==================== var_assign_ctrl
$ cat config.mk
export PLATFORM = sky130hd
export DESIGN_NAME = var_assign_ctrl
export DESIGN_NICKNAME = d
export VERILOG_FILES = /design/src/rtl/vamk_pkg.sv /design/src/rtl/exp_timer.sv /design/src/rtl/var_assign_ctrl.sv
export SDC_FILE = /design/constraint.sdc
export NUM_CORES = 1
export LEC_CHECK = 0
export CAP_MARGIN = 15
export CORE_ASPECT_RATIO = 0.5
export CORE_UTILIZATION = 44
export DETAILED_ROUTE_END_ITERATION = 16
export MAX_ROUTING_LAYER = met4
export PLACE_DENSITY = 0.95
export SKIP_LAST_GASP = 1
export SLEW_MARGIN = 20
export SYNTH_ARGS = -nofsm -noshare
export SYNTH_HDL_FRONTEND = slang
export SYNTH_SLANG_ARGS = --single-unit
$ cat constraint.sdc
create_clock -name clk -period 2.9 [get_ports clk]
set_clock_uncertainty 0.05 [all_clocks]
set_input_delay 0.58 -clock clk [delete_from_list [all_inputs] [get_ports clk]]
set_output_delay 0.58 -clock clk [all_outputs]
set_load 0.02 [all_outputs]
$ cat src/rtl/vamk_pkg.sv
`default_nettype none
// ============================================================================
// Module   : vamk_pkg
// Purpose  : Shared definitions for the variable-assignment controller.
//            Holds the assignment operator encodings, the completion status
//            codes and the controller state enumeration.
// Contents : op_e     - cmd_op encodings (values 4..7 are illegal)
//            status_e - done_status encodings
//            state_e  - controller FSM states
// Revision : 1.0 - initial release
// ============================================================================
package vamk_pkg;

   // Assignment operators carried on cmd_op.
   typedef enum logic [2:0] {
      OP_EQ          = 3'd0,   // =   overwrite with raw value
      OP_COLON_EQ    = 3'd1,   // :=  overwrite with expanded value
      OP_QUESTION_EQ = 3'd2,   // ?=  assign expanded value only if undefined
      OP_PLUS_EQ     = 3'd3    // +=  append expanded value if already defined
   } op_e;

   // Completion status reported with done_valid.
   typedef enum logic [1:0] {
      STATUS_WRITTEN = 2'd0,
      STATUS_SKIPPED = 2'd1,
      STATUS_BAD_OP  = 2'd2,
      STATUS_TIMEOUT = 2'd3
   } status_e;

   // Controller states.
   typedef enum logic [2:0] {
      S_IDLE     = 3'd0,
      S_LOOKUP   = 3'd1,
      S_CHECK    = 3'd2,
      S_EXP_REQ  = 3'd3,
      S_EXP_WAIT = 3'd4,
      S_WRITE    = 3'd5,
      S_DONE     = 3'd6
   } state_e;

endpackage : vamk_pkg
`default_nettype wire

$ cat src/rtl/exp_timer.sv
`default_nettype none
// ============================================================================
// Module   : exp_timer
// Purpose  : Expander response timeout counter. While enable is high the
//            counter advances once per cycle; expired is asserted in the
//            LIMIT-th enabled cycle (the first enabled cycle counts as 1).
//            clear has priority and returns the counter to zero.
// Ports    : clk     in  clock
//            rst     in  asynchronous active-high reset
//            clear   in  synchronous clear of the count
//            enable  in  count this cycle
//            expired out high in the LIMIT-th consecutive enabled cycle
// Params   : LIMIT   cycle count that expires the timer (must be >= 1)
// Revision : 1.0 - initial release
// ============================================================================
module exp_timer #(
   parameter int unsigned LIMIT = 255
) (
   input  logic clk,
   input  logic rst,
   input  logic clear,
   input  logic enable,
   output logic expired
);

   // count_q holds the number of already completed enabled cycles, so the
   // cycle currently in progress is count_q+1. It never needs to reach LIMIT.
   localparam int unsigned CNT_W = (LIMIT < 2) ? 1 : $clog2(LIMIT);
   localparam logic [CNT_W-1:0] LAST_CNT = CNT_W'(LIMIT - 1);

   logic [CNT_W-1:0] count_q;
   logic [CNT_W-1:0] count_d;

   always_comb begin
      expired = enable && (count_q == LAST_CNT);
      count_d = count_q;
      if (clear) begin
         count_d = '0;
      end else if (enable && !expired) begin
         count_d = count_q + CNT_W'(1);
      end
   end

   always_ff @(posedge clk or posedge rst) begin
      if (rst) begin
         count_q <= '0;
      end else begin
         count_q <= count_d;
      end
   end

endmodule : exp_timer
`default_nettype wire

$ cat src/rtl/var_assign_ctrl.sv
`default_nettype none
// ============================================================================
// Module   : var_assign_ctrl
// Purpose  : Executes one variable-assignment command at a time against an
//            external variable table and value expander. Supports =, :=, ?=
//            and +=, reporting each command's outcome with a done pulse.
// Ports    : clk, rst                       clock, async active-high reset
//            cmd_valid/cmd_ready            command handshake
//            cmd_op/cmd_name/cmd_value      operator, table index, raw value
//            tbl_rd_en/tbl_rd_addr          defined-bit lookup strobe/index
//            tbl_rd_defined                 lookup result (cycle after strobe)
//            tbl_wr_en/addr/data/append     table write strobe and payload
//            exp_req_valid/ready/data       expander request handshake
//            exp_rsp_valid/exp_rsp_data     expander response pulse
//            done_valid/done_status         completion pulse and status
//            busy                           high whenever not idle
// Params   : NAME_W, DATA_W, EXP_TIMEOUT
// Revision : 1.0 - initial release
// ============================================================================
module var_assign_ctrl
   import vamk_pkg::*;
#(
   parameter int unsigned NAME_W      = 6,
   parameter int unsigned DATA_W      = 32,
   parameter int unsigned EXP_TIMEOUT = 255
) (
   input  logic              clk,
   input  logic              rst,
   input  logic              cmd_valid,
   output logic              cmd_ready,
   input  logic [2:0]        cmd_op,
   input  logic [NAME_W-1:0] cmd_name,
   input  logic [DATA_W-1:0] cmd_value,
   output logic              tbl_rd_en,
   output logic [NAME_W-1:0] tbl_rd_addr,
   input  logic              tbl_rd_defined,
   output logic              tbl_wr_en,
   output logic [NAME_W-1:0] tbl_wr_addr,
   output logic [DATA_W-1:0] tbl_wr_data,
   output logic              tbl_wr_append,
   output logic              exp_req_valid,
   input  logic              exp_req_ready,
   output logic [DATA_W-1:0] exp_req_data,
   input  logic              exp_rsp_valid,
   input  logic [DATA_W-1:0] exp_rsp_data,
   output logic              done_valid,
   output logic [1:0]        done_status,
   output logic              busy
);

   state_e            state_q,   state_d;
   logic [2:0]        op_q,      op_d;
   logic [NAME_W-1:0] name_q,    name_d;
   // Holds the raw value until the expander answers, then the expanded value.
   logic [DATA_W-1:0] value_q,   value_d;
   logic              defined_q, defined_d;
   status_e           status_q,  status_d;

   logic              timer_clear;
   logic              timer_en;
   logic              timer_expired;

   assign timer_en    = (state_q == S_EXP_WAIT);
   assign timer_clear = (state_q != S_EXP_WAIT);

   exp_timer #(
      .LIMIT   (EXP_TIMEOUT)
   ) u_exp_timer (
      .clk     (clk),
      .rst     (rst),
      .clear   (timer_clear),
      .enable  (timer_en),
      .expired (timer_expired)
   );

   always_ff @(posedge clk or posedge rst) begin
      if (rst) begin
         state_q   <= S_IDLE;
         op_q      <= '0;
         name_q    <= '0;
         value_q   <= '0;
         defined_q <= 1'b0;
         status_q  <= STATUS_WRITTEN;
      end else begin
         state_q   <= state_d;
         op_q      <= op_d;
         name_q    <= name_d;
         value_q   <= value_d;
         defined_q <= defined_d;
         status_q  <= status_d;
      end
   end

   always_comb begin
      state_d       = state_q;
      op_d          = op_q;
      name_d        = name_q;
      value_d       = value_q;
      defined_d     = defined_q;
      status_d      = status_q;

      // Every output is gated by state so nothing but cmd_ready is driven
      // while idle or in reset.
      cmd_ready     = 1'b0;
      tbl_rd_en     = 1'b0;
      tbl_rd_addr   = '0;
      tbl_wr_en     = 1'b0;
      tbl_wr_addr   = '0;
      tbl_wr_data   = '0;
      tbl_wr_append = 1'b0;
      exp_req_valid = 1'b0;
      exp_req_data  = '0;
      done_valid    = 1'b0;
      done_status   = STATUS_WRITTEN;
      busy          = (state_q != S_IDLE);

      case (state_q)
         S_IDLE: begin
            cmd_ready = 1'b1;
            if (cmd_valid) begin
               op_d      = cmd_op;
               name_d    = cmd_name;
               value_d   = cmd_value;
               defined_d = 1'b0;
               status_d  = STATUS_WRITTEN;
               case (cmd_op)
                  OP_EQ:          state_d = S_WRITE;
                  OP_COLON_EQ:    state_d = S_EXP_REQ;
                  OP_QUESTION_EQ: state_d = S_LOOKUP;
                  OP_PLUS_EQ:     state_d = S_LOOKUP;
                  default: begin
                     status_d = STATUS_BAD_OP;
                     state_d  = S_DONE;
                  end
               endcase
            end
         end

         S_LOOKUP: begin
            tbl_rd_en   = 1'b1;
            tbl_rd_addr = name_q;
            state_d     = S_CHECK;
         end

         S_CHECK: begin
            defined_d = tbl_rd_defined;
            if ((op_q == OP_QUESTION_EQ) && tbl_rd_defined) begin
               status_d = STATUS_SKIPPED;
               state_d  = S_DONE;
            end else begin
               state_d  = S_EXP_REQ;
            end
         end

         S_EXP_REQ: begin
            exp_req_valid = 1'b1;
            exp_req_data  = value_q;
            if (exp_req_ready) begin
               state_d = S_EXP_WAIT;
            end
         end

         S_EXP_WAIT: begin
            // A response landing in the expiry cycle still wins.
            if (exp_rsp_valid) begin
               value_d = exp_rsp_data;
               state_d = S_WRITE;
            end else if (timer_expired) begin
               status_d = STATUS_TIMEOUT;
               state_d  = S_DONE;
            end
         end

         S_WRITE: begin
            tbl_wr_en     = 1'b1;
            tbl_wr_addr   = name_q;
            tbl_wr_data   = value_q;
            // Only += appends, and only onto an already defined variable;
            // defined_q stays 0 for ops that never pass through CHECK.
            tbl_wr_append = defined_q && (op_q == OP_PLUS_EQ);
            done_valid    = 1'b1;
            done_status   = STATUS_WRITTEN;
            state_d       = S_IDLE;
         end

         S_DONE: begin
            done_valid  = 1'b1;
            done_status = status_q;
            state_d     = S_IDLE;
         end

         default: begin
            state_d = S_IDLE;
         end
      endcase
   end

endmodule : var_assign_ctrl
`default_nettype wire
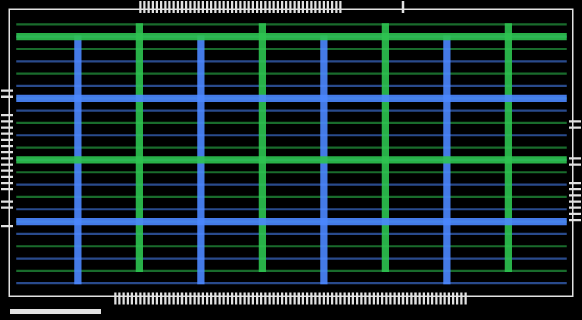
var_assign_ctrl: PDN straps and rails
The bar under the picture is 20 um long. Pins as bars on the die edge.
Blue marks VSS. Green marks VDD.
22 met1 rails follow the rows. 4 straps on met5. 164 signal pins sit on the boundary. The core has 21 rows. 8 straps on met4.
maximum VDD drop: 0.5096 mV
die width: 124 um

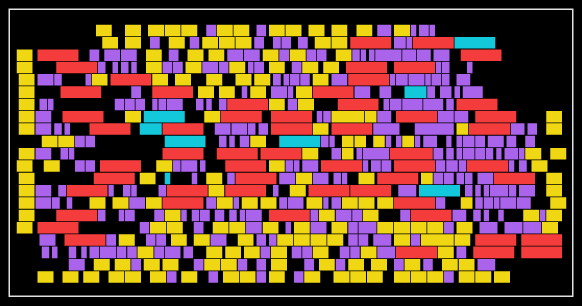
var_assign_ctrl: placement by cell class
Purple marks remaining logic cells, cells 268. Yellow marks remaining buffers and delay cells, cells 174. Red marks registers, cells 55. Cyan marks clock drivers and dummy loads, cells 8.
Post-Route Utilization: 0.7431
Finished Cell Area: 5155 um2
row cnt: 21
sequential portion of the cell area: 0.2672
Core ar.: 6937 um2

==> results.json <==
{
  "outcome": "finished, final reports clean",
  "wire_per_inst_um": 16.06,
  "met2_length_um": 5130,
  "antenna_found_initial": 0,
  "ff2ff_path_depth": 7,
  "switchingPower_w": 0.001642,
  "drt-total-wl_um": 9586,
  "largest_reg_flops": 32,
  "fmax_mhz": 356.6,
  "worstSetupPathType": "register to output port",
  "log.warning_count": 27,
  "drc_errors": 0,
  "synth_flop_count": 55,
  "crit_chain": "nand2b_2 -> nor2_2 -> buf_12 -> and2_1 -> clkdlybuf4s50_1",
  "ys_top_logic_family": "simple AND/OR/NAND/NOR gates",
  "finalCritPeriodShare": 0.9670,
  "largest_area_cell": "dfrtp_1",
  "yosys_area_um2": 3274,
  "xor_area_frac": 0.01070,
  "ys_sh_aoi": 0.1135,
  "cp-start-kind": "register",
  "crit_arrival_ns": 2.17,
  "fin_ws_ns": 0.09577,
  "nonClkBufAreaFrac": 0.3374,
  "track_usage": 0.2645,
  "seq_power_share": 0.342
}

==================== hex_scan_decoder_flat
`config.mk`:
```
export PLATFORM = sky130hd
export DESIGN_NAME = hex_scan_decoder_flat
export DESIGN_NICKNAME = d
export VERILOG_FILES = /design/src/rtl/hex_seg_pkg.sv /design/src/rtl/hex_scan_decoder_if.sv /design/src/rtl/seg_to_nibble.sv /design/src/rtl/hex_scan_decoder.sv /design/src/flat_wrapper.sv
export SDC_FILE = /design/constraint.sdc
export NUM_CORES = 1
export LEC_CHECK = 0
export ABC_AREA = 1
export CAP_MARGIN = 20
export CORE_MARGIN = 4
export CORE_UTILIZATION = 61
export DETAILED_ROUTE_END_ITERATION = 16
export HOLD_SLACK_MARGIN = 0.05
export MAX_ROUTING_LAYER = met4
export PLACE_DENSITY = 0.87
export SLEW_MARGIN = 20
export SYNTH_ARGS = -nofsm -noshare
export SYNTH_HDL_FRONTEND = slang
export SYNTH_SLANG_ARGS = --single-unit
```
`constraint.sdc`:
```
create_clock -name clk -period 5.2 [get_ports clk]
set_input_delay 1.3 -clock clk [delete_from_list [all_inputs] [get_ports clk]]
set_output_delay 1.3 -clock clk [all_outputs]
set_load 0.1 [all_outputs]
```
`src/rtl/hex_seg_pkg.sv`:
```
// rtl/hex_seg_pkg.sv - seven-segment patterns and capture-state type shared by the scan decoder
package hex_seg_pkg;

    // Active-low segment patterns, bit order g..a
    localparam logic [6:0] SEG_0     = 7'h40;
    localparam logic [6:0] SEG_1     = 7'h79;
    localparam logic [6:0] SEG_2     = 7'h24;
    localparam logic [6:0] SEG_3     = 7'h30;
    localparam logic [6:0] SEG_4     = 7'h19;
    localparam logic [6:0] SEG_5     = 7'h12;
    localparam logic [6:0] SEG_6     = 7'h02;
    localparam logic [6:0] SEG_7     = 7'h78;
    localparam logic [6:0] SEG_8     = 7'h00;
    localparam logic [6:0] SEG_9     = 7'h10;
    localparam logic [6:0] SEG_9_ALT = 7'h18;
    localparam logic [6:0] SEG_A     = 7'h08;
    localparam logic [6:0] SEG_B     = 7'h03;
    localparam logic [6:0] SEG_C     = 7'h46;
    localparam logic [6:0] SEG_D     = 7'h21;
    localparam logic [6:0] SEG_E     = 7'h06;
    localparam logic [6:0] SEG_F     = 7'h0E;
    localparam logic [6:0] SEG_BLANK = 7'h7F;

    localparam int DP_BIT = 7;

    typedef enum logic [1:0] {
        SETTLE  = 2'd0,
        CAPTURE = 2'd1,
        LOCKED  = 2'd2
    } cap_state_t;

endpackage

```
`src/rtl/hex_scan_decoder_if.sv`:
```
// rtl/hex_scan_decoder_if.sv - decoded-frame valid/ready bundle
// master: decoder side (drives frame, valid, overrun); slave: consumer side (drives out_ready)
interface hex_scan_decoder_if #(
    parameter int DIGITS = 4
);
    logic [4*DIGITS-1:0] out_value;
    logic [DIGITS-1:0]   out_dp;
    logic                out_err;
    logic                out_valid;
    logic                out_ready;
    logic                overrun;

    modport master (
        output out_value, out_dp, out_err, out_valid, overrun,
        input  out_ready
    );

    modport slave (
        input  out_value, out_dp, out_err, out_valid, overrun,
        output out_ready
    );
endinterface

```
`src/rtl/seg_to_nibble.sv`:
```
// rtl/seg_to_nibble.sv - combinational inverse of the hexEncode segment table
// seg[6:0] in (active-low g..a); nibble[3:0] out; err out (pattern not in table, nibble forced 0)
module seg_to_nibble
    import hex_seg_pkg::*;
(
    input  logic [6:0] seg,
    output logic [3:0] nibble,
    output logic       err
);
    always_comb begin
        nibble = 4'h0;
        err    = 1'b0;
        case (seg)
            SEG_0:            nibble = 4'h0;
            SEG_1:            nibble = 4'h1;
            SEG_2:            nibble = 4'h2;
            SEG_3:            nibble = 4'h3;
            SEG_4:            nibble = 4'h4;
            SEG_5:            nibble = 4'h5;
            SEG_6:            nibble = 4'h6;
            SEG_7:            nibble = 4'h7;
            SEG_8:            nibble = 4'h8;
            SEG_9, SEG_9_ALT: nibble = 4'h9;
            SEG_A:            nibble = 4'hA;
            SEG_B:            nibble = 4'hB;
            SEG_C:            nibble = 4'hC;
            SEG_D:            nibble = 4'hD;
            SEG_E:            nibble = 4'hE;
            SEG_F:            nibble = 4'hF;
            default:          err    = 1'b1;
        endcase
    end
endmodule

```
`src/rtl/hex_scan_decoder.sv`:
```
// rtl/hex_scan_decoder.sv - reconstructs a multiplexed seven-segment display into hex frames
// clk, rst_n (async active-low); an[DIGITS] digit enables (active-low); hex[8] segments (active-low, [7]=dp)
// frm (master): out_value/out_dp/out_err/out_valid out, out_ready in, overrun one-cycle drop pulse
module hex_scan_decoder
    import hex_seg_pkg::*;
#(
    parameter int DIGITS = 4,
    parameter int STABLE = 4
) (
    input  logic               clk,
    input  logic               rst_n,
    input  logic [DIGITS-1:0]  an,
    input  logic [7:0]         hex,
    hex_scan_decoder_if.master frm
);
    localparam int CW = $clog2(STABLE + 1);
    localparam int IW = (DIGITS > 1) ? $clog2(DIGITS) : 1;

    logic [DIGITS-1:0]   r_an_s1, r_an_s2;
    logic [7:0]          r_hex_s1, r_hex_s2;
    logic [CW-1:0]       r_cnt;
    cap_state_t          r_state;
    logic [4*DIGITS-1:0] r_shadow;
    logic [DIGITS-1:0]   r_dp_sh, r_err_sh, r_seen;
    logic [4*DIGITS-1:0] r_out_value;
    logic [DIGITS-1:0]   r_out_dp;
    logic                r_out_err, r_out_valid, r_overrun;

    logic                w_moving;
    logic [IW-1:0]       w_idx;
    logic                w_sample;
    logic [3:0]          w_nib;
    logic                w_seg_err;
    logic [4*DIGITS-1:0] w_shadow_nx;
    logic [DIGITS-1:0]   w_dp_nx, w_err_nx, w_seen_nx;
    logic                w_complete, w_load, w_drop, w_accept;

    seg_to_nibble u_dec (
        .seg    (r_hex_s2[6:0]),
        .nibble (w_nib),
        .err    (w_seg_err)
    );

    // The first stage holds what the bus becomes on the next edge, so comparing
    // stages tells us whether S is about to change.
    assign w_moving = (r_an_s1 != r_an_s2) || (r_hex_s1 != r_hex_s2);

    always_comb begin
        w_idx = '0;
        for (int k = 0; k < DIGITS; k++) begin
            if (!r_an_s2[k]) w_idx = IW'(k);
        end
    end

    // Blank or ghosted (multiple digits enabled) buses are ignored.
    assign w_sample = (r_state == CAPTURE) && $onehot(~r_an_s2);

    always_comb begin
        w_shadow_nx = r_shadow;
        w_dp_nx     = r_dp_sh;
        w_err_nx    = r_err_sh;
        w_seen_nx   = r_seen;
        if (w_sample) begin
            w_shadow_nx[4*w_idx +: 4] = w_nib;
            w_dp_nx[w_idx]            = ~r_hex_s2[DP_BIT];
            w_err_nx[w_idx]           = w_seg_err;
            w_seen_nx[w_idx]          = 1'b1;
        end
    end

    // Completion folds in the digit being sampled so the frame emerges on the
    // edge that leaves CAPTURE.
    assign w_complete = w_sample && (&w_seen_nx);
    assign w_accept   = r_out_valid && frm.out_ready;
    assign w_load     = w_complete && (!r_out_valid || frm.out_ready);
    assign w_drop     = w_complete && !w_load;

    always_ff @(posedge clk or negedge rst_n) begin
        if (!rst_n) begin
            r_an_s1     <= '1;
            r_an_s2     <= '1;
            r_hex_s1    <= '1;
            r_hex_s2    <= '1;
            r_cnt       <= '0;
            r_state     <= SETTLE;
            r_shadow    <= '0;
            r_dp_sh     <= '0;
            r_err_sh    <= '0;
            r_seen      <= '0;
            r_out_value <= '0;
            r_out_dp    <= '0;
            r_out_err   <= 1'b0;
            r_out_valid <= 1'b0;
            r_overrun   <= 1'b0;
        end else begin
            r_an_s1  <= an;
            r_an_s2  <= r_an_s1;
            r_hex_s1 <= hex;
            r_hex_s2 <= r_hex_s1;

            case (r_state)
                SETTLE: begin
                    if (w_moving) begin
                        r_cnt <= '0;
                    end else begin
                        r_cnt <= r_cnt + 1'b1;
                        if (r_cnt == CW'(STABLE - 1)) r_state <= CAPTURE;
                    end
                end
                CAPTURE: r_state <= LOCKED;
                LOCKED: begin
                    if (w_moving) begin
                        r_state <= SETTLE;
                        r_cnt   <= '0;
                    end
                end
                default: begin
                    r_state <= SETTLE;
                    r_cnt   <= '0;
                end
            endcase

            if (w_sample) begin
                r_shadow <= w_shadow_nx;
                r_dp_sh  <= w_dp_nx;
            end
            if (w_complete) begin
                r_seen   <= '0;
                r_err_sh <= '0;
            end else if (w_sample) begin
                r_seen   <= w_seen_nx;
                r_err_sh <= w_err_nx;
            end

            if (w_load) begin
                r_out_value <= w_shadow_nx;
                r_out_dp    <= w_dp_nx;
                r_out_err   <= |w_err_nx;
                r_out_valid <= 1'b1;
            end else if (w_accept) begin
                r_out_valid <= 1'b0;
            end
            r_overrun <= w_drop;
        end
    end

    assign frm.out_value = r_out_value;
    assign frm.out_dp    = r_out_dp;
    assign frm.out_err   = r_out_err;
    assign frm.out_valid = r_out_valid;
    assign frm.overrun   = r_overrun;
endmodule

```
`src/flat_wrapper.sv`:
```
// flat-port wrapper written by rule: the top's interface ports become plain ports
module hex_scan_decoder_flat import hex_seg_pkg::*;
#(
    parameter int DIGITS = 4,
    parameter int STABLE = 4
)
  (clk, rst_n, an, hex, frm_out_value, frm_out_dp, frm_out_err, frm_out_valid, frm_overrun, frm_out_ready);
  hex_scan_decoder_if #(.DIGITS(DIGITS)) frm_i ();
  input  logic clk;
  input  logic rst_n;
  input  logic [DIGITS-1:0] an;
  input  logic [7:0] hex;
  output wire logic [$bits(frm_i.out_value)-1:0] frm_out_value;
  output wire logic [$bits(frm_i.out_dp)-1:0] frm_out_dp;
  output wire logic [$bits(frm_i.out_err)-1:0] frm_out_err;
  output wire logic [$bits(frm_i.out_valid)-1:0] frm_out_valid;
  output wire logic [$bits(frm_i.overrun)-1:0] frm_overrun;
  input wire logic [$bits(frm_i.out_ready)-1:0] frm_out_ready;
  assign frm_out_value = frm_i.out_value;
  assign frm_out_dp = frm_i.out_dp;
  assign frm_out_err = frm_i.out_err;
  assign frm_out_valid = frm_i.out_valid;
  assign frm_overrun = frm_i.overrun;
  assign frm_i.out_ready = frm_out_ready;
  hex_scan_decoder #(.DIGITS(DIGITS), .STABLE(STABLE)) u_core (.clk(clk), .rst_n(rst_n), .an(an), .hex(hex), .frm(frm_i));
endmodule
```
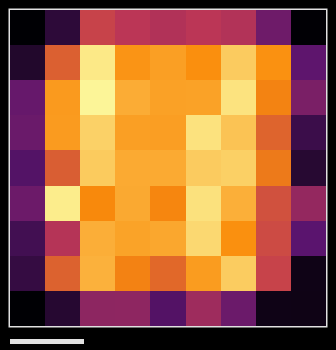
hex_scan_decoder_flat: cell area per tile
The bar under the picture is 20 um long. 9 x 9 tiles, from black (low) to pale yellow (high), 0 to 100% covered.
The mean over all tiles is 57%. The densest ninth of the die: centre. The fullest tile reaches 98%. 43% of the tiles are over 75% full.
Init Core Util: 0.6244
Core ar.: 5886 um2
Post-Route Utilization: 0.7277

==> results.json <==
{
  "track_usage": 0.2287,
  "fmax_mhz": 316.0,
  "outcome": "finished, final reports clean",
  "grt_pass1_vias": 2941,
  "cts_max_level": 3,
  "power_leader": "registers",
  "comb-cell-share": 0.3310,
  "cts.clk_slew.worst_paths_ns": 0.08,
  "final_layout_size_suffix_gt1_frac": 0.1250,
  "peakVddDrop_mv": 0.1720,
  "seq_share": 0.4744,
  "highest_layer": "met4",
  "final_common_cell": "nand2_1",
  "hold_slack_ns": 0.3740,
  "cts-buffers-inserted": 9,
  "log.warning_count": 34,
  "nWellTaps": 75,
  "place_ws_ns": 2.090,
  "cts_tree": "built",
  "first_pass_iters": 4,
  "place.gp.congestion": 0.8958,
  "path_delay_family": "buffers and inverters",
  "synth_async_sr_flop_share": 1.000,
  "floorplan.nets": 444,
  "logic_area_um2": 1418,
  "cp-start-kind": "register",
  "pwr.group.clock_w": 0.000425,
  "power_density_nw_per_um2": 268.4,
  "met1_usage": 0.2754
}

==================== cam_timing_seq
--- src/rtl/cam_timing_seq.sv ---
// cam_timing_seq
// Camera-style video timing generator: produces pclk, href, vsync, a pixel
// strobe and x/y pixel coordinates for single or free-running frames.
// Optional test pattern output pix_data is enabled with the macro
// CAM_TIMING_SEQ_PATTERN_EN.
module cam_timing_seq #(
   parameter int PIX_DIV  = 4,
   parameter int H_ACTIVE = 640,
   parameter int H_BLANK  = 144,
   parameter int V_SYNC   = 3,
   parameter int V_BACK   = 17,
   parameter int V_LINES  = 480,
   parameter int V_FRONT  = 10
) (
   input  logic        clk,
   input  logic        reset,
   input  logic        start,
   input  logic        stop,
   input  logic        continuous,
   output logic        pclk,
   output logic        href,
   output logic        vsync,
   output logic        pix_tick,
   output logic [15:0] pix_x,
   output logic [15:0] pix_y,
   output logic        frame_done,
   output logic        busy
`ifdef CAM_TIMING_SEQ_PATTERN_EN
   ,
   output logic [7:0]  pix_data
`endif
);

   localparam int H_TOTAL = H_ACTIVE + H_BLANK;
   localparam int PW      = $clog2(PIX_DIV);

   localparam logic [PW-1:0] PIX_LAST = PW'(PIX_DIV - 1);
   localparam logic [PW-1:0] PIX_HALF = PW'(PIX_DIV / 2);
   localparam logic [15:0]   X_LAST   = 16'(H_TOTAL - 1);
   localparam logic [15:0]   X_ACTIVE = 16'(H_ACTIVE);

   typedef enum logic [2:0] {
      IDLE   = 3'd0,
      VSYNC  = 3'd1,
      VBACK  = 3'd2,
      ACTIVE = 3'd3,
      VFRONT = 3'd4
   } state_t;

   state_t         state;
   state_t         next_state;
   logic [PW-1:0]  pix_cnt;
   logic [15:0]    line_cnt;
   logic [15:0]    line_limit;
   logic           stop_pending;
   logic           period_end;
   logic           line_end;
   logic           last_line;
   logic           frame_end;

   // Line budget of the current vertical region, used to find its last line
   always_comb begin
      line_limit = 16'd1;
      case (state)
         VSYNC:   line_limit = 16'(V_SYNC);
         VBACK:   line_limit = 16'(V_BACK);
         ACTIVE:  line_limit = 16'(V_LINES);
         VFRONT:  line_limit = 16'(V_FRONT);
         default: line_limit = 16'd1;
      endcase
   end

   // Timing event decode: end of pixel period, end of line, end of frame
   always_comb begin
      period_end = (state != IDLE) && (pix_cnt == '0);
      line_end   = period_end && (pix_x == X_LAST);
      last_line  = (line_cnt == (line_limit - 16'd1));
      frame_end  = (state == VFRONT) && line_end && last_line;
   end

   // State register
   always_ff @(posedge clk) begin
      if (reset) begin
         state <= IDLE;
      end else begin
         state <= next_state;
      end
   end

   // Next-state logic: regions only change on the last line's final pixel;
   // a stop arriving on the exit cycle itself still forces a return to IDLE
   always_comb begin
      next_state = state;
      case (state)
         IDLE: begin
            if (start) next_state = VSYNC;
         end
         VSYNC: begin
            if (line_end && last_line) next_state = VBACK;
         end
         VBACK: begin
            if (line_end && last_line) next_state = ACTIVE;
         end
         ACTIVE: begin
            if (line_end && last_line) next_state = VFRONT;
         end
         VFRONT: begin
            if (frame_end) begin
               if (continuous && !stop_pending && !stop) next_state = VSYNC;
               else                                    next_state = IDLE;
            end
         end
         default: next_state = IDLE;
      endcase
   end

   // Output decode from the registered state and counters
   always_comb begin
      busy     = (state != IDLE);
      vsync    = (state == VSYNC);
      href     = (state == ACTIVE) && (pix_x < X_ACTIVE);
      pix_tick = busy && (pix_cnt == PIX_LAST);
      pclk     = busy && (pix_cnt >= PIX_HALF);
   end

   // Pixel, line and row counters plus the deferred-stop flag
   always_ff @(posedge clk) begin
      if (reset) begin
         pix_cnt      <= '0;
         pix_x        <= '0;
         pix_y        <= '0;
         line_cnt     <= '0;
         stop_pending <= 1'b0;
         frame_done   <= 1'b0;
      end else begin
         frame_done <= frame_end;

         if (state == IDLE) begin
            pix_cnt  <= start ? PIX_LAST : '0;
            pix_x    <= '0;
            pix_y    <= '0;
            line_cnt <= '0;
         end else begin
            pix_cnt <= period_end ? PIX_LAST : (pix_cnt - 1'b1);

            if (period_end) begin
               pix_x <= line_end ? 16'd0 : (pix_x + 16'd1);
            end

            if (line_end) begin
               line_cnt <= last_line ? 16'd0 : (line_cnt + 16'd1);
               if (state == ACTIVE) begin
                  pix_y <= last_line ? 16'd0 : (pix_y + 16'd1);
               end
            end
         end

         if ((state != IDLE) && stop) begin
            stop_pending <= 1'b1;
         end
         if (next_state == IDLE) begin
            stop_pending <= 1'b0;
         end
      end
   end

`ifdef CAM_TIMING_SEQ_PATTERN_EN
   // Diagonal XOR test pattern, present only while the line is valid
   always_comb begin
      pix_data = href ? (pix_x[7:0] ^ pix_y[7:0]) : 8'd0;
   end
`endif

endmodule
--- config.mk ---
export PLATFORM = sky130hd
export DESIGN_NAME = cam_timing_seq
export DESIGN_NICKNAME = d
export VERILOG_FILES = /design/src/rtl/cam_timing_seq.sv
export SDC_FILE = /design/constraint.sdc
export NUM_CORES = 1
export LEC_CHECK = 0
export CELL_PAD_IN_SITES_DETAIL_PLACEMENT = 1
export CELL_PAD_IN_SITES_GLOBAL_PLACEMENT = 1
export CORE_MARGIN = 5
export CORE_UTILIZATION = 42
export CTS_CLUSTER_DIAMETER = 200
export DETAILED_ROUTE_END_ITERATION = 7
export GPL_TIMING_DRIVEN = 0
export PLACE_DENSITY = 0.77
export RECOVER_POWER = 50
export SLEW_MARGIN = 20
export SYNTH_ARGS = -nofsm -noshare
export SYNTH_HDL_FRONTEND = slang
export SYNTH_SLANG_ARGS = --single-unit
export TNS_END_PERCENT = 100
--- constraint.sdc ---
create_clock -name clk -period 4.6 [get_ports clk]
set_input_delay 0.69 -clock clk [delete_from_list [all_inputs] [get_ports clk]]
set_output_delay 0.69 -clock clk [all_outputs]
set_load 0.01 [all_outputs]
==> results.json <==
{
  "outcome": "finished, final reports clean",
  "floorplan.core_util": 0.4248,
  "syn_area_um2": 3032,
  "synth_async_sr_flop_share": 0,
  "n_fill_cell": 872,
  "cts_buffer_depth": 2,
  "vias": 2615,
  "ys_sh_simple": 0.3273,
  "worst_pin_slew_ns": 0.8556,
  "drt-met1-wl_um": 3511,
  "dpl.cell_count": 494,
  "top_cell": "nor2_1",
  "met3_usage": 0.03108,
  "n_all_inverters": 13,
  "antenna_found_initial": 0,
  "yosys-top-cells-count": "nor2_1, dfxtp_1, xnor2_1, nand2_1, xor2_1",
  "die_h_um": 94.96,
  "track_usage": 0.1730,
  "first_iter_violations": 30,
  "comb_cell_power_w": 0.0000693,
  "final_common_cell": "nor2_1",
  "drc_errors": 0,
  "yosysUniqueCellTypes": 53
}
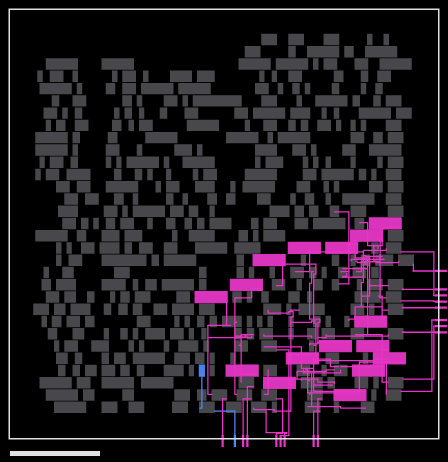
cam_timing_seq: nets reached from selected ports
The bar under the picture is 20 um long.
Magenta marks `pix_x`, bits 16, direction output, edge 8 bottom, 8 right, end cells 16, buffers 16, wire 817 um. Blue marks `pclk`, bits 1, direction output, edge bottom, end cells 1, buffers 1, wire 18.6 um.
io pins: 43
I/O Buffers: 42


==================== mbank_req_demux_flat
mbank_req_demux_flat, nets reached from selected ports:
The bar under the picture is 20 um long.
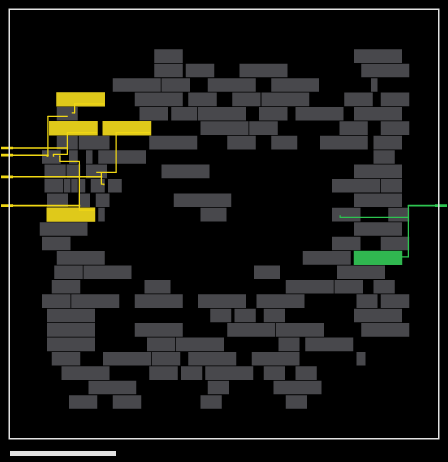
mbank_req_demux_flat, routing congestion map:
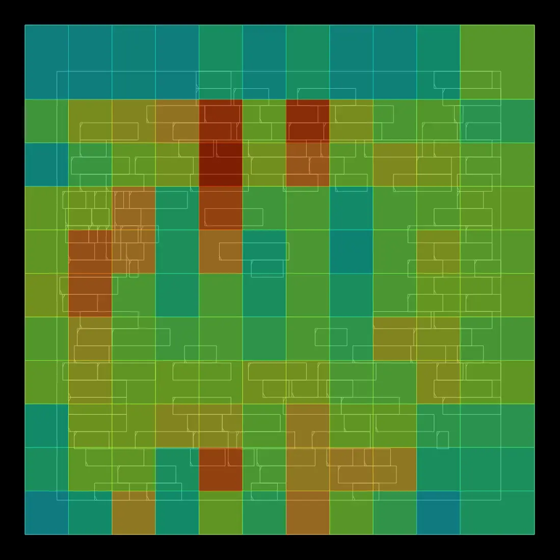
mbank_req_demux_flat, placement by cell class:
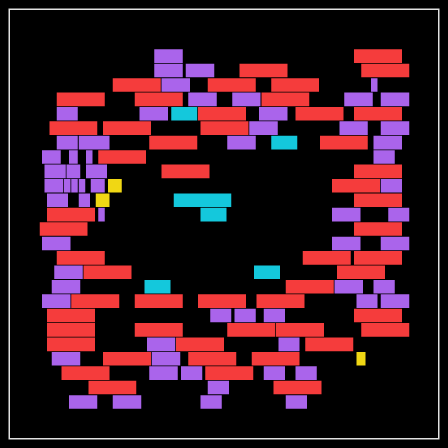
`config.mk`:
```
export PLATFORM = sky130hd
export DESIGN_NAME = mbank_req_demux_flat
export DESIGN_NICKNAME = d
export VERILOG_FILES = /design/src/rtl/mbank_pkg.sv /design/src/rtl/mbank_req_demux_if.sv /design/src/rtl/mbank_sat_cnt.sv /design/src/rtl/mbank_req_demux.sv /design/src/flat_wrapper.sv
export SDC_FILE = /design/constraint.sdc
export NUM_CORES = 1
export LEC_CHECK = 0
export CORE_MARGIN = 5
export CORE_UTILIZATION = 42
export DETAILED_ROUTE_END_ITERATION = 12
export DONT_BUFFER_PORTS = 1
export RECOVER_POWER = 25
export SYNTH_ARGS = -nofsm -noshare
export SYNTH_HDL_FRONTEND = slang
export SYNTH_SLANG_ARGS = --single-unit
```
`constraint.sdc`:
```
create_clock -name clk -period 2.4 [get_ports clk]
set_input_delay 0.48 -clock clk [delete_from_list [all_inputs] [get_ports clk]]
set_output_delay 0.48 -clock clk [all_outputs]
set_load 0.005 [all_outputs]
```
`src/rtl/mbank_pkg.sv`:
```
// Shared types and helpers for the multi-bank request demux.
// Optional statistics build: define MBANK_DEMUX_STATS_EN.
package mbank_pkg;

  localparam int MBANK_MAX_BANKS = 16;
  localparam int STAT_W = 16;
  localparam int ERR_CNT_W = 8;

  typedef enum logic {
    EMPTY = 1'b0,
    FULL  = 1'b1
  } demux_state_e;

  function automatic logic [31:0] bank_idx(
    input logic [31:0] addr,
    input int          laddr_w
  );
    return addr >> laddr_w;
  endfunction

endpackage

```
`src/rtl/mbank_req_demux_if.sv`:
```
// Request bus between the AXI front-end, the demux and the banks.
// slave = demux view, master = driver/bank-model view.
interface mbank_req_demux_if #(
  parameter int NUM_BANKS = 4,
  parameter int ADDR_W    = 12,
  parameter int DATA_W    = 32
);
  localparam int SEL_W   = $clog2(NUM_BANKS);
  localparam int LADDR_W = ADDR_W - SEL_W;
  localparam int STRB_W  = DATA_W / 8;

  logic                 in_valid;
  logic                 in_ready;
  logic [ADDR_W-1:0]    in_addr;
  logic                 in_we;
  logic [DATA_W-1:0]    in_wdata;
  logic [STRB_W-1:0]    in_wstrb;
  logic [NUM_BANKS-1:0] out_valid;
  logic [NUM_BANKS-1:0] out_ready;
  logic [LADDR_W-1:0]   out_addr;
  logic                 out_we;
  logic [DATA_W-1:0]    out_wdata;
  logic [STRB_W-1:0]    out_wstrb;
  logic                 err_sel;

  modport slave (
    input  in_valid, in_addr, in_we, in_wdata, in_wstrb,
    input  out_ready,
    output in_ready,
    output out_valid, out_addr, out_we, out_wdata, out_wstrb,
    output err_sel
  );

  modport master (
    output in_valid, in_addr, in_we, in_wdata, in_wstrb,
    output out_ready,
    input  in_ready,
    input  out_valid, out_addr, out_we, out_wdata, out_wstrb,
    input  err_sel
  );

endinterface

```
`src/rtl/mbank_sat_cnt.sv`:
```
// Saturating up-counter with synchronous clear (clear wins over inc).
// Used only by the statistics build (MBANK_DEMUX_STATS_EN).
module mbank_sat_cnt #(
  parameter int W = 16
) (
  input  logic         clk,
  input  logic         rst_n,
  input  logic         clr,
  input  logic         inc,
  output logic [W-1:0] cnt
);

  always_ff @(posedge clk or negedge rst_n) begin
    if (!rst_n) begin
      cnt <= '0;
    end else if (clr) begin
      cnt <= '0;
    end else if (inc && (cnt != '1)) begin
      cnt <= cnt + 1'b1;
    end
  end

endmodule

```
`src/rtl/mbank_req_demux.sv`:
```
// Registered 1-to-NUM_BANKS request demux, one-entry output stage.
// Define MBANK_DEMUX_STATS_EN for per-bank handshake and error counters.
module mbank_req_demux
  import mbank_pkg::*;
#(
  parameter int NUM_BANKS = 4,
  parameter int ADDR_W    = 12,
  parameter int DATA_W    = 32
) (
  input  logic clk,
  input  logic rst_n,
  mbank_req_demux_if.slave bus
`ifdef MBANK_DEMUX_STATS_EN
  ,
  input  logic                        stat_clr,
  output logic [NUM_BANKS*STAT_W-1:0] stat_cnt,
  output logic [ERR_CNT_W-1:0]        err_cnt
`endif
);

  localparam int SEL_W   = $clog2(NUM_BANKS);
  localparam int LADDR_W = ADDR_W - SEL_W;
  localparam int STRB_W  = DATA_W / 8;

  demux_state_e         state_q, state_d;
  logic [NUM_BANKS-1:0] vld_q, vld_d;
  logic [NUM_BANKS-1:0] one;
  logic [LADDR_W-1:0]   addr_q;
  logic                 we_q;
  logic [DATA_W-1:0]    wdata_q;
  logic [STRB_W-1:0]    wstrb_q;
  logic                 err_q;
  logic [31:0]          idx_w;
  logic [SEL_W-1:0]     idx;
  logic                 in_rng;
  logic                 drain;
  logic                 rdy;
  logic                 accept;
  logic                 load;

  assign idx_w  = bank_idx(32'(bus.in_addr), LADDR_W);
  assign in_rng = idx_w < 32'(NUM_BANKS);
  assign idx    = idx_w[SEL_W-1:0];
  assign one    = NUM_BANKS'(1) << idx;

  // vld_q is one-hot on the held bank, so this is out_ready[hold_sel]
  assign drain  = |(vld_q & bus.out_ready);
  assign rdy    = (state_q == EMPTY) || drain;
  assign accept = bus.in_valid && rdy;

  always_comb begin
    state_d = state_q;
    load    = 1'b0;
    unique case (state_q)
      EMPTY: begin
        if (accept && in_rng) begin
          load    = 1'b1;
          state_d = FULL;
        end
      end
      FULL: begin
        if (drain) begin
          if (accept && in_rng) begin
            load = 1'b1;
          end else begin
            state_d = EMPTY;
          end
        end
      end
      default: state_d = EMPTY;
    endcase
    vld_d = vld_q;
    if (load) begin
      vld_d = one;
    end else if (state_d == EMPTY) begin
      vld_d = '0;
    end
  end

  always_ff @(posedge clk or negedge rst_n) begin
    if (!rst_n) begin
      state_q <= EMPTY;
      vld_q   <= '0;
      addr_q  <= '0;
      we_q    <= 1'b0;
      wdata_q <= '0;
      wstrb_q <= '0;
      err_q   <= 1'b0;
    end else begin
      state_q <= state_d;
      vld_q   <= vld_d;
      err_q   <= accept && !in_rng;
      if (load) begin
        addr_q  <= bus.in_addr[LADDR_W-1:0];
        we_q    <= bus.in_we;
        wdata_q <= bus.in_wdata;
        wstrb_q <= bus.in_wstrb;
      end
    end
  end

  assign bus.in_ready  = rdy;
  assign bus.out_valid = vld_q;
  assign bus.out_addr  = addr_q;
  assign bus.out_we    = we_q;
  assign bus.out_wdata = wdata_q;
  assign bus.out_wstrb = wstrb_q;
  assign bus.err_sel   = err_q;

`ifdef MBANK_DEMUX_STATS_EN
  for (genvar i = 0; i < NUM_BANKS; i++) begin : g_stat
    mbank_sat_cnt #(.W(STAT_W)) u_cnt (
      .clk   (clk),
      .rst_n (rst_n),
      .clr   (stat_clr),
      .inc   (vld_q[i] & bus.out_ready[i]),
      .cnt   (stat_cnt[i*STAT_W +: STAT_W])
    );
  end

  mbank_sat_cnt #(.W(ERR_CNT_W)) u_err (
    .clk   (clk),
    .rst_n (rst_n),
    .clr   (stat_clr),
    .inc   (err_q),
    .cnt   (err_cnt)
  );
`endif

endmodule

```
`src/flat_wrapper.sv`:
```
// flat-port wrapper written by rule: the top's interface ports become plain ports
module mbank_req_demux_flat import mbank_pkg::*;
#(
  parameter int NUM_BANKS = 4,
  parameter int ADDR_W    = 12,
  parameter int DATA_W    = 32
)
  (clk, rst_n, bus_in_valid, bus_in_addr, bus_in_we, bus_in_wdata, bus_in_wstrb, bus_out_ready, bus_in_ready, bus_out_valid, bus_out_addr, bus_out_we, bus_out_wdata, bus_out_wstrb, bus_err_sel);
  mbank_req_demux_if #(.NUM_BANKS(NUM_BANKS), .ADDR_W(ADDR_W), .DATA_W(DATA_W)) bus_i ();
  input  logic clk;
  input  logic rst_n;
  input wire logic [$bits(bus_i.in_valid)-1:0] bus_in_valid;
  input wire logic [$bits(bus_i.in_addr)-1:0] bus_in_addr;
  input wire logic [$bits(bus_i.in_we)-1:0] bus_in_we;
  input wire logic [$bits(bus_i.in_wdata)-1:0] bus_in_wdata;
  input wire logic [$bits(bus_i.in_wstrb)-1:0] bus_in_wstrb;
  input wire logic [$bits(bus_i.out_ready)-1:0] bus_out_ready;
  output wire logic [$bits(bus_i.in_ready)-1:0] bus_in_ready;
  output wire logic [$bits(bus_i.out_valid)-1:0] bus_out_valid;
  output wire logic [$bits(bus_i.out_addr)-1:0] bus_out_addr;
  output wire logic [$bits(bus_i.out_we)-1:0] bus_out_we;
  output wire logic [$bits(bus_i.out_wdata)-1:0] bus_out_wdata;
  output wire logic [$bits(bus_i.out_wstrb)-1:0] bus_out_wstrb;
  output wire logic [$bits(bus_i.err_sel)-1:0] bus_err_sel;
  assign bus_i.in_valid = bus_in_valid;
  assign bus_i.in_addr = bus_in_addr;
  assign bus_i.in_we = bus_in_we;
  assign bus_i.in_wdata = bus_in_wdata;
  assign bus_i.in_wstrb = bus_in_wstrb;
  assign bus_i.out_ready = bus_out_ready;
  assign bus_in_ready = bus_i.in_ready;
  assign bus_out_valid = bus_i.out_valid;
  assign bus_out_addr = bus_i.out_addr;
  assign bus_out_we = bus_i.out_we;
  assign bus_out_wdata = bus_i.out_wdata;
  assign bus_out_wstrb = bus_i.out_wstrb;
  assign bus_err_sel = bus_i.err_sel;
  mbank_req_demux #(.NUM_BANKS(NUM_BANKS), .ADDR_W(ADDR_W), .DATA_W(DATA_W)) u_core (.clk(clk), .rst_n(rst_n), .bus(bus_i));
endmodule
```
==> results.json <==
{
  "outcome": "finished, final reports clean",
  "vias": 1021,
  "wl_met3_um": 524,
  "worstSetupPathType": "register to output port",
  "hold_slack_ns": 0.3272,
  "cts_buffer_depth": 2,
  "rsz0062_at_grt": "false",
  "endpoint": "bus_in_ready",
  "peakVddDrop_mv": 0.5913,
  "yosysSeqAreaShare": 0.6183,
  "drc_errors": 0,
  "grt-ovfl-total": 0,
  "ys_top_logic_family": "multiplexers",
  "flop_area_um2": 1301,
  "first_iter_violations": 35,
  "n_fill_cell": 417,
  "floorplan.nets": 177,
  "drt-met1-wl_um": 1408,
  "via_per_inst": 5.346,
  "logic_area_um2": 757.0,
  "synth_top_area_share": 0.6183
}
About 'nets reached from selected ports' of mbank_req_demux_flat:
Yellow marks `bus_out_valid`, bits 4, direction output, edge left, end cells 4, buffers 0, wire 115 um. Green marks `bus_out_we`, bits 1, direction output, edge right, end cells 1, buffers 0, wire 29.6 um.
io pins: 109
I/O Buffers: 0

About 'routing congestion map' of mbank_req_demux_flat:
met3 usage: 0.06652
Total Routing Usage GR: 0.1224
GR Util met1: 0.1277
busiest grt layer: met2
GRT met2 Usage: 0.2127

About 'placement by cell class' of mbank_req_demux_flat:
Cyan marks clock drivers and dummy loads, cells 6. Yellow marks remaining buffers and delay cells, cells 3. Purple marks remaining logic cells, cells 63. Red marks registers, cells 52.
Core ar.: 4786 um2
sequential portion of the cell area: 0.5746
row cnt: 25
Finished Cell Area: 2265 um2
Post-Route Utilization: 0.4732


==================== uart_boot_ctrl
uart_boot_ctrl, cell area per tile:
The bar under the picture is 50 um long. 14 x 9 tiles, from black (low) to pale yellow (high), 0 to 100% covered.
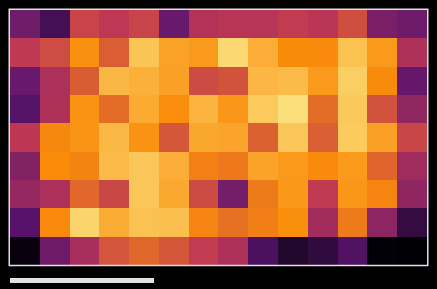
uart_boot_ctrl, PDN straps and rails:
The bar under the picture is 50 um long. Pins as bars on the die edge.
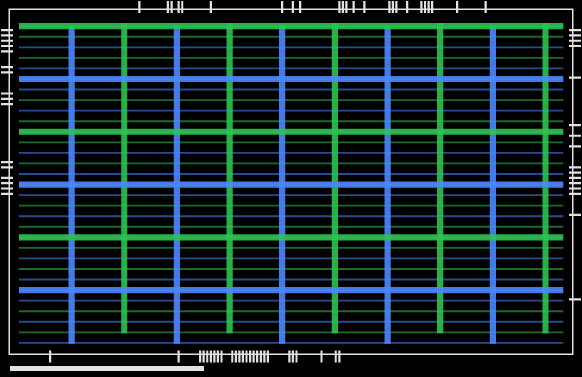
uart_boot_ctrl, nets reached from selected ports:
The bar under the picture is 50 um long.
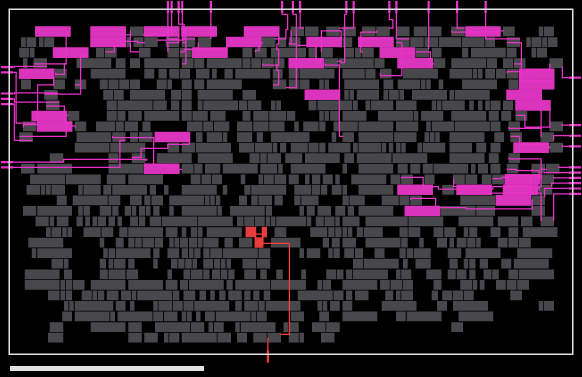
--- src/rtl/boot_pkg.sv ---
// boot_pkg: shared types and defaults for the boot loader
// and its UART front-end.
package boot_pkg;

  localparam int unsigned CLK_HZ    = 50_000_000;
  localparam int unsigned BAUD_RATE = 115_200;
  localparam int unsigned BAUD_DIV  = CLK_HZ / BAUD_RATE;

  localparam int unsigned BOOT_MAX_WORDS   = 16384;
  localparam int unsigned BOOT_IDLE_CYCLES = 65535;

  typedef enum logic [1:0] {
    IDLE,
    RECV,
    FLUSH,
    DONE
  } boot_state_t;

endpackage

--- src/rtl/boot_word_packer.sv ---
// boot_word_packer: little-endian byte-to-word assembler.
// Lanes clear on each full word so a flush is zero-padded.
module boot_word_packer (
  input  logic        clk,
  input  logic        rst,
  input  logic        clr,
  input  logic        en,
  input  logic        byte_valid,
  input  logic [7:0]  byte_in,
  output logic [1:0]  byte_cnt,
  output logic [31:0] word_full,
  output logic [31:0] pad_word
);

  logic [3:0][7:0] lanes_q;
  logic [1:0]      cnt_q;

  // Store each accepted byte in its lane; restart lanes after lane 3.
  always_ff @(posedge clk or negedge rst) begin
    if (!rst) begin
      lanes_q <= '0;
      cnt_q   <= '0;
    end else if (clr) begin
      lanes_q <= '0;
      cnt_q   <= '0;
    end else if (en && byte_valid) begin
      if (cnt_q == 2'd3) begin
        lanes_q <= '0;
      end else begin
        lanes_q[cnt_q] <= byte_in;
      end
      cnt_q <= cnt_q + 2'd1;
    end
  end

  assign byte_cnt  = cnt_q;
  assign word_full = {byte_in, lanes_q[2], lanes_q[1], lanes_q[0]};
  assign pad_word  = lanes_q;

endmodule

--- src/rtl/uart_boot_ctrl.sv ---
// uart_boot_ctrl: holds the CPU in reset while UART bytes
// are packed into words and written to memory.
module uart_boot_ctrl #(
  parameter int unsigned       DATA_W      = 32,
  parameter int unsigned       ADDR_W      = 32,
  parameter logic [ADDR_W-1:0] BASE_ADDR   = '0,
  parameter int unsigned       MAX_WORDS   = boot_pkg::BOOT_MAX_WORDS,
  parameter int unsigned       IDLE_CYCLES = boot_pkg::BOOT_IDLE_CYCLES
) (
  input  logic              clk,
  input  logic              rst,
  input  logic              start,
  input  logic [7:0]        rx_byte,
  input  logic              rx_valid,
  output logic              mem_we,
  output logic [ADDR_W-1:0] mem_addr,
  output logic [DATA_W-1:0] mem_wdata,
  input  logic              mem_ack,
  output logic              cpu_hold,
  output logic              busy,
  output logic              done,
  output logic              err
);

  import boot_pkg::*;

  localparam int WI_W = $clog2(MAX_WORDS) + 1;
  localparam int IC_W = $clog2(IDLE_CYCLES + 1);

  localparam logic [WI_W-1:0] WI_LAST = WI_W'(MAX_WORDS - 1);
  localparam logic [IC_W-1:0] IC_MAX  = IC_W'(IDLE_CYCLES);
  localparam logic [IC_W-1:0] IC_LAST = IC_W'(IDLE_CYCLES - 1);

  boot_state_t     state_q;
  boot_state_t     state_d;
  logic [WI_W-1:0] word_idx_q;
  logic [WI_W-1:0] widx_nxt;
  logic [IC_W-1:0] idle_q;
  logic            seen_q;

  logic        restart;
  logic        pk_clr;
  logic        load_full;
  logic        load_pad;
  logic        set_err;
  logic        idle_clr;
  logic        idle_inc;

  logic        ack_fire;
  logic        wr_busy;
  logic        hit_max;
  logic        pk_en;
  logic        byte_take;
  logic        word_done;
  logic [1:0]  byte_cnt;
  logic [31:0] word_full;
  logic [31:0] pad_word;
  logic [ADDR_W-1:0] wr_addr;

  // An ack completes the pending write; a word that arrives
  // while the write is still unacked cannot be queued.
  assign ack_fire  = mem_we & mem_ack;
  assign wr_busy   = mem_we & ~mem_ack;
  assign hit_max   = ack_fire && (word_idx_q == WI_LAST);
  assign pk_en     = (state_q == RECV) && !hit_max;
  assign byte_take = pk_en & rx_valid;
  assign word_done = byte_take && (byte_cnt == 2'd3);
  assign widx_nxt  = word_idx_q + WI_W'(ack_fire);
  assign wr_addr   = BASE_ADDR + (ADDR_W'(widx_nxt) << 2);

  boot_word_packer u_packer (
    .clk        (clk),
    .rst        (rst),
    .clr        (pk_clr | restart),
    .en         (pk_en),
    .byte_valid (rx_valid),
    .byte_in    (rx_byte),
    .byte_cnt   (byte_cnt),
    .word_full  (word_full),
    .pad_word   (pad_word)
  );

  // State register.
  always_ff @(posedge clk or negedge rst) begin
    if (!rst) begin
      state_q <= IDLE;
    end else begin
      state_q <= state_d;
    end
  end

  // Next state and per-cycle control strobes.
  always_comb begin
    state_d   = state_q;
    restart   = 1'b0;
    pk_clr    = 1'b0;
    load_full = 1'b0;
    load_pad  = 1'b0;
    set_err   = 1'b0;
    idle_clr  = 1'b0;
    idle_inc  = 1'b0;
    unique case (state_q)
      IDLE: begin
        if (start) begin
          state_d = RECV;
          restart = 1'b1;
        end
      end
      RECV: begin
        if (hit_max) begin
          state_d = DONE;
        end else begin
          if (word_done) begin
            if (wr_busy) begin
              set_err = 1'b1;
            end else begin
              load_full = 1'b1;
            end
          end
          if (byte_take) begin
            idle_clr = 1'b1;
          end else if (seen_q) begin
            idle_inc = 1'b1;
            if (idle_q >= IC_LAST) begin
              state_d = FLUSH;
            end
          end
        end
      end
      FLUSH: begin
        if (hit_max) begin
          state_d = DONE;
        end else if (!wr_busy) begin
          if (byte_cnt != 2'd0) begin
            load_pad = 1'b1;
            pk_clr   = 1'b1;
          end else begin
            state_d = DONE;
          end
        end
      end
      DONE: begin
        if (start) begin
          state_d = RECV;
          restart = 1'b1;
        end
      end
    endcase
  end

  // Idle timer: armed by the first byte, cleared by every byte.
  always_ff @(posedge clk or negedge rst) begin
    if (!rst) begin
      idle_q <= '0;
      seen_q <= 1'b0;
    end else if (restart) begin
      idle_q <= '0;
      seen_q <= 1'b0;
    end else if (idle_clr) begin
      idle_q <= '0;
      seen_q <= 1'b1;
    end else if (idle_inc && idle_q != IC_MAX) begin
      idle_q <= idle_q + IC_W'(1);
    end
  end

  // Write register, word index and sticky overrun flag.
  always_ff @(posedge clk or negedge rst) begin
    if (!rst) begin
      mem_we     <= 1'b0;
      mem_addr   <= BASE_ADDR;
      mem_wdata  <= '0;
      word_idx_q <= '0;
      err        <= 1'b0;
    end else if (restart) begin
      mem_we     <= 1'b0;
      mem_addr   <= BASE_ADDR;
      mem_wdata  <= '0;
      word_idx_q <= '0;
      err        <= 1'b0;
    end else begin
      if (ack_fire) begin
        mem_we     <= 1'b0;
        word_idx_q <= widx_nxt;
      end
      if (load_full || load_pad) begin
        mem_we    <= 1'b1;
        mem_addr  <= wr_addr;
        mem_wdata <= load_full ? word_full : pad_word;
      end
      if (set_err) begin
        err <= 1'b1;
      end
    end
  end

  assign busy     = (state_q == RECV) || (state_q == FLUSH);
  assign cpu_hold = busy;
  assign done     = (state_q == DONE);

endmodule
--- config.mk ---
export PLATFORM = sky130hd
export DESIGN_NAME = uart_boot_ctrl
export DESIGN_NICKNAME = d
export VERILOG_FILES = /design/src/rtl/boot_pkg.sv /design/src/rtl/boot_word_packer.sv /design/src/rtl/uart_boot_ctrl.sv
export SDC_FILE = /design/constraint.sdc
export NUM_CORES = 1
export LEC_CHECK = 0
export CORE_ASPECT_RATIO = 0.6
export CORE_MARGIN = 2
export CORE_UTILIZATION = 55
export DETAILED_ROUTE_END_ITERATION = 7
export GPL_TIMING_DRIVEN = 0
export PLACE_DENSITY = 0.79
export SYNTH_ARGS = -nofsm -noshare
export SYNTH_HDL_FRONTEND = slang
export SYNTH_HIERARCHICAL = 1
export SYNTH_SLANG_ARGS = --single-unit
export TNS_END_PERCENT = 1
--- constraint.sdc ---
create_clock -name clk -period 3.4 [get_ports clk]
set_input_delay 0.34 -clock clk [delete_from_list [all_inputs] [get_ports clk]]
set_output_delay 0.34 -clock clk [all_outputs]
set_load 0.005 [all_outputs]
==> results.json <==
{
  "comb.multi_input.count": 399,
  "syn_area_um2": 6545,
  "synth_flop_count": 117,
  "grt_pass1_wl_um": 26060,
  "fin_ws_ns": 0.6115,
  "clock_latency_ns": 0.41,
  "power_frac_comb": 0.351,
  "largest_area_cell": "dfrtp_1",
  "cts-buffers-inserted": 17,
  "finalSetupViolCount": 0,
  "path_max_fanout": 10,
  "topCellsByArea": "dfrtp_1, buf_4, o2bb2ai_1",
  "worst_pin_slew_ns": 0.7773,
  "yosysUniqueCellTypes": 60,
  "logic_area_um2": 2907,
  "outcome": "finished, final reports clean",
  "fin_crit_ns": 2.788
}
About 'cell area per tile' of uart_boot_ctrl:
The mean over all tiles is 61%. 1.6% of the tiles are nearly empty. 37% of the tiles are over 75% full. The emptiest ninth of the die: lower right. The fullest tile reaches 93%.
Init Core Util: 0.5717
Post-Route Utilization: 0.7011

About 'PDN straps and rails' of uart_boot_ctrl:
Blue marks VSS. Green marks VDD.
The core has 30 rows. 31 met1 rails follow the rows.
Core ar.: 11450 um2
maximum VDD drop: 0.4052 mV

About 'nets reached from selected ports' of uart_boot_ctrl:
Magenta marks `mem_wdata`, bits 32, direction output, edge 15 top, 10 right, 7 left, end cells 32, buffers 32, wire 948 um. Red marks `mem_ack`, bits 1, direction input, edge bottom, end cells 3, buffers 1, wire 43.4 um.
I/O Buffers: 64
io pins: 82


==================== reset_sequencer
reset_sequencer, placement by cell class:
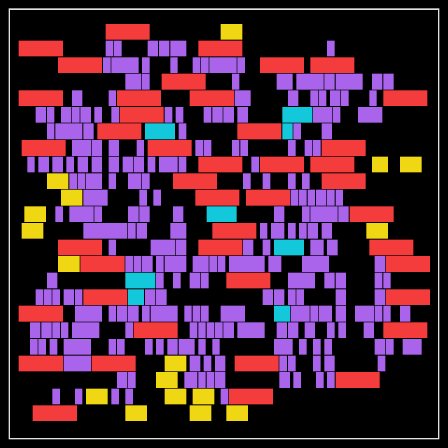
reset_sequencer, routing congestion map:
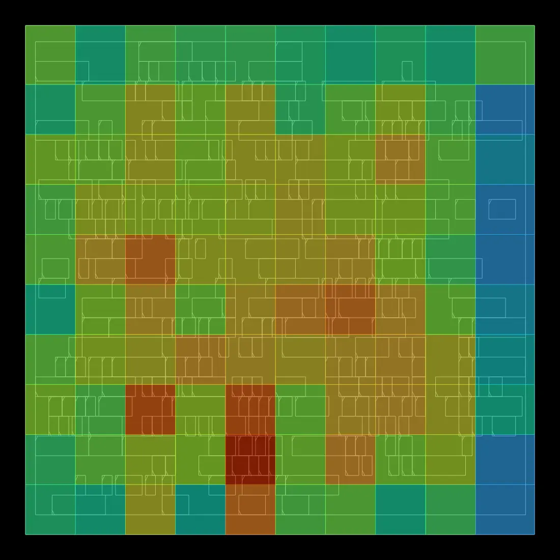
**config.mk**
```make
export PLATFORM = sky130hd
export DESIGN_NAME = reset_sequencer
export DESIGN_NICKNAME = d
export VERILOG_FILES = /design/src/rtl/reset_sequencer.sv
export SDC_FILE = /design/constraint.sdc
export NUM_CORES = 1
export LEC_CHECK = 0
export ABC_AREA = 1
export CAP_MARGIN = 20
export CORE_MARGIN = 1
export CORE_UTILIZATION = 46
export CTS_CLUSTER_DIAMETER = 100
export DETAILED_ROUTE_END_ITERATION = 8
export PLACE_DENSITY = 0.65
export SYNTH_ARGS = -nofsm -noshare
export SYNTH_HDL_FRONTEND = slang
export SYNTH_SLANG_ARGS = --single-unit
```
**constraint.sdc**
```tcl
create_clock -name cpu_clk_g -period 3.3 [get_ports cpu_clk_g]
set_input_delay 0.66 -clock cpu_clk_g [delete_from_list [all_inputs] [get_ports cpu_clk_g]]
set_output_delay 0.66 -clock cpu_clk_g [all_outputs]
set_load 0.01 [all_outputs]
```
**src/rtl/reset_sequencer.sv**
```systemverilog
// Reset sequencer: filters PLL lock, debounces a push-button and walks the
// per-channel resets out of assertion one at a time, waiting for each
// channel's done_in (with timeout) before releasing the next one.
//
// Ports
//   cpu_clk_g   system clock, rising edge
//   rst         synchronous active-high reset
//   btn         raw asynchronous push-button (high = pressed)
//   pll_lock    asynchronous PLL lock indicator
//   sw_rst_req  single-cycle software reset request
//   done_in     per-channel init-complete level
//   ch_rst      per-channel reset outputs, active-high
//   all_ready   RUN state with every done_in high
//   fault       sticky done_in timeout flag
//   state       0 WAIT_LOCK, 1 HOLD, 2 RELEASE, 3 RUN
module reset_sequencer #(
    parameter int unsigned NUM_CH          = 4,
    parameter int unsigned SYNC_STAGES     = 3,
    parameter int unsigned DEBOUNCE_CYCLES = 16,
    parameter int unsigned LOCK_FILTER     = 8,
    parameter int unsigned HOLD_CYCLES     = 8,
    parameter int unsigned STAGGER_CYCLES  = 4,
    parameter int unsigned TIMEOUT_CYCLES  = 64
) (
    input  logic              cpu_clk_g,
    input  logic              rst,
    input  logic              btn,
    input  logic              pll_lock,
    input  logic              sw_rst_req,
    input  logic [NUM_CH-1:0] done_in,
    output logic [NUM_CH-1:0] ch_rst,
    output logic              all_ready,
    output logic              fault,
    output logic [1:0]        state
);

    localparam int unsigned DB_W = $clog2(DEBOUNCE_CYCLES) + 1;
    localparam int unsigned LK_W = $clog2(LOCK_FILTER) + 1;
    localparam int unsigned HD_W = $clog2(HOLD_CYCLES) + 1;
    localparam int unsigned ST_W = $clog2(STAGGER_CYCLES) + 1;
    localparam int unsigned TO_W = $clog2(TIMEOUT_CYCLES) + 1;
    localparam int unsigned IX_W = $clog2(NUM_CH) + 1;

    localparam logic [1:0] S_WAIT_LOCK = 2'd0;
    localparam logic [1:0] S_HOLD      = 2'd1;
    localparam logic [1:0] S_RELEASE   = 2'd2;
    localparam logic [1:0] S_RUN       = 2'd3;

    logic [SYNC_STAGES-1:0] btn_sync_q, btn_sync_d;
    logic [SYNC_STAGES-1:0] lock_sync_q, lock_sync_d;
    logic                   db_level_q, db_level_d;
    logic                   db_prev_q, db_prev_d;
    logic [DB_W-1:0]        db_cnt_q, db_cnt_d;
    logic [LK_W-1:0]        lock_cnt_q, lock_cnt_d;
    logic [1:0]             state_q, state_d;
    logic [HD_W-1:0]        hold_cnt_q, hold_cnt_d;
    logic [ST_W-1:0]        stag_cnt_q, stag_cnt_d;
    logic [TO_W-1:0]        to_cnt_q, to_cnt_d;
    logic [IX_W-1:0]        ch_idx_q, ch_idx_d;
    logic                   waiting_q, waiting_d;
    logic [NUM_CH-1:0]      ch_rst_q, ch_rst_d;
    logic                   all_ready_q, all_ready_d;
    logic                   fault_q, fault_d;

    logic btn_s, lock_s, lock_ok_c, btn_evt_c, sel_done_c, restart_c;

    assign btn_s  = btn_sync_q[SYNC_STAGES-1];
    assign lock_s = lock_sync_q[SYNC_STAGES-1];

    // Lock is trusted only while the filter is full and the current sample is high.
    assign lock_ok_c = lock_s & (lock_cnt_q == LK_W'(LOCK_FILTER));
    assign btn_evt_c = db_level_q & ~db_prev_q;
    assign restart_c = btn_evt_c | sw_rst_req;

    // Synchronizers, button debounce and lock filter.
    always_comb begin
        btn_sync_d  = {btn_sync_q[SYNC_STAGES-2:0], btn};
        lock_sync_d = {lock_sync_q[SYNC_STAGES-2:0], pll_lock};
        db_level_d  = db_level_q;
        db_prev_d   = db_level_q;
        db_cnt_d    = '0;
        lock_cnt_d  = '0;
        if (btn_s != db_level_q) begin
            if (db_cnt_q == DB_W'(DEBOUNCE_CYCLES - 1)) begin
                db_level_d = btn_s;
            end else begin
                db_cnt_d = db_cnt_q + DB_W'(1);
            end
        end
        if (lock_s) begin
            lock_cnt_d = (lock_cnt_q == LK_W'(LOCK_FILTER)) ? lock_cnt_q
                                                             : lock_cnt_q + LK_W'(1);
        end
    end

    // Sequencer next-state and output logic.
    always_comb begin
        state_d     = state_q;
        hold_cnt_d  = hold_cnt_q;
        stag_cnt_d  = stag_cnt_q;
        to_cnt_d    = to_cnt_q;
        ch_idx_d    = ch_idx_q;
        waiting_d   = waiting_q;
        ch_rst_d    = ch_rst_q;
        fault_d     = fault_q;
        sel_done_c  = 1'b0;

        for (int unsigned i = 0; i < NUM_CH; i++) begin
            if (ch_idx_q == IX_W'(i)) sel_done_c = done_in[i];
        end

        case (state_q)
            S_WAIT_LOCK: begin
                if (lock_ok_c) begin
                    state_d    = S_HOLD;
                    hold_cnt_d = '0;
                end
            end
            S_HOLD: begin
                if (hold_cnt_q == HD_W'(HOLD_CYCLES - 1)) begin
                    state_d    = S_RELEASE;
                    ch_idx_d   = '0;
                    waiting_d  = 1'b0;
                    stag_cnt_d = '0;
                end else begin
                    hold_cnt_d = hold_cnt_q + HD_W'(1);
                end
            end
            S_RELEASE: begin
                if (!waiting_q) begin
                    if (stag_cnt_q == ST_W'(STAGGER_CYCLES - 1)) begin
                        for (int unsigned i = 0; i < NUM_CH; i++) begin
                            if (ch_idx_q == IX_W'(i)) ch_rst_d[i] = 1'b0;
                        end
                        waiting_d = 1'b1;
                        to_cnt_d  = '0;
                    end else begin
                        stag_cnt_d = stag_cnt_q + ST_W'(1);
                    end
                end else if (sel_done_c || to_cnt_q == TO_W'(TIMEOUT_CYCLES - 1)) begin
                    // A timeout is flagged, then treated like a completed channel.
                    if (!sel_done_c) fault_d = 1'b1;
                    if (ch_idx_q == IX_W'(NUM_CH - 1)) begin
                        state_d = S_RUN;
                    end else begin
                        ch_idx_d   = ch_idx_q + IX_W'(1);
                        waiting_d  = 1'b0;
                        stag_cnt_d = '0;
                    end
                end else begin
                    to_cnt_d = to_cnt_q + TO_W'(1);
                end
            end
            default: ;
        endcase

        // Lock loss outranks a button/software restart.
        if (state_q != S_WAIT_LOCK && !lock_ok_c) begin
            state_d = S_WAIT_LOCK;
        end else if (state_q != S_WAIT_LOCK && restart_c) begin
            state_d    = S_HOLD;
            hold_cnt_d = '0;
        end

        if (state_d == S_WAIT_LOCK || state_d == S_HOLD) begin
            ch_rst_d  = '1;
            ch_idx_d  = '0;
            waiting_d = 1'b0;
        end

        all_ready_d = (state_d == S_RUN) && (&done_in);
    end

    always_ff @(posedge cpu_clk_g) begin
        if (rst) begin
            btn_sync_q  <= '0;
            lock_sync_q <= '0;
            db_level_q  <= 1'b0;
            db_prev_q   <= 1'b0;
            db_cnt_q    <= '0;
            lock_cnt_q  <= '0;
            state_q     <= S_WAIT_LOCK;
            hold_cnt_q  <= '0;
            stag_cnt_q  <= '0;
            to_cnt_q    <= '0;
            ch_idx_q    <= '0;
            waiting_q   <= 1'b0;
            ch_rst_q    <= '1;
            all_ready_q <= 1'b0;
            fault_q     <= 1'b0;
        end else begin
            btn_sync_q  <= btn_sync_d;
            lock_sync_q <= lock_sync_d;
            db_level_q  <= db_level_d;
            db_prev_q   <= db_prev_d;
            db_cnt_q    <= db_cnt_d;
            lock_cnt_q  <= lock_cnt_d;
            state_q     <= state_d;
            hold_cnt_q  <= hold_cnt_d;
            stag_cnt_q  <= stag_cnt_d;
            to_cnt_q    <= to_cnt_d;
            ch_idx_q    <= ch_idx_d;
            waiting_q   <= waiting_d;
            ch_rst_q    <= ch_rst_d;
            all_ready_q <= all_ready_d;
            fault_q     <= fault_d;
        end
    end

    assign ch_rst    = ch_rst_q;
    assign all_ready = all_ready_q;
    assign fault     = fault_q;
    assign state     = state_q;

endmodule

```
==> results.json <==
{
  "outcome": "finished, final reports clean",
  "dpl.cell_count": 350,
  "cp-start-kind": "register",
  "ys_warn_count": 0,
  "grt_pass1_wl_um": 7113,
  "floorplan.nets": 307,
  "internal_power_w": 0.0006826,
  "r2r-end": "to_cnt_q[6]$_SDFFE_PP0P_",
  "yosysUniqueCellTypes": 33,
  "area_share_clock_buf_inv": 0.03645,
  "fin_crit_ns": 2.215,
  "crit_buf_inv": 1,
  "max_flop_register": "to_cnt_q",
  "flop_area_um2": 860.8,
  "cp.required_ns": 2.64
}
Notes on 'placement by cell class' of reset_sequencer above:
Cyan marks clock drivers and dummy loads, cells 8. Yellow marks remaining buffers and delay cells, cells 17. Purple marks remaining logic cells, cells 238. Red marks registers, cells 43.
sequential portion of the cell area: 0.3532
Post-Route Utilization: 0.5522
row cnt: 24
Core ar.: 4414 um2
Finished Cell Area: 2437 um2

Notes on 'routing congestion map' of reset_sequencer above:
met3 usage: 0.04762
DR WL/cell: 10.91 um
busiest grt layer: met2
Total Routing Usage GR: 0.1802


==================== video_regs_flat
<file path="src/rtl/video_regs_if.sv">
// CPU register-window bus for the video register block.
interface video_regs_if;
    logic        cs;
    logic        write;
    logic        rd;
    logic [11:0] addr;
    logic [15:0] wdata;
    logic [15:0] rdata;

    modport master (
        output cs, write, rd, addr, wdata,
        input  rdata
    );

    modport slave (
        input  cs, write, rd, addr, wdata,
        output rdata
    );
endinterface

</file>
<file path="src/rtl/video_regs.sv">
// Sprite shadow/active registers, frame status, frame counter and
// sprite animation sequencer behind a small CPU register window.
module video_regs #(
    parameter int CORDW    = 16,
    parameter int ANIM_LEN = 64
) (
    input  logic                    clk,
    input  logic                    rst_n,
    video_regs_if.slave             bus,
    input  logic                    frame,
    input  logic                    vsync,
    output logic signed [CORDW-1:0] sprx,
    output logic signed [CORDW-1:0] spry,
    output logic                    spr_en,
    output logic [1:0]              anim_frame,
    output logic                    irq
);
    localparam int CW = $clog2(ANIM_LEN);
    localparam logic [CW-1:0] C_LAST = CW'(ANIM_LEN - 1);
    localparam logic [CW-1:0] C_Q1   = CW'(ANIM_LEN / 4 - 1);
    localparam logic [CW-1:0] C_HALF = CW'(ANIM_LEN / 2 - 1);
    localparam logic [CW-1:0] C_Q3   = CW'(3 * ANIM_LEN / 4 - 1);

    typedef enum logic {MANUAL, RUN} anim_e;

    logic [CORDW-1:0] sx_sh;
    logic [CORDW-1:0] sy_sh;
    logic [5:0]       ctrl_sh;
    logic [5:0]       ctrl_act;
    logic             flag;
    logic [15:0]      fcnt;
    anim_e            state;
    anim_e            state_d;
    logic [CW-1:0]    cnt;
    logic [CW-1:0]    cnt_d;
    logic [1:0]       run_fr;
    logic [1:0]       run_fr_d;
    logic             wr;
    logic             clr;

    assign wr  = bus.cs && bus.write;
    assign clr = bus.cs && bus.rd && (bus.addr == 12'h003);

    always_ff @(posedge clk or negedge rst_n) begin
        if (!rst_n) begin
            sx_sh   <= '0;
            sy_sh   <= '0;
            ctrl_sh <= '0;
        end else if (wr) begin
            case (bus.addr)
                12'h000: sx_sh   <= CORDW'(bus.wdata);
                12'h001: sy_sh   <= CORDW'(bus.wdata);
                12'h002: ctrl_sh <= {bus.wdata[5:4], 1'b0, bus.wdata[2:0]};
                default: ;
            endcase
        end
    end

    // Active copies sample the shadows before any same-cycle write lands.
    always_ff @(posedge clk or negedge rst_n) begin
        if (!rst_n) begin
            sprx     <= '0;
            spry     <= '0;
            ctrl_act <= '0;
            fcnt     <= '0;
        end else if (frame) begin
            sprx     <= sx_sh;
            spry     <= sy_sh;
            ctrl_act <= ctrl_sh;
            fcnt     <= fcnt + 16'd1;
        end
    end

    always_ff @(posedge clk or negedge rst_n) begin
        if (!rst_n) begin
            flag <= 1'b0;
            irq  <= 1'b0;
        end else begin
            irq <= flag && ctrl_act[2];
            if (frame)
                flag <= 1'b1;
            else if (clr)
                flag <= 1'b0;
        end
    end

    function automatic logic [CW-1:0] next_cnt(input logic [CW-1:0] c);
        return (c == C_LAST) ? '0 : c + 1'b1;
    endfunction

    function automatic logic [1:0] sched(
        input logic [CW-1:0] c,
        input logic [1:0]    cur
    );
        if (c == '0)          return 2'd0;
        else if (c == C_Q1)   return 2'd1;
        else if (c == C_HALF) return 2'd0;
        else if (c == C_Q3)   return 2'd2;
        else                  return cur;
    endfunction

    always_ff @(posedge clk or negedge rst_n) begin
        if (!rst_n) begin
            state  <= MANUAL;
            cnt    <= '0;
            run_fr <= '0;
        end else begin
            state  <= state_d;
            cnt    <= cnt_d;
            run_fr <= run_fr_d;
        end
    end

    // Mode changes follow the anim_run bit that was active before this frame.
    always_comb begin
        state_d  = state;
        cnt_d    = cnt;
        run_fr_d = run_fr;
        if (frame) begin
            unique case (state)
                MANUAL: begin
                    if (ctrl_act[1]) begin
                        state_d  = RUN;
                        run_fr_d = sched('0, run_fr);
                        cnt_d    = next_cnt('0);
                    end
                end
                RUN: begin
                    if (!ctrl_act[1]) begin
                        state_d = MANUAL;
                    end else begin
                        run_fr_d = sched(cnt, run_fr);
                        cnt_d    = next_cnt(cnt);
                    end
                end
            endcase
        end
    end

    assign spr_en     = ctrl_act[0];
    assign anim_frame = (state == RUN) ? run_fr :
                        (ctrl_act[5:4] == 2'd3) ? 2'd2 : ctrl_act[5:4];

    always_comb begin
        bus.rdata = 16'h0000;
        case (bus.addr)
            12'h000: bus.rdata = 16'(sx_sh);
            12'h001: bus.rdata = 16'(sy_sh);
            12'h002: bus.rdata = {10'd0, ctrl_sh};
            12'h003: bus.rdata = {14'd0, vsync, flag};
            12'h004: bus.rdata = fcnt;
            default: bus.rdata = 16'h0000;
        endcase
    end
endmodule
</file>
<file path="src/flat_wrapper.sv">
// flat-port wrapper written by rule: the top's interface ports become plain ports
module video_regs_flat 
#(
    parameter int CORDW    = 16,
    parameter int ANIM_LEN = 64
)
  (clk, rst_n, frame, vsync, sprx, spry, spr_en, anim_frame, irq, bus_cs, bus_write, bus_rd, bus_addr, bus_wdata, bus_rdata);
  video_regs_if bus_i ();
  input  logic clk;
  input  logic rst_n;
  input  logic frame;
  input  logic vsync;
  output logic signed [CORDW-1:0] sprx;
  output logic signed [CORDW-1:0] spry;
  output logic spr_en;
  output logic [1:0] anim_frame;
  output logic irq;
  input wire logic [$bits(bus_i.cs)-1:0] bus_cs;
  input wire logic [$bits(bus_i.write)-1:0] bus_write;
  input wire logic [$bits(bus_i.rd)-1:0] bus_rd;
  input wire logic [$bits(bus_i.addr)-1:0] bus_addr;
  input wire logic [$bits(bus_i.wdata)-1:0] bus_wdata;
  output wire logic [$bits(bus_i.rdata)-1:0] bus_rdata;
  assign bus_i.cs = bus_cs;
  assign bus_i.write = bus_write;
  assign bus_i.rd = bus_rd;
  assign bus_i.addr = bus_addr;
  assign bus_i.wdata = bus_wdata;
  assign bus_rdata = bus_i.rdata;
  video_regs #(.CORDW(CORDW), .ANIM_LEN(ANIM_LEN)) u_core (.clk(clk), .rst_n(rst_n), .bus(bus_i), .frame(frame), .vsync(vsync), .sprx(sprx), .spry(spry), .spr_en(spr_en), .anim_frame(anim_frame), .irq(irq));
endmodule
</file>
<file path="config.mk">
export PLATFORM = sky130hd
export DESIGN_NAME = video_regs_flat
export DESIGN_NICKNAME = d
export VERILOG_FILES = /design/src/rtl/video_regs_if.sv /design/src/rtl/video_regs.sv /design/src/flat_wrapper.sv
export SDC_FILE = /design/constraint.sdc
export NUM_CORES = 1
export LEC_CHECK = 0
export CAP_MARGIN = 0
export CORE_MARGIN = 3
export CORE_UTILIZATION = 47
export DETAILED_ROUTE_END_ITERATION = 8
export HOLD_SLACK_MARGIN = 0.02
export PLACE_DENSITY_LB_ADDON = 0.15
export SLEW_MARGIN = 0
export SYNTH_ARGS = -nofsm -noshare
export SYNTH_HDL_FRONTEND = slang
export SYNTH_SLANG_ARGS = --single-unit
</file>
<file path="constraint.sdc">
create_clock -name clk -period 1.6 [get_ports clk]
set_input_delay 0.24 -clock clk [delete_from_list [all_inputs] [get_ports clk]]
set_output_delay 0.24 -clock clk [all_outputs]
set_load 0.02 [all_outputs]
</file>
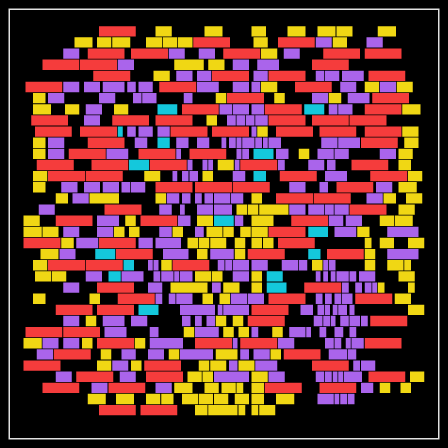
video_regs_flat: placement by cell class
Yellow marks remaining buffers and delay cells, cells 154. Cyan marks clock drivers and dummy loads, cells 16. Red marks registers, cells 101. Purple marks remaining logic cells, cells 231.
row cnt: 35
Core ar.: 9328 um2
sequential portion of the cell area: 0.3909
Finished Cell Area: 6465 um2
Post-Route Utilization: 0.6931

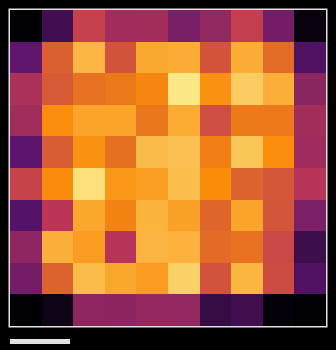
video_regs_flat: cell area per tile
The bar under the picture is 20 um long. 10 x 10 tiles, from black (low) to pale yellow (high), 0 to 100% covered.
The fullest tile reaches 95%. The emptiest ninth of the die: lower right. 4.0% of the tiles are nearly empty. 34% of the tiles are over 75% full. The mean over all tiles is 58%. The densest ninth of the die: centre.
Init Core Util: 0.4887

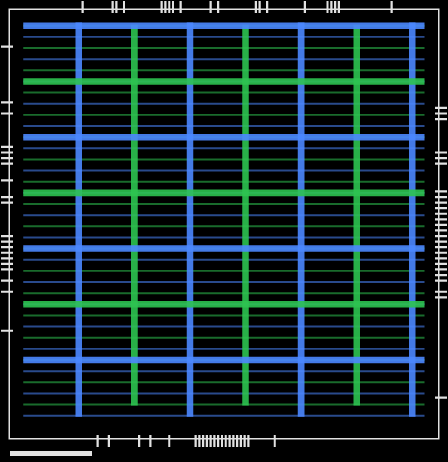
video_regs_flat: PDN straps and rails
The bar under the picture is 20 um long. Pins as bars on the die edge.
Blue marks VSS. Green marks VDD.
36 met1 rails follow the rows. 7 straps on met5. The core has 35 rows. 87 signal pins sit on the boundary. 7 straps on met4.
Vert. Die Dim: 104.5 um
die width: 104.5 um

==> results.json <==
{
  "finalSetupViolCount": 27,
  "final_layout_size_suffix_gt1_frac": 0.4163,
  "max-cap-violations": 0,
  "mux_share": 0.2171,
  "slew_headroom": 0.6676,
  "crit_buf_inv": 1,
  "cts_hold_buf": 1,
  "finalCritPeriodShare": 1.258,
  "fin_ws_ns": -0.4127,
  "path_max_fanout": 2,
  "fin_crit_ns": 2.013,
  "met1_usage": 0.2800,
  "fin_worst_skew_ns": 0.01502,
  "gr-max-usage-layer": "met2",
  "wire_per_inst_um": 18.14,
  "outcome": "finished with violations",
  "violations": "setup timing",
  "antenna_found_initial": 0,
  "path_delay_family": "multiplexers",
  "power_density_nw_per_um2": 753.2,
  "power_frac_comb": 0.118,
  "final_cell_mix": "dfrtp_1, mux2_2, buf_4",
  "fin_cells": 631,
  "n_all_inverters": 5,
  "switchingPower_w": 0.001333,
  "yosys_area_um2": 4558,
  "clkSinkCount": 101,
  "signal_buffers": 154
}

==================== pos_cell_access_ctrl_flat
pos_cell_access_ctrl_flat, placement by cell class:
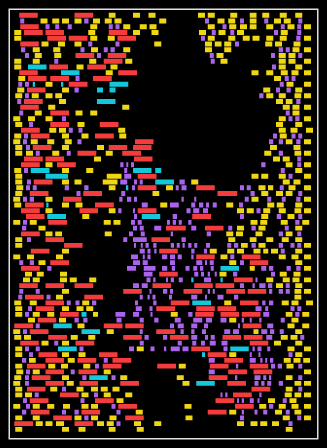
pos_cell_access_ctrl_flat, cell area per tile:
The bar under the picture is 50 um long. 15 x 20 tiles, from black (low) to pale yellow (high), 0 to 100% covered.
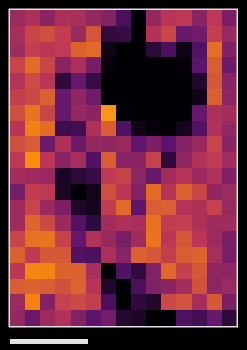
==> config.mk <==
export PLATFORM = sky130hd
export DESIGN_NAME = pos_cell_access_ctrl_flat
export DESIGN_NICKNAME = d
export VERILOG_FILES = /design/src/rtl/pos_cell_access_ctrl_if.sv /design/src/rtl/pos_cell_access_ctrl.sv /design/src/flat_wrapper.sv
export SDC_FILE = /design/constraint.sdc
export NUM_CORES = 1
export LEC_CHECK = 0
export CAP_MARGIN = 25
export CELL_PAD_IN_SITES_DETAIL_PLACEMENT = 1
export CELL_PAD_IN_SITES_GLOBAL_PLACEMENT = 2
export CORE_ASPECT_RATIO = 1.4
export CORE_UTILIZATION = 22
export CTS_BUF_LIST = sky130_fd_sc_hd__clkbuf_16
export DETAILED_ROUTE_END_ITERATION = 7
export PLACE_DENSITY = 0.83
export SYNTH_ARGS = -nofsm -noshare
export SYNTH_HDL_FRONTEND = slang
export SYNTH_SLANG_ARGS = --single-unit
==> constraint.sdc <==
create_clock -name clk -period 4.02 [get_ports clk]
set_input_delay 0.804 -clock clk [delete_from_list [all_inputs] [get_ports clk]]
set_output_delay 0.804 -clock clk [all_outputs]
set_load 0.02 [all_outputs]
==> src/rtl/pos_cell_access_ctrl_if.sv <==
// Handshake, stream and RAM-side signals of the position cell access controller.
interface pos_cell_access_ctrl_if #(
  parameter int DATA_WIDTH = 96,
  parameter int ADDR_WIDTH = 8
);
  logic                  rd_req;
  logic                  rd_ack;
  logic [DATA_WIDTH-1:0] pos_out;
  logic                  pos_valid;
  logic                  pos_last;
  logic [ADDR_WIDTH-1:0] particle_id;
  logic                  rd_done;
  logic                  wr_valid;
  logic                  wr_ready;
  logic [DATA_WIDTH-1:0] wr_data;
  logic                  wr_last;
  logic                  wr_done;
  logic                  wr_ovf;
  logic                  cnt_err;
  logic [ADDR_WIDTH-1:0] mem_address;
  logic [DATA_WIDTH-1:0] mem_data;
  logic                  mem_rden;
  logic                  mem_wren;
  logic [DATA_WIDTH-1:0] mem_q;

  modport slave (
    input  rd_req, wr_valid, wr_data, wr_last, mem_q,
    output rd_ack, pos_out, pos_valid, pos_last, particle_id, rd_done,
           wr_ready, wr_done, wr_ovf, cnt_err,
           mem_address, mem_data, mem_rden, mem_wren
  );

  modport master (
    output rd_req, wr_valid, wr_data, wr_last, mem_q,
    input  rd_ack, pos_out, pos_valid, pos_last, particle_id, rd_done,
           wr_ready, wr_done, wr_ovf, cnt_err,
           mem_address, mem_data, mem_rden, mem_wren
  );
endinterface

==> src/rtl/pos_cell_access_ctrl.sv <==
// Arbitrates one single-port position cell RAM between a whole-cell reader and a whole-cell writer.
// Read beats land 2 cycles after their address; no stream backpressure, writer is throttled by wr_ready.
module pos_cell_access_ctrl #(
  parameter int DATA_WIDTH   = 96,
  parameter int PARTICLE_NUM = 220,
  parameter int ADDR_WIDTH   = 8
) (
  input logic                   clk,
  input logic                   rst_n,
  pos_cell_access_ctrl_if.slave bus
);
  localparam logic [ADDR_WIDTH-1:0] MAX_N   = ADDR_WIDTH'(PARTICLE_NUM - 1);
  localparam logic [ADDR_WIDTH-1:0] CNT_SAT = ADDR_WIDTH'(PARTICLE_NUM);

  typedef enum logic [2:0] {IDLE, RD_CNT, RD_WAIT, RD_STREAM, RD_DRAIN, WR, WR_CNT} state_t;
  typedef enum logic {GRANT_RD, GRANT_WR} grant_t;

  state_t                state, state_nxt;
  grant_t                last_grant;
  logic [ADDR_WIDTH-1:0] addr_q, addr_nxt;
  logic [DATA_WIDTH-1:0] data_q, data_nxt;
  logic                  rden_q, rden_nxt, wren_q, wren_nxt;
  logic                  grant_rd, grant_wr;
  logic                  wait_q, cnt_capture;
  logic [ADDR_WIDTH-1:0] n_q, cnt_raw, cnt_clamp;
  logic                  v1_q, v2_q;
  logic [ADDR_WIDTH-1:0] id1_q, id2_q;
  logic [ADDR_WIDTH-1:0] beat_cnt, beat_clamp;
  logic                  wr_fin_q, wr_rdy, wr_accept;
  logic                  rd_zero_q, cnt_err_q, wr_ovf_q, beat_last;

  assign cnt_raw     = bus.mem_q[ADDR_WIDTH-1:0];
  assign cnt_clamp   = (cnt_raw > MAX_N) ? MAX_N : cnt_raw;
  assign cnt_capture = (state == RD_WAIT) && wait_q;
  assign beat_clamp  = (beat_cnt > MAX_N) ? MAX_N : beat_cnt;
  assign wr_rdy      = (state == WR) && !wr_fin_q;
  assign wr_accept   = bus.wr_valid && wr_rdy;

  always_comb begin
    state_nxt = state;
    addr_nxt  = '0;
    data_nxt  = '0;
    rden_nxt  = 1'b0;
    wren_nxt  = 1'b0;
    grant_rd  = 1'b0;
    grant_wr  = 1'b0;
    case (state)
      IDLE: begin
        if (bus.rd_req && (!bus.wr_valid || last_grant == GRANT_WR)) begin
          grant_rd  = 1'b1;
          rden_nxt  = 1'b1;
          state_nxt = RD_CNT;
        end else if (bus.wr_valid) begin
          grant_wr  = 1'b1;
          state_nxt = WR;
        end
      end
      RD_CNT: state_nxt = RD_WAIT;
      // Second wait cycle is when the count word arrives from the RAM.
      RD_WAIT: begin
        if (wait_q) begin
          if (cnt_clamp == '0) begin
            state_nxt = IDLE;
          end else begin
            addr_nxt  = ADDR_WIDTH'(1);
            rden_nxt  = 1'b1;
            state_nxt = RD_STREAM;
          end
        end
      end
      RD_STREAM: begin
        if (addr_q == n_q) begin
          state_nxt = RD_DRAIN;
        end else begin
          addr_nxt = addr_q + ADDR_WIDTH'(1);
          rden_nxt = 1'b1;
        end
      end
      RD_DRAIN: if (!v1_q) state_nxt = IDLE;
      WR: begin
        if (wr_fin_q) begin
          wren_nxt  = 1'b1;
          data_nxt  = {{(DATA_WIDTH-ADDR_WIDTH){1'b0}}, beat_clamp};
          state_nxt = WR_CNT;
        end else if (wr_accept && beat_cnt < MAX_N) begin
          wren_nxt = 1'b1;
          addr_nxt = beat_cnt + ADDR_WIDTH'(1);
          data_nxt = bus.wr_data;
        end
      end
      WR_CNT:  state_nxt = IDLE;
      default: state_nxt = IDLE;
    endcase
  end

  always_ff @(posedge clk or negedge rst_n) begin
    if (!rst_n) begin
      state      <= IDLE;
      last_grant <= GRANT_WR;
      addr_q     <= '0;
      data_q     <= '0;
      rden_q     <= 1'b0;
      wren_q     <= 1'b0;
      wait_q     <= 1'b0;
      n_q        <= '0;
      v1_q       <= 1'b0;
      v2_q       <= 1'b0;
      id1_q      <= '0;
      id2_q      <= '0;
      beat_cnt   <= '0;
      wr_fin_q   <= 1'b0;
      rd_zero_q  <= 1'b0;
      cnt_err_q  <= 1'b0;
      wr_ovf_q   <= 1'b0;
    end else begin
      state  <= state_nxt;
      addr_q <= addr_nxt;
      data_q <= data_nxt;
      rden_q <= rden_nxt;
      wren_q <= wren_nxt;
      if (grant_rd) last_grant <= GRANT_RD;
      if (grant_wr) last_grant <= GRANT_WR;
      wait_q    <= (state == RD_WAIT) && !wait_q;
      rd_zero_q <= cnt_capture && (cnt_clamp == '0);
      if (cnt_capture) n_q <= cnt_clamp;
      if (cnt_capture && cnt_raw > MAX_N) cnt_err_q <= 1'b1;
      // Every RD_STREAM cycle carries one issued data read; delay it to meet mem_q.
      v1_q  <= (state == RD_STREAM);
      id1_q <= addr_q;
      v2_q  <= v1_q;
      id2_q <= id1_q;
      if (grant_wr) begin
        beat_cnt <= '0;
        wr_fin_q <= 1'b0;
      end else if (wr_accept) begin
        if (beat_cnt != CNT_SAT) beat_cnt <= beat_cnt + ADDR_WIDTH'(1);
        if (bus.wr_last) wr_fin_q <= 1'b1;
        if (beat_cnt >= MAX_N) wr_ovf_q <= 1'b1;
      end
    end
  end

  assign beat_last       = v2_q && (id2_q == n_q);
  assign bus.rd_ack      = (state == RD_CNT);
  assign bus.pos_valid   = v2_q;
  assign bus.pos_out     = v2_q ? bus.mem_q : '0;
  assign bus.particle_id = v2_q ? id2_q : '0;
  assign bus.pos_last    = beat_last;
  assign bus.rd_done     = rd_zero_q || beat_last;
  assign bus.wr_ready    = wr_rdy;
  assign bus.wr_done     = (state == WR_CNT);
  assign bus.wr_ovf      = wr_ovf_q;
  assign bus.cnt_err     = cnt_err_q;
  assign bus.mem_address = addr_q;
  assign bus.mem_data    = data_q;
  assign bus.mem_rden    = rden_q;
  assign bus.mem_wren    = wren_q;
endmodule

==> src/flat_wrapper.sv <==
// flat-port wrapper written by rule: the top's interface ports become plain ports
module pos_cell_access_ctrl_flat 
#(
  parameter int DATA_WIDTH   = 96,
  parameter int PARTICLE_NUM = 220,
  parameter int ADDR_WIDTH   = 8
)
  (clk, rst_n, bus_rd_req, bus_wr_valid, bus_wr_data, bus_wr_last, bus_mem_q, bus_rd_ack, bus_pos_out, bus_pos_valid, bus_pos_last, bus_particle_id, bus_rd_done, bus_wr_ready, bus_wr_done, bus_wr_ovf, bus_cnt_err, bus_mem_address, bus_mem_data, bus_mem_rden, bus_mem_wren);
  pos_cell_access_ctrl_if #(.DATA_WIDTH(DATA_WIDTH), .ADDR_WIDTH(ADDR_WIDTH)) bus_i ();
  input logic clk;
  input logic rst_n;
  input wire logic [$bits(bus_i.rd_req)-1:0] bus_rd_req;
  input wire logic [$bits(bus_i.wr_valid)-1:0] bus_wr_valid;
  input wire logic [$bits(bus_i.wr_data)-1:0] bus_wr_data;
  input wire logic [$bits(bus_i.wr_last)-1:0] bus_wr_last;
  input wire logic [$bits(bus_i.mem_q)-1:0] bus_mem_q;
  output wire logic [$bits(bus_i.rd_ack)-1:0] bus_rd_ack;
  output wire logic [$bits(bus_i.pos_out)-1:0] bus_pos_out;
  output wire logic [$bits(bus_i.pos_valid)-1:0] bus_pos_valid;
  output wire logic [$bits(bus_i.pos_last)-1:0] bus_pos_last;
  output wire logic [$bits(bus_i.particle_id)-1:0] bus_particle_id;
  output wire logic [$bits(bus_i.rd_done)-1:0] bus_rd_done;
  output wire logic [$bits(bus_i.wr_ready)-1:0] bus_wr_ready;
  output wire logic [$bits(bus_i.wr_done)-1:0] bus_wr_done;
  output wire logic [$bits(bus_i.wr_ovf)-1:0] bus_wr_ovf;
  output wire logic [$bits(bus_i.cnt_err)-1:0] bus_cnt_err;
  output wire logic [$bits(bus_i.mem_address)-1:0] bus_mem_address;
  output wire logic [$bits(bus_i.mem_data)-1:0] bus_mem_data;
  output wire logic [$bits(bus_i.mem_rden)-1:0] bus_mem_rden;
  output wire logic [$bits(bus_i.mem_wren)-1:0] bus_mem_wren;
  assign bus_i.rd_req = bus_rd_req;
  assign bus_i.wr_valid = bus_wr_valid;
  assign bus_i.wr_data = bus_wr_data;
  assign bus_i.wr_last = bus_wr_last;
  assign bus_i.mem_q = bus_mem_q;
  assign bus_rd_ack = bus_i.rd_ack;
  assign bus_pos_out = bus_i.pos_out;
  assign bus_pos_valid = bus_i.pos_valid;
  assign bus_pos_last = bus_i.pos_last;
  assign bus_particle_id = bus_i.particle_id;
  assign bus_rd_done = bus_i.rd_done;
  assign bus_wr_ready = bus_i.wr_ready;
  assign bus_wr_done = bus_i.wr_done;
  assign bus_wr_ovf = bus_i.wr_ovf;
  assign bus_cnt_err = bus_i.cnt_err;
  assign bus_mem_address = bus_i.mem_address;
  assign bus_mem_data = bus_i.mem_data;
  assign bus_mem_rden = bus_i.mem_rden;
  assign bus_mem_wren = bus_i.mem_wren;
  pos_cell_access_ctrl #(.DATA_WIDTH(DATA_WIDTH), .PARTICLE_NUM(PARTICLE_NUM), .ADDR_WIDTH(ADDR_WIDTH)) u_core (.clk(clk), .rst_n(rst_n), .bus(bus_i));
endmodule
==> results.json <==
{
  "crit_buf_inv": 2,
  "gr-max-usage-layer": "met2",
  "power_frac_clock": 0.257,
  "cts-buffers-inserted": 17,
  "largest_reg_flops": 96,
  "pwr.group.clock_w": 0.00145,
  "finalNetCount": 1177,
  "area.growth.synth_to_final_pct": 80.12,
  "die_width_um": 145.2,
  "syn_area_um2": 6314,
  "outcome": "finished, final reports clean",
  "seq_power_share": 0.342,
  "comb.multi_input.count": 382,
  "dpl.cell_count": 1333,
  "min_to": "u_core.id2_q[5]$_DFF_PN0_",
  "grt_pass1_vias": 6423,
  "worstSetupPathType": "register to output port",
  "comb-cell-share": 0.2117,
  "cp-start-kind": "register"
}
About 'placement by cell class' of pos_cell_access_ctrl_flat:
Yellow marks remaining buffers and delay cells, cells 421. Purple marks remaining logic cells, cells 388. Cyan marks clock drivers and dummy loads, cells 29. Red marks registers, cells 149.
Core ar.: 28310 um2
row cnt: 73
sequential portion of the cell area: 0.3281
Finished Cell Area: 11370 um2
Post-Route Utilization: 0.4016

About 'cell area per tile' of pos_cell_access_ctrl_flat:
11% of the tiles are nearly empty. The fullest tile reaches 77%. The emptiest ninth of the die: top centre.
Init Core Util: 0.2230


==================== pe_lut_mac_flat
pe_lut_mac_flat, cell area per tile:
The bar under the picture is 50 um long. 14 x 14 tiles, from black (low) to pale yellow (high), 0 to 100% covered.
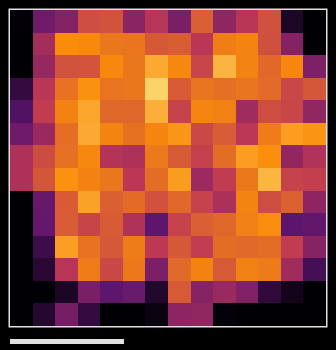
pe_lut_mac_flat, placement by cell class:
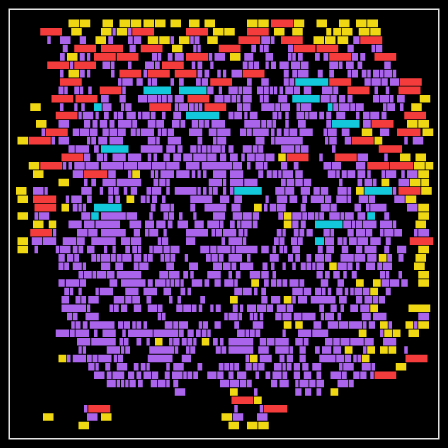
<file path="src/rtl/pe_lut_mac_if.sv">
// Bus bundle for one systolic PE: operand/marker inputs, forwarded
// operands to the neighbour, live accumulator and the result handshake.
interface pe_lut_mac_if #(
  parameter int DATA_SIZE = 8,
  parameter int ACC_WIDTH = 20
);
  logic                 in_valid;
  logic [DATA_SIZE-1:0] in_a;
  logic [DATA_SIZE-1:0] in_b;
  logic                 in_first;
  logic                 in_last;
  logic                 out_valid;
  logic [DATA_SIZE-1:0] out_a;
  logic [DATA_SIZE-1:0] out_b;
  logic                 out_first;
  logic                 out_last;
  logic [ACC_WIDTH-1:0] acc_out;
  logic                 res_valid;
  logic                 res_ready;
  logic [ACC_WIDTH-1:0] res_data;
  logic                 res_sat;
  logic                 res_overrun;

  // Upstream feeder / collector side
  modport master (
    output in_valid, in_a, in_b, in_first, in_last, res_ready,
    input  out_valid, out_a, out_b, out_first, out_last, acc_out,
           res_valid, res_data, res_sat, res_overrun
  );

  // Processing element side
  modport slave (
    input  in_valid, in_a, in_b, in_first, in_last, res_ready,
    output out_valid, out_a, out_b, out_first, out_last, acc_out,
           res_valid, res_data, res_sat, res_overrun
  );
endinterface

</file>
<file path="src/rtl/pe_lut_mac.sv">
// Output-stationary systolic PE: forwards A/B one stage, multiplies with a
// DIGIT x DIGIT partial-product table, accumulates a first/last framed dot
// product and hands each result to a one-entry valid/ready register.
module pe_lut_mac #(
  parameter int DATA_SIZE = 8,
  parameter int DIGIT     = 4,
  parameter int ACC_WIDTH = 20,
  parameter int SIGNED    = 0,
  parameter int SATURATE  = 0
) (
  input  logic         clk,
  input  logic         reset,
  pe_lut_mac_if.slave  bus
);
  localparam int ND = DATA_SIZE / DIGIT;
  localparam int NV = 1 << DIGIT;
  localparam int PW = 2 * DATA_SIZE;
  localparam int SW = ACC_WIDTH + 1;

  // Table entries are built by repeated addition at elaboration time.
  function automatic int tbl_prod(input int i, input int j);
    int p;
    p = 0;
    for (int k = 0; k < j; k++) p += i;
    return p;
  endfunction

  logic [2*DIGIT-1:0] lut [NV][NV];

  for (genvar gi = 0; gi < NV; gi++) begin : g_row
    for (genvar gj = 0; gj < NV; gj++) begin : g_col
      localparam int PV = tbl_prod(gi, gj);
      assign lut[gi][gj] = PV[2*DIGIT-1:0];
    end
  end

  logic                 a_neg, b_neg;
  logic [DATA_SIZE-1:0] mag_a, mag_b;
  logic [PW-1:0]        mag_p, prod;
  logic [SW-1:0]        prod_ext, base, sum;
  logic [ACC_WIDTH-1:0] acc, acc_next;
  logic                 sat, sat_next, ovf;

  // Stage 1: the forwarded registers double as the multiplier operands.
  always_ff @(posedge clk) begin
    if (reset) begin
      bus.out_valid <= 1'b0;
      bus.out_first <= 1'b0;
      bus.out_last  <= 1'b0;
      bus.out_a     <= '0;
      bus.out_b     <= '0;
    end else begin
      bus.out_valid <= bus.in_valid;
      bus.out_first <= bus.in_valid & bus.in_first;
      bus.out_last  <= bus.in_valid & bus.in_last;
      if (bus.in_valid) begin
        bus.out_a <= bus.in_a;
        bus.out_b <= bus.in_b;
      end
    end
  end

  // Sign-magnitude product from table partial products, extended to SW bits.
  always_comb begin
    a_neg = (SIGNED != 0) && bus.out_a[DATA_SIZE-1];
    b_neg = (SIGNED != 0) && bus.out_b[DATA_SIZE-1];
    mag_a = a_neg ? -bus.out_a : bus.out_a;
    mag_b = b_neg ? -bus.out_b : bus.out_b;
    mag_p = '0;
    for (int i = 0; i < ND; i++) begin
      for (int j = 0; j < ND; j++) begin
        mag_p = mag_p + (PW'(lut[mag_a[i*DIGIT +: DIGIT]][mag_b[j*DIGIT +: DIGIT]])
                         << ((i + j) * DIGIT));
      end
    end
    prod = (a_neg ^ b_neg) ? -mag_p : mag_p;
    if (SIGNED != 0) prod_ext = {{(SW-PW){prod[PW-1]}}, prod};
    else             prod_ext = {{(SW-PW){1'b0}}, prod};
  end

  // Next accumulator: restart on first, add, then clamp or wrap.
  always_comb begin
    base     = bus.out_first ? '0 : {(SIGNED != 0) && acc[ACC_WIDTH-1], acc};
    sum      = base + prod_ext;
    acc_next = sum[ACC_WIDTH-1:0];
    ovf      = 1'b0;
    if (SATURATE != 0) begin
      if (SIGNED != 0) begin
        ovf = sum[SW-1] ^ sum[SW-2];
        if (ovf) acc_next = sum[SW-1] ? {1'b1, {(ACC_WIDTH-1){1'b0}}}
                                      : {1'b0, {(ACC_WIDTH-1){1'b1}}};
      end else begin
        ovf = sum[SW-1];
        if (ovf) acc_next = '1;
      end
    end
    sat_next = (bus.out_first ? 1'b0 : sat) | ovf;
  end

  assign bus.acc_out = acc;

  // Stage 2: accumulator update and the one-entry result register.
  always_ff @(posedge clk) begin
    if (reset) begin
      acc             <= '0;
      sat             <= 1'b0;
      bus.res_valid   <= 1'b0;
      bus.res_data    <= '0;
      bus.res_sat     <= 1'b0;
      bus.res_overrun <= 1'b0;
    end else begin
      if (bus.out_valid) begin
        acc <= acc_next;
        sat <= sat_next;
      end
      if (bus.out_valid && bus.out_last) begin
        bus.res_data  <= acc_next;
        bus.res_sat   <= sat_next;
        bus.res_valid <= 1'b1;
        if (bus.res_valid && !bus.res_ready) bus.res_overrun <= 1'b1;
      end else if (bus.res_valid && bus.res_ready) begin
        bus.res_valid <= 1'b0;
      end
    end
  end
endmodule

</file>
<file path="src/flat_wrapper.sv">
// flat-port wrapper written by rule: the top's interface ports become plain ports
module pe_lut_mac_flat 
#(
  parameter int DATA_SIZE = 8,
  parameter int DIGIT     = 4,
  parameter int ACC_WIDTH = 20,
  parameter int SIGNED    = 0,
  parameter int SATURATE  = 0
)
  (clk, reset, bus_in_valid, bus_in_a, bus_in_b, bus_in_first, bus_in_last, bus_res_ready, bus_out_valid, bus_out_a, bus_out_b, bus_out_first, bus_out_last, bus_acc_out, bus_res_valid, bus_res_data, bus_res_sat, bus_res_overrun);
  pe_lut_mac_if #(.DATA_SIZE(DATA_SIZE), .ACC_WIDTH(ACC_WIDTH)) bus_i ();
  input  logic clk;
  input  logic reset;
  input wire logic [$bits(bus_i.in_valid)-1:0] bus_in_valid;
  input wire logic [$bits(bus_i.in_a)-1:0] bus_in_a;
  input wire logic [$bits(bus_i.in_b)-1:0] bus_in_b;
  input wire logic [$bits(bus_i.in_first)-1:0] bus_in_first;
  input wire logic [$bits(bus_i.in_last)-1:0] bus_in_last;
  input wire logic [$bits(bus_i.res_ready)-1:0] bus_res_ready;
  output wire logic [$bits(bus_i.out_valid)-1:0] bus_out_valid;
  output wire logic [$bits(bus_i.out_a)-1:0] bus_out_a;
  output wire logic [$bits(bus_i.out_b)-1:0] bus_out_b;
  output wire logic [$bits(bus_i.out_first)-1:0] bus_out_first;
  output wire logic [$bits(bus_i.out_last)-1:0] bus_out_last;
  output wire logic [$bits(bus_i.acc_out)-1:0] bus_acc_out;
  output wire logic [$bits(bus_i.res_valid)-1:0] bus_res_valid;
  output wire logic [$bits(bus_i.res_data)-1:0] bus_res_data;
  output wire logic [$bits(bus_i.res_sat)-1:0] bus_res_sat;
  output wire logic [$bits(bus_i.res_overrun)-1:0] bus_res_overrun;
  assign bus_i.in_valid = bus_in_valid;
  assign bus_i.in_a = bus_in_a;
  assign bus_i.in_b = bus_in_b;
  assign bus_i.in_first = bus_in_first;
  assign bus_i.in_last = bus_in_last;
  assign bus_i.res_ready = bus_res_ready;
  assign bus_out_valid = bus_i.out_valid;
  assign bus_out_a = bus_i.out_a;
  assign bus_out_b = bus_i.out_b;
  assign bus_out_first = bus_i.out_first;
  assign bus_out_last = bus_i.out_last;
  assign bus_acc_out = bus_i.acc_out;
  assign bus_res_valid = bus_i.res_valid;
  assign bus_res_data = bus_i.res_data;
  assign bus_res_sat = bus_i.res_sat;
  assign bus_res_overrun = bus_i.res_overrun;
  pe_lut_mac #(.DATA_SIZE(DATA_SIZE), .DIGIT(DIGIT), .ACC_WIDTH(ACC_WIDTH), .SIGNED(SIGNED), .SATURATE(SATURATE)) u_core (.clk(clk), .reset(reset), .bus(bus_i));
endmodule
</file>
<file path="config.mk">
export PLATFORM = sky130hd
export DESIGN_NAME = pe_lut_mac_flat
export DESIGN_NICKNAME = d
export VERILOG_FILES = /design/src/rtl/pe_lut_mac_if.sv /design/src/rtl/pe_lut_mac.sv /design/src/flat_wrapper.sv
export SDC_FILE = /design/constraint.sdc
export NUM_CORES = 1
export LEC_CHECK = 0
export CAP_MARGIN = 20
export CORE_UTILIZATION = 45
export DETAILED_ROUTE_END_ITERATION = 10
export PLACE_DENSITY_LB_ADDON = 0.25
export SYNTH_ARGS = -nofsm -noshare
export SYNTH_HDL_FRONTEND = slang
export SYNTH_SLANG_ARGS = --single-unit
</file>
<file path="constraint.sdc">
create_clock -name clk -period 7.4 [get_ports clk]
set_input_delay 1.48 -clock clk [delete_from_list [all_inputs] [get_ports clk]]
set_output_delay 1.48 -clock clk [all_outputs]
set_load 0.01 [all_outputs]
</file>
==> results.json <==
{
  "outcome": "finished with violations",
  "violations": "DRC",
  "yosysSeqAreaShare": 0.1494,
  "met1_usage": 0.3860,
  "clock_latency_ns": 0.35,
  "place.gp.congestion": 0.9923,
  "die_width_um": 139.0,
  "peakVddDrop_mv": 0.1043,
  "yosysCellCount": 1173,
  "power_density_nw_per_um2": 138.3,
  "yosysUniqueCellTypes": 77,
  "drt-total-wl_um": 27580,
  "drc_errors": 2,
  "logic_area_um2": 6565,
  "grt_pass1_vias": 8384,
  "ff_count": 63,
  "ant_nets": 0
}
About 'cell area per tile' of pe_lut_mac_flat:
The emptiest ninth of the die: lower left. 9.7% of the tiles are over 75% full. 10% of the tiles are nearly empty. The mean over all tiles is 49%.
Post-Route Utilization: 0.5392
Core ar.: 18150 um2
Init Core Util: 0.4653

About 'placement by cell class' of pe_lut_mac_flat:
Yellow marks remaining buffers and delay cells, cells 126. Purple marks remaining logic cells, cells 990. Red marks registers, cells 63. Cyan marks clock drivers and dummy loads, cells 16.
Finished Cell Area: 9784 um2
row cnt: 49
sequential portion of the cell area: 0.1298


==================== complex_exe_unit
===== src/rtl/complex_exe_unit.sv =====
// Multi-cycle complex-number execution unit: ADD/SUB in one EXEC cycle,
// MUL and CMUL (a * conj(b)) in four EXEC cycles sharing one W x W multiplier.
module complex_exe_unit #(
   parameter int W = 32
) (
   input  logic         clk,
   input  logic         rst_b,
   input  logic         start,
   input  logic         flush,
   input  logic [1:0]   op,
   input  logic [W-1:0] a_re,
   input  logic [W-1:0] a_im,
   input  logic [W-1:0] b_re,
   input  logic [W-1:0] b_im,
   input  logic [3:0]   wr_reg1_in,
   input  logic [3:0]   wr_reg2_in,
   input  logic         reg_write_en_C_in,
   output logic         busy,
   output logic         done,
   output logic [W-1:0] res_re,
   output logic [W-1:0] res_im,
   output logic [3:0]   wr_reg1,
   output logic [3:0]   wr_reg2,
   output logic         reg_write_en_C
);

   typedef enum logic [1:0] {IDLE, EXEC, DONE} state_t;

   localparam logic [1:0] OP_SUB  = 2'b01;
   localparam logic [1:0] OP_CMUL = 2'b11;

   state_t       state_q, state_d;
   logic [1:0]   cnt_q, cnt_d;
   logic [1:0]   op_q, op_d;
   logic [W-1:0] aRe_q, aRe_d, aIm_q, aIm_d, bRe_q, bRe_d, bIm_q, bIm_d;
   logic [W-1:0] accRe_q, accRe_d, accIm_q, accIm_d;
   logic [W-1:0] resRe_q, resRe_d, resIm_q, resIm_d;
   logic [3:0]   wr1_q, wr1_d, wr2_q, wr2_d;
   logic         we_q, we_d;
   logic         isCmul;
   logic [W-1:0] mulX, mulY, prod;

   assign isCmul = (op_q == OP_CMUL);

   // Shared multiplier: the step counter picks which cross product feeds it.
   always_comb begin
      mulX = aRe_q;
      mulY = bRe_q;
      case (cnt_q)
         2'd0: begin mulX = aRe_q; mulY = bRe_q; end
         2'd1: begin mulX = aIm_q; mulY = bIm_q; end
         2'd2: begin mulX = isCmul ? aIm_q : aRe_q; mulY = isCmul ? bRe_q : bIm_q; end
         default: begin mulX = isCmul ? aRe_q : aIm_q; mulY = isCmul ? bIm_q : bRe_q; end
      endcase
      prod = mulX * mulY;
   end

   always_comb begin
      state_d = state_q;
      cnt_d   = cnt_q;
      op_d    = op_q;
      aRe_d   = aRe_q;
      aIm_d   = aIm_q;
      bRe_d   = bRe_q;
      bIm_d   = bIm_q;
      accRe_d = accRe_q;
      accIm_d = accIm_q;
      resRe_d = resRe_q;
      resIm_d = resIm_q;
      wr1_d   = wr1_q;
      wr2_d   = wr2_q;
      we_d    = we_q;
      unique case (state_q)
         IDLE: begin
            if (start && !flush) begin
               state_d = EXEC;
               cnt_d   = 2'd0;
               op_d    = op;
               aRe_d   = a_re;
               aIm_d   = a_im;
               bRe_d   = b_re;
               bIm_d   = b_im;
               wr1_d   = wr_reg1_in;
               wr2_d   = wr_reg2_in;
               we_d    = reg_write_en_C_in;
            end
         end
         EXEC: begin
            if (flush) begin
               state_d = IDLE;
               cnt_d   = 2'd0;
            end else if (!op_q[1]) begin
               resRe_d = (op_q == OP_SUB) ? aRe_q - bRe_q : aRe_q + bRe_q;
               resIm_d = (op_q == OP_SUB) ? aIm_q - bIm_q : aIm_q + bIm_q;
               state_d = DONE;
            end else begin
               // Partial sums live in acc*; the result registers change only on the last step.
               cnt_d = cnt_q + 2'd1;
               case (cnt_q)
                  2'd0: accRe_d = prod;
                  2'd1: accRe_d = isCmul ? accRe_q + prod : accRe_q - prod;
                  2'd2: accIm_d = prod;
                  default: begin
                     resRe_d = accRe_q;
                     resIm_d = isCmul ? accIm_q - prod : accIm_q + prod;
                     state_d = DONE;
                  end
               endcase
            end
         end
         DONE: begin
            state_d = IDLE;
            cnt_d   = 2'd0;
         end
         default: begin
            state_d = IDLE;
            cnt_d   = 2'd0;
         end
      endcase
   end

   always_ff @(posedge clk or negedge rst_b) begin
      if (!rst_b) begin
         state_q <= IDLE;
         cnt_q   <= '0;
         op_q    <= '0;
         aRe_q   <= '0;
         aIm_q   <= '0;
         bRe_q   <= '0;
         bIm_q   <= '0;
         accRe_q <= '0;
         accIm_q <= '0;
         resRe_q <= '0;
         resIm_q <= '0;
         wr1_q   <= '0;
         wr2_q   <= '0;
         we_q    <= 1'b0;
      end else begin
         state_q <= state_d;
         cnt_q   <= cnt_d;
         op_q    <= op_d;
         aRe_q   <= aRe_d;
         aIm_q   <= aIm_d;
         bRe_q   <= bRe_d;
         bIm_q   <= bIm_d;
         accRe_q <= accRe_d;
         accIm_q <= accIm_d;
         resRe_q <= resRe_d;
         resIm_q <= resIm_d;
         wr1_q   <= wr1_d;
         wr2_q   <= wr2_d;
         we_q    <= we_d;
      end
   end

   // A flush arriving in DONE kills the pulse in that same cycle.
   assign busy           = (state_q != IDLE);
   assign done           = (state_q == DONE) && !flush;
   assign reg_write_en_C = done && we_q;
   assign res_re         = resRe_q;
   assign res_im         = resIm_q;
   assign wr_reg1        = wr1_q;
   assign wr_reg2        = wr2_q;

endmodule


===== config.mk =====
export PLATFORM = sky130hd
export DESIGN_NAME = complex_exe_unit
export DESIGN_NICKNAME = d
export VERILOG_FILES = /design/src/rtl/complex_exe_unit.sv
export SDC_FILE = /design/constraint.sdc
export NUM_CORES = 2
export LEC_CHECK = 0
export CAP_MARGIN = 20
export CORE_MARGIN = 2
export CORE_UTILIZATION = 55
export CTS_CLUSTER_DIAMETER = 40
export DETAILED_ROUTE_END_ITERATION = 6
export GPL_TIMING_DRIVEN = 0
export PLACE_DENSITY_LB_ADDON = 0.3
export SLEW_MARGIN = 30
export SYNTH_ARGS = -nofsm -noshare
export SYNTH_HDL_FRONTEND = slang
export SYNTH_SLANG_ARGS = --single-unit

===== constraint.sdc =====
create_clock -name clk -period 26.2 [get_ports clk]
set_input_delay 5.24 -clock clk [delete_from_list [all_inputs] [get_ports clk]]
set_output_delay 5.24 -clock clk [all_outputs]
set_load 0.005 [all_outputs]

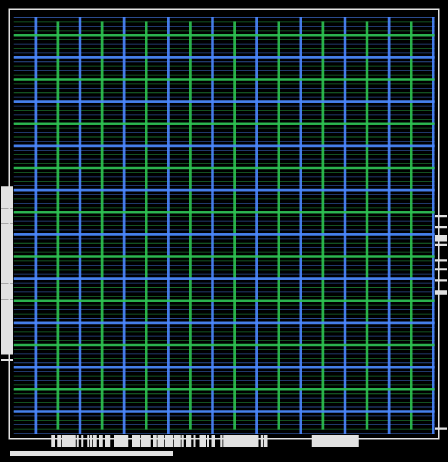
complex_exe_unit: PDN straps and rails
The bar under the picture is 100 um long. Pins as bars on the die edge.
Green marks VDD. Blue marks VSS.
19 straps on met4. The core has 94 rows.
Vert. Die Dim: 263.0 um

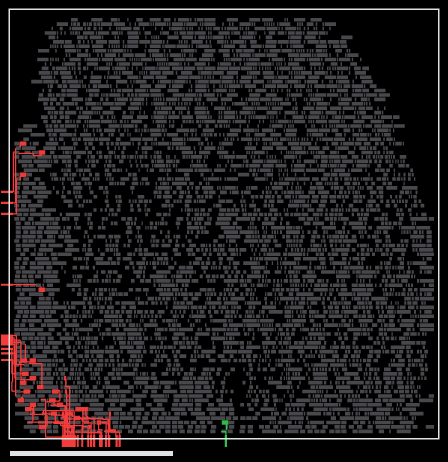
complex_exe_unit: nets reached from selected ports
The bar under the picture is 100 um long.
Red marks `b_im`, bits 32, direction input, edge 20 bottom, 12 left, end cells 32, buffers 32, wire 981 um. Green marks `reg_write_en_C_in`, bits 1, direction input, edge bottom, end cells 1, buffers 1, wire 10.1 um.
io pins: 218
I/O Buffers: 217

==> results.json <==
{
  "outcome": "finished with violations",
  "cts_hold_buf": 0,
  "cp-end-kind": "register",
  "worstSetupPathType": "register to register",
  "fin_cells": 5436,
  "endpoint": "res_im[30]$_DFFE_PN0P_",
  "min_path_cells": 2,
  "crit_arrival_ns": 14.84,
  "cts.clk_slew.worst_paths_ns": 0.06,
  "synth_async_sr_flop_share": 1.000,
  "dpl.cell_count": 5366,
  "top_cell": "inv_1",
  "final_cell_mix": "inv_1, nor2_1, nand2_1",
  "cts_tree": "built",
  "synthCells": 4278,
  "hp-class": "register to register",
  "avgSynthCellArea_um2": 8.625,
  "drc_errors": 1,
  "violations": "DRC",
  "area.growth.synth_to_final_pct": 13.26,
  "grt_max_degree": 85,
  "slew_headroom": 0.2128,
  "yosysSeqAreaShare": 0.1838,
  "first_iter_violations": 3853
}

==================== register_file_param_flat
File: src/rtl/register_file_param_if.sv
// Register-file bus: write port, two read ports, clear-sweep control.
// Parameters must match the register_file_param instance that uses it.
interface register_file_param_if #(
   parameter int DATA_WIDTH = 32,
   parameter int ADDR_WIDTH = 3
);
   logic                  we;
   logic [ADDR_WIDTH-1:0] wAddr;
   logic [DATA_WIDTH-1:0] wData;
   logic                  re0;
   logic                  re1;
   logic [ADDR_WIDTH-1:0] rAddr0;
   logic [ADDR_WIDTH-1:0] rAddr1;
   logic [DATA_WIDTH-1:0] rData0;
   logic [DATA_WIDTH-1:0] rData1;
   logic                  rValid0;
   logic                  rValid1;
   logic                  clr;
   logic                  busy;

   modport master (
      output we, wAddr, wData, re0, re1, rAddr0, rAddr1, clr,
      input  rData0, rData1, rValid0, rValid1, busy
   );

   modport slave (
      input  we, wAddr, wData, re0, re1, rAddr0, rAddr1, clr,
      output rData0, rData1, rValid0, rValid1, busy
   );
endinterface

File: src/rtl/register_file_param.sv
// Parametrised register file: 1 write port, 2 registered read ports, clear sweeper.
// Optional macro REGFILE_BYPASS_EN forwards same-edge write data to a matching read.

module register_file_param_rdport #(
   parameter int DATA_WIDTH = 32
) (
   input  logic                  clk,
   input  logic                  reset,
   input  logic                  i_re,
   input  logic [DATA_WIDTH-1:0] i_word,
   output logic [DATA_WIDTH-1:0] o_data,
   output logic                  o_valid
);
   logic [DATA_WIDTH-1:0] r_data;
   logic                  r_valid;

   // Data holds its last value when the port is idle; only valid drops.
   always_ff @(posedge clk) begin
      if (reset) begin
         r_data  <= '0;
         r_valid <= 1'b0;
      end else begin
         r_valid <= i_re;
         if (i_re) r_data <= i_word;
      end
   end

   assign o_data  = r_data;
   assign o_valid = r_valid;
endmodule

module register_file_param #(
   parameter int DATA_WIDTH = 32,
   parameter int ADDR_WIDTH = 3
) (
   input  logic                  clk,
   input  logic                  reset,
   register_file_param_if.slave  bus
);
   localparam int NUM_PORTS = 2;
   localparam int DEPTH     = 1 << ADDR_WIDTH;
   localparam logic [ADDR_WIDTH-1:0] LAST = ADDR_WIDTH'(DEPTH - 1);

   typedef enum logic {S_IDLE, S_CLEAR} state_t;

   state_t                         r_state, w_state_nxt;
   logic [ADDR_WIDTH-1:0]          r_ptr, w_ptr_nxt;
   logic                           w_busy;
   logic                           w_wr_acc;
   logic [DEPTH-1:0][DATA_WIDTH-1:0] r_mem;

   logic [NUM_PORTS-1:0]                 w_re;
   logic [NUM_PORTS-1:0][ADDR_WIDTH-1:0] w_raddr;
   logic [NUM_PORTS-1:0][DATA_WIDTH-1:0] w_word;
   logic [NUM_PORTS-1:0][DATA_WIDTH-1:0] w_rdata;
   logic [NUM_PORTS-1:0]                 w_rvalid;

   always_ff @(posedge clk) begin
      if (reset) begin
         r_state <= S_IDLE;
         r_ptr   <= '0;
      end else begin
         r_state <= w_state_nxt;
         r_ptr   <= w_ptr_nxt;
      end
   end

   // Sweep ends by comparing against the last address, so ptr may wrap harmlessly.
   always_comb begin
      w_state_nxt = r_state;
      w_ptr_nxt   = r_ptr;
      w_busy      = 1'b0;
      case (r_state)
         S_IDLE: begin
            if (bus.clr) begin
               w_state_nxt = S_CLEAR;
               w_ptr_nxt   = '0;
            end
         end
         S_CLEAR: begin
            w_busy    = 1'b1;
            w_ptr_nxt = r_ptr + 1'b1;
            if (r_ptr == LAST) w_state_nxt = S_IDLE;
         end
         default: w_state_nxt = S_IDLE;
      endcase
   end

   // Writes arriving during a sweep are silently dropped.
   assign w_wr_acc = bus.we & ~w_busy;

   always_ff @(posedge clk) begin
      if (reset) begin
         r_mem <= '0;
      end else if (w_busy) begin
         r_mem[r_ptr] <= '0;
      end else if (w_wr_acc) begin
         r_mem[bus.wAddr] <= bus.wData;
      end
   end

   assign w_re[0]    = bus.re0;
   assign w_re[1]    = bus.re1;
   assign w_raddr[0] = bus.rAddr0;
   assign w_raddr[1] = bus.rAddr1;

   for (genvar g = 0; g < NUM_PORTS; g++) begin : g_rd
`ifdef REGFILE_BYPASS_EN
      assign w_word[g] = (w_wr_acc && (bus.wAddr == w_raddr[g])) ? bus.wData
                                                                   : r_mem[w_raddr[g]];
`else
      assign w_word[g] = r_mem[w_raddr[g]];
`endif
      register_file_param_rdport #(.DATA_WIDTH(DATA_WIDTH)) u_rd (
         .clk     (clk),
         .reset   (reset),
         .i_re    (w_re[g]),
         .i_word  (w_word[g]),
         .o_data  (w_rdata[g]),
         .o_valid (w_rvalid[g])
      );
   end

   assign bus.rData0  = w_rdata[0];
   assign bus.rData1  = w_rdata[1];
   assign bus.rValid0 = w_rvalid[0];
   assign bus.rValid1 = w_rvalid[1];
   assign bus.busy    = w_busy;
endmodule

File: src/flat_wrapper.sv
// flat-port wrapper written by rule: the top's interface ports become plain ports
module register_file_param_flat 
#(
   parameter int DATA_WIDTH = 32,
   parameter int ADDR_WIDTH = 3
)
  (clk, reset, bus_we, bus_wAddr, bus_wData, bus_re0, bus_re1, bus_rAddr0, bus_rAddr1, bus_clr, bus_rData0, bus_rData1, bus_rValid0, bus_rValid1, bus_busy);
  register_file_param_if #(.DATA_WIDTH(DATA_WIDTH), .ADDR_WIDTH(ADDR_WIDTH)) bus_i ();
  input  logic clk;
  input  logic reset;
  input wire logic [$bits(bus_i.we)-1:0] bus_we;
  input wire logic [$bits(bus_i.wAddr)-1:0] bus_wAddr;
  input wire logic [$bits(bus_i.wData)-1:0] bus_wData;
  input wire logic [$bits(bus_i.re0)-1:0] bus_re0;
  input wire logic [$bits(bus_i.re1)-1:0] bus_re1;
  input wire logic [$bits(bus_i.rAddr0)-1:0] bus_rAddr0;
  input wire logic [$bits(bus_i.rAddr1)-1:0] bus_rAddr1;
  input wire logic [$bits(bus_i.clr)-1:0] bus_clr;
  output wire logic [$bits(bus_i.rData0)-1:0] bus_rData0;
  output wire logic [$bits(bus_i.rData1)-1:0] bus_rData1;
  output wire logic [$bits(bus_i.rValid0)-1:0] bus_rValid0;
  output wire logic [$bits(bus_i.rValid1)-1:0] bus_rValid1;
  output wire logic [$bits(bus_i.busy)-1:0] bus_busy;
  assign bus_i.we = bus_we;
  assign bus_i.wAddr = bus_wAddr;
  assign bus_i.wData = bus_wData;
  assign bus_i.re0 = bus_re0;
  assign bus_i.re1 = bus_re1;
  assign bus_i.rAddr0 = bus_rAddr0;
  assign bus_i.rAddr1 = bus_rAddr1;
  assign bus_i.clr = bus_clr;
  assign bus_rData0 = bus_i.rData0;
  assign bus_rData1 = bus_i.rData1;
  assign bus_rValid0 = bus_i.rValid0;
  assign bus_rValid1 = bus_i.rValid1;
  assign bus_busy = bus_i.busy;
  register_file_param #(.DATA_WIDTH(DATA_WIDTH), .ADDR_WIDTH(ADDR_WIDTH)) u_core (.clk(clk), .reset(reset), .bus(bus_i));
endmodule
File: config.mk
export PLATFORM = sky130hd
export DESIGN_NAME = register_file_param_flat
export DESIGN_NICKNAME = d
export VERILOG_FILES = /design/src/rtl/register_file_param_if.sv /design/src/rtl/register_file_param.sv /design/src/flat_wrapper.sv
export SDC_FILE = /design/constraint.sdc
export NUM_CORES = 1
export LEC_CHECK = 0
export ABC_AREA = 1
export CAP_MARGIN = 20
export CORE_MARGIN = 2
export CORE_UTILIZATION = 40
export CTS_BUF_LIST = sky130_fd_sc_hd__clkbuf_4 sky130_fd_sc_hd__clkbuf_8
export DETAILED_ROUTE_END_ITERATION = 10
export GPL_TIMING_DRIVEN = 0
export PLACE_DENSITY_LB_ADDON = 0.3
export SLEW_MARGIN = 20
export SYNTH_ARGS = -nofsm -noshare
export SYNTH_HDL_FRONTEND = slang
export SYNTH_SLANG_ARGS = --single-unit
File: constraint.sdc
create_clock -name clk -period 2.3 [get_ports clk]
set_input_delay 0.46 -clock clk [delete_from_list [all_inputs] [get_ports clk]]
set_output_delay 0.46 -clock clk [all_outputs]
set_load 0.05 [all_outputs]
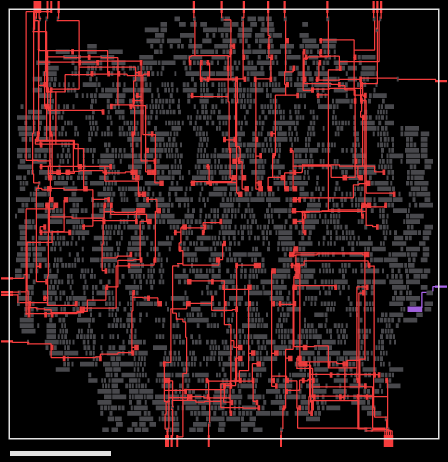
register_file_param_flat: nets reached from selected ports
The bar under the picture is 50 um long.
Purple marks `bus_rValid1`, bits 1, direction output, edge right, end cells 1, buffers 1, wire 14.1 um. Red marks `bus_wData`, bits 32, direction input, edge 16 top, 11 bottom, 4 left, 1 right, end cells 256, buffers 32, wire 5950 um.
io pins: 114
I/O Buffers: 77

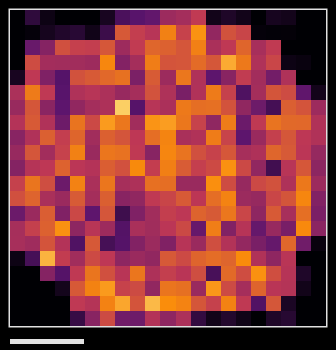
register_file_param_flat: cell area per tile
The bar under the picture is 50 um long. 21 x 21 tiles, from black (low) to pale yellow (high), 0 to 100% covered.
10% of the tiles are nearly empty. The emptiest ninth of the die: upper right. The fullest tile reaches 90%.
Init Core Util: 0.4045
Core ar.: 42980 um2
Post-Route Utilization: 0.4691

==> results.json <==
{
  "outcome": "finished with violations",
  "violations": "setup timing",
  "yosys_area_um2": 17390,
  "seq_power_share": 0.411,
  "ff_count": 326,
  "dpl.cell_count": 3431,
  "cts_resized": 14,
  "fin_ws_ns": -0.07820,
  "power_leader": "clock",
  "vias": 20700,
  "postCtsSetupBuffers": 0,
  "nWellTaps": 585,
  "grt_pass1_vias": 19580,
  "ff2ff_path_depth": 6,
  "track_usage": 0.3614,
  "finalSetupViolCount": 3
}


## Gallery

PDN straps and rails.
panel A
The bar under the picture is 50 um long. Pins as bars on the die edge.
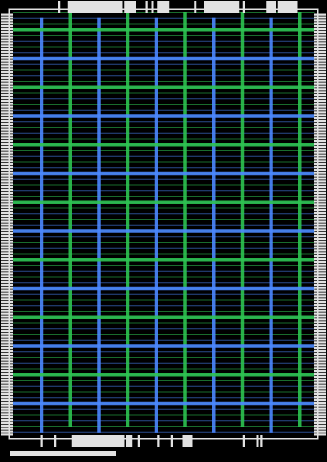
panel B
The bar under the picture is 20 um long. Pins as bars on the die edge.
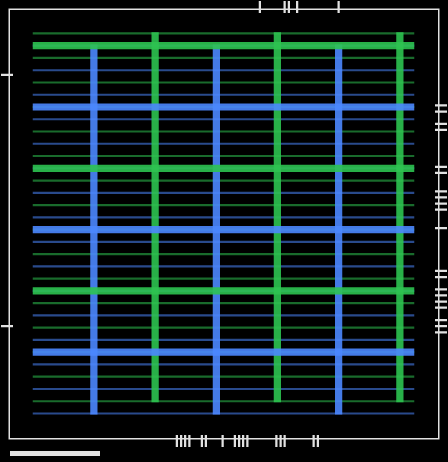
panel C
The bar under the picture is 20 um long. Pins as bars on the die edge.
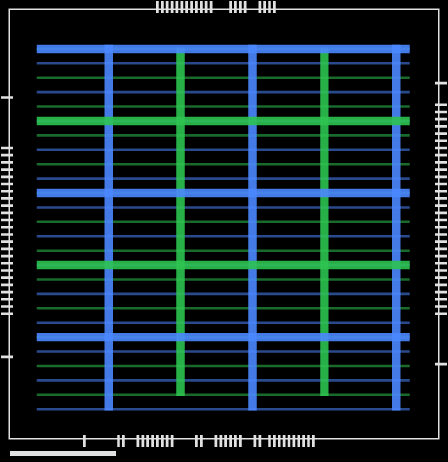
panel D
The bar under the picture is 20 um long. Pins as bars on the die edge.
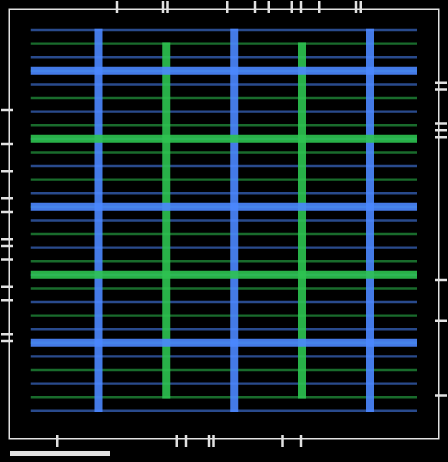
panel E
The bar under the picture is 50 um long. Pins as bars on the die edge.
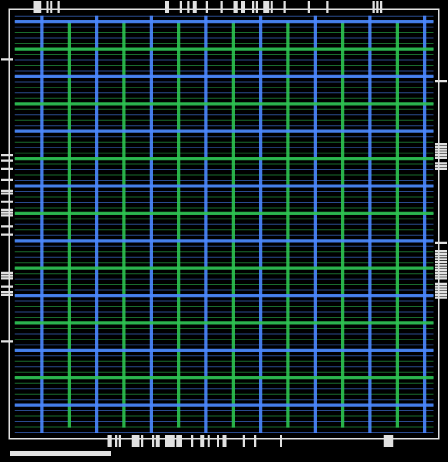
panel F
The bar under the picture is 50 um long. Pins as bars on the die edge.
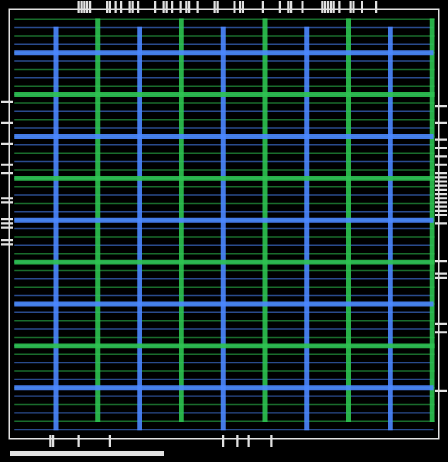
The one with the most pins is panel A.
The one with the largest die is panel E.
Panel F is pe_lut_mac_flat.
Panel C is mbank_req_demux_flat.
Panel B is cam_timing_seq.
Panel E is register_file_param_flat.
Panel A is pos_cell_access_ctrl_flat.
Panel D is hex_scan_decoder_flat.


==> gallery <==
Nets reached from selected ports.
shot_01.png
The bar under the picture is 20 um long.
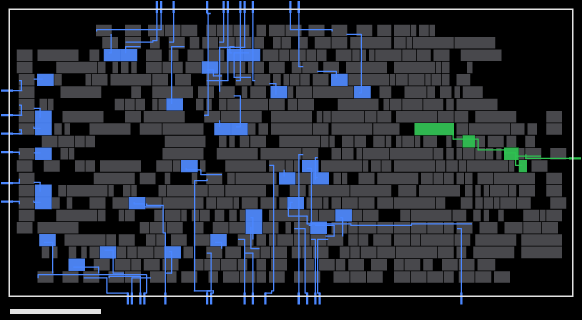
shot_02.png
The bar under the picture is 20 um long.
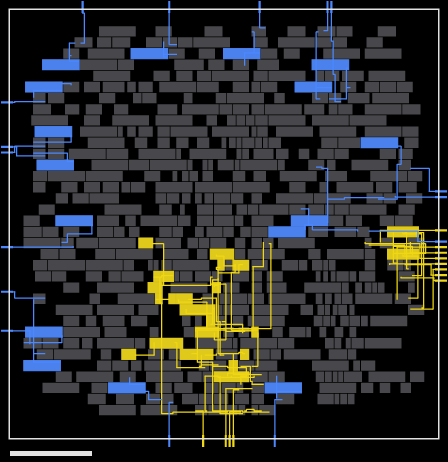
shot_03.png
The bar under the picture is 20 um long.
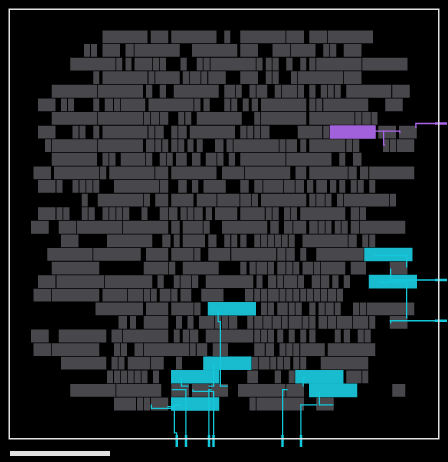
shot_04.png
The bar under the picture is 20 um long.
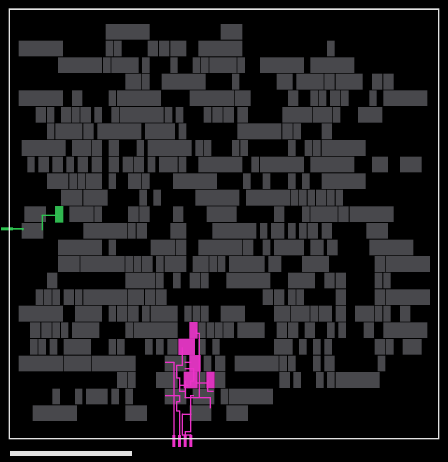
shot_05.png
The bar under the picture is 50 um long.
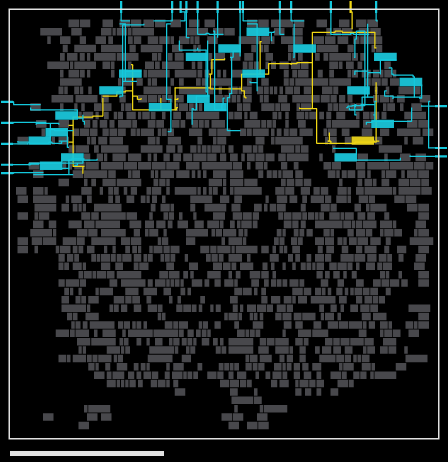
shot_06.png
The bar under the picture is 50 um long.
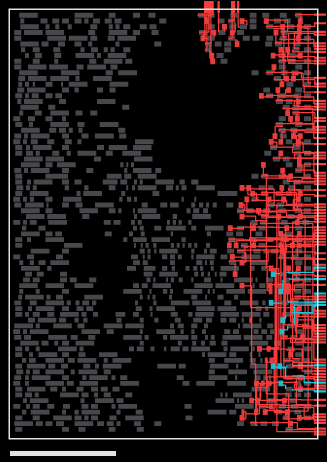
- shot_02.png = video_regs_flat
- shot_05.png = pe_lut_mac_flat
- shot_01.png = var_assign_ctrl
- shot_04.png = reset_sequencer
- shot_03.png = hex_scan_decoder_flat
- shot_06.png = pos_cell_access_ctrl_flat
Of these, largest die: shot_06.png
Of these, smallest die: shot_04.png

Key to shot_05.png:
Cyan marks `bus_acc_out`, bits 20, direction output, edge 12 top, 5 left, 3 right, end cells 20, buffers 20, wire 800 um. Yellow marks `bus_out_valid`, bits 1, direction output, edge top, end cells 1, buffers 2, wire 303 um.

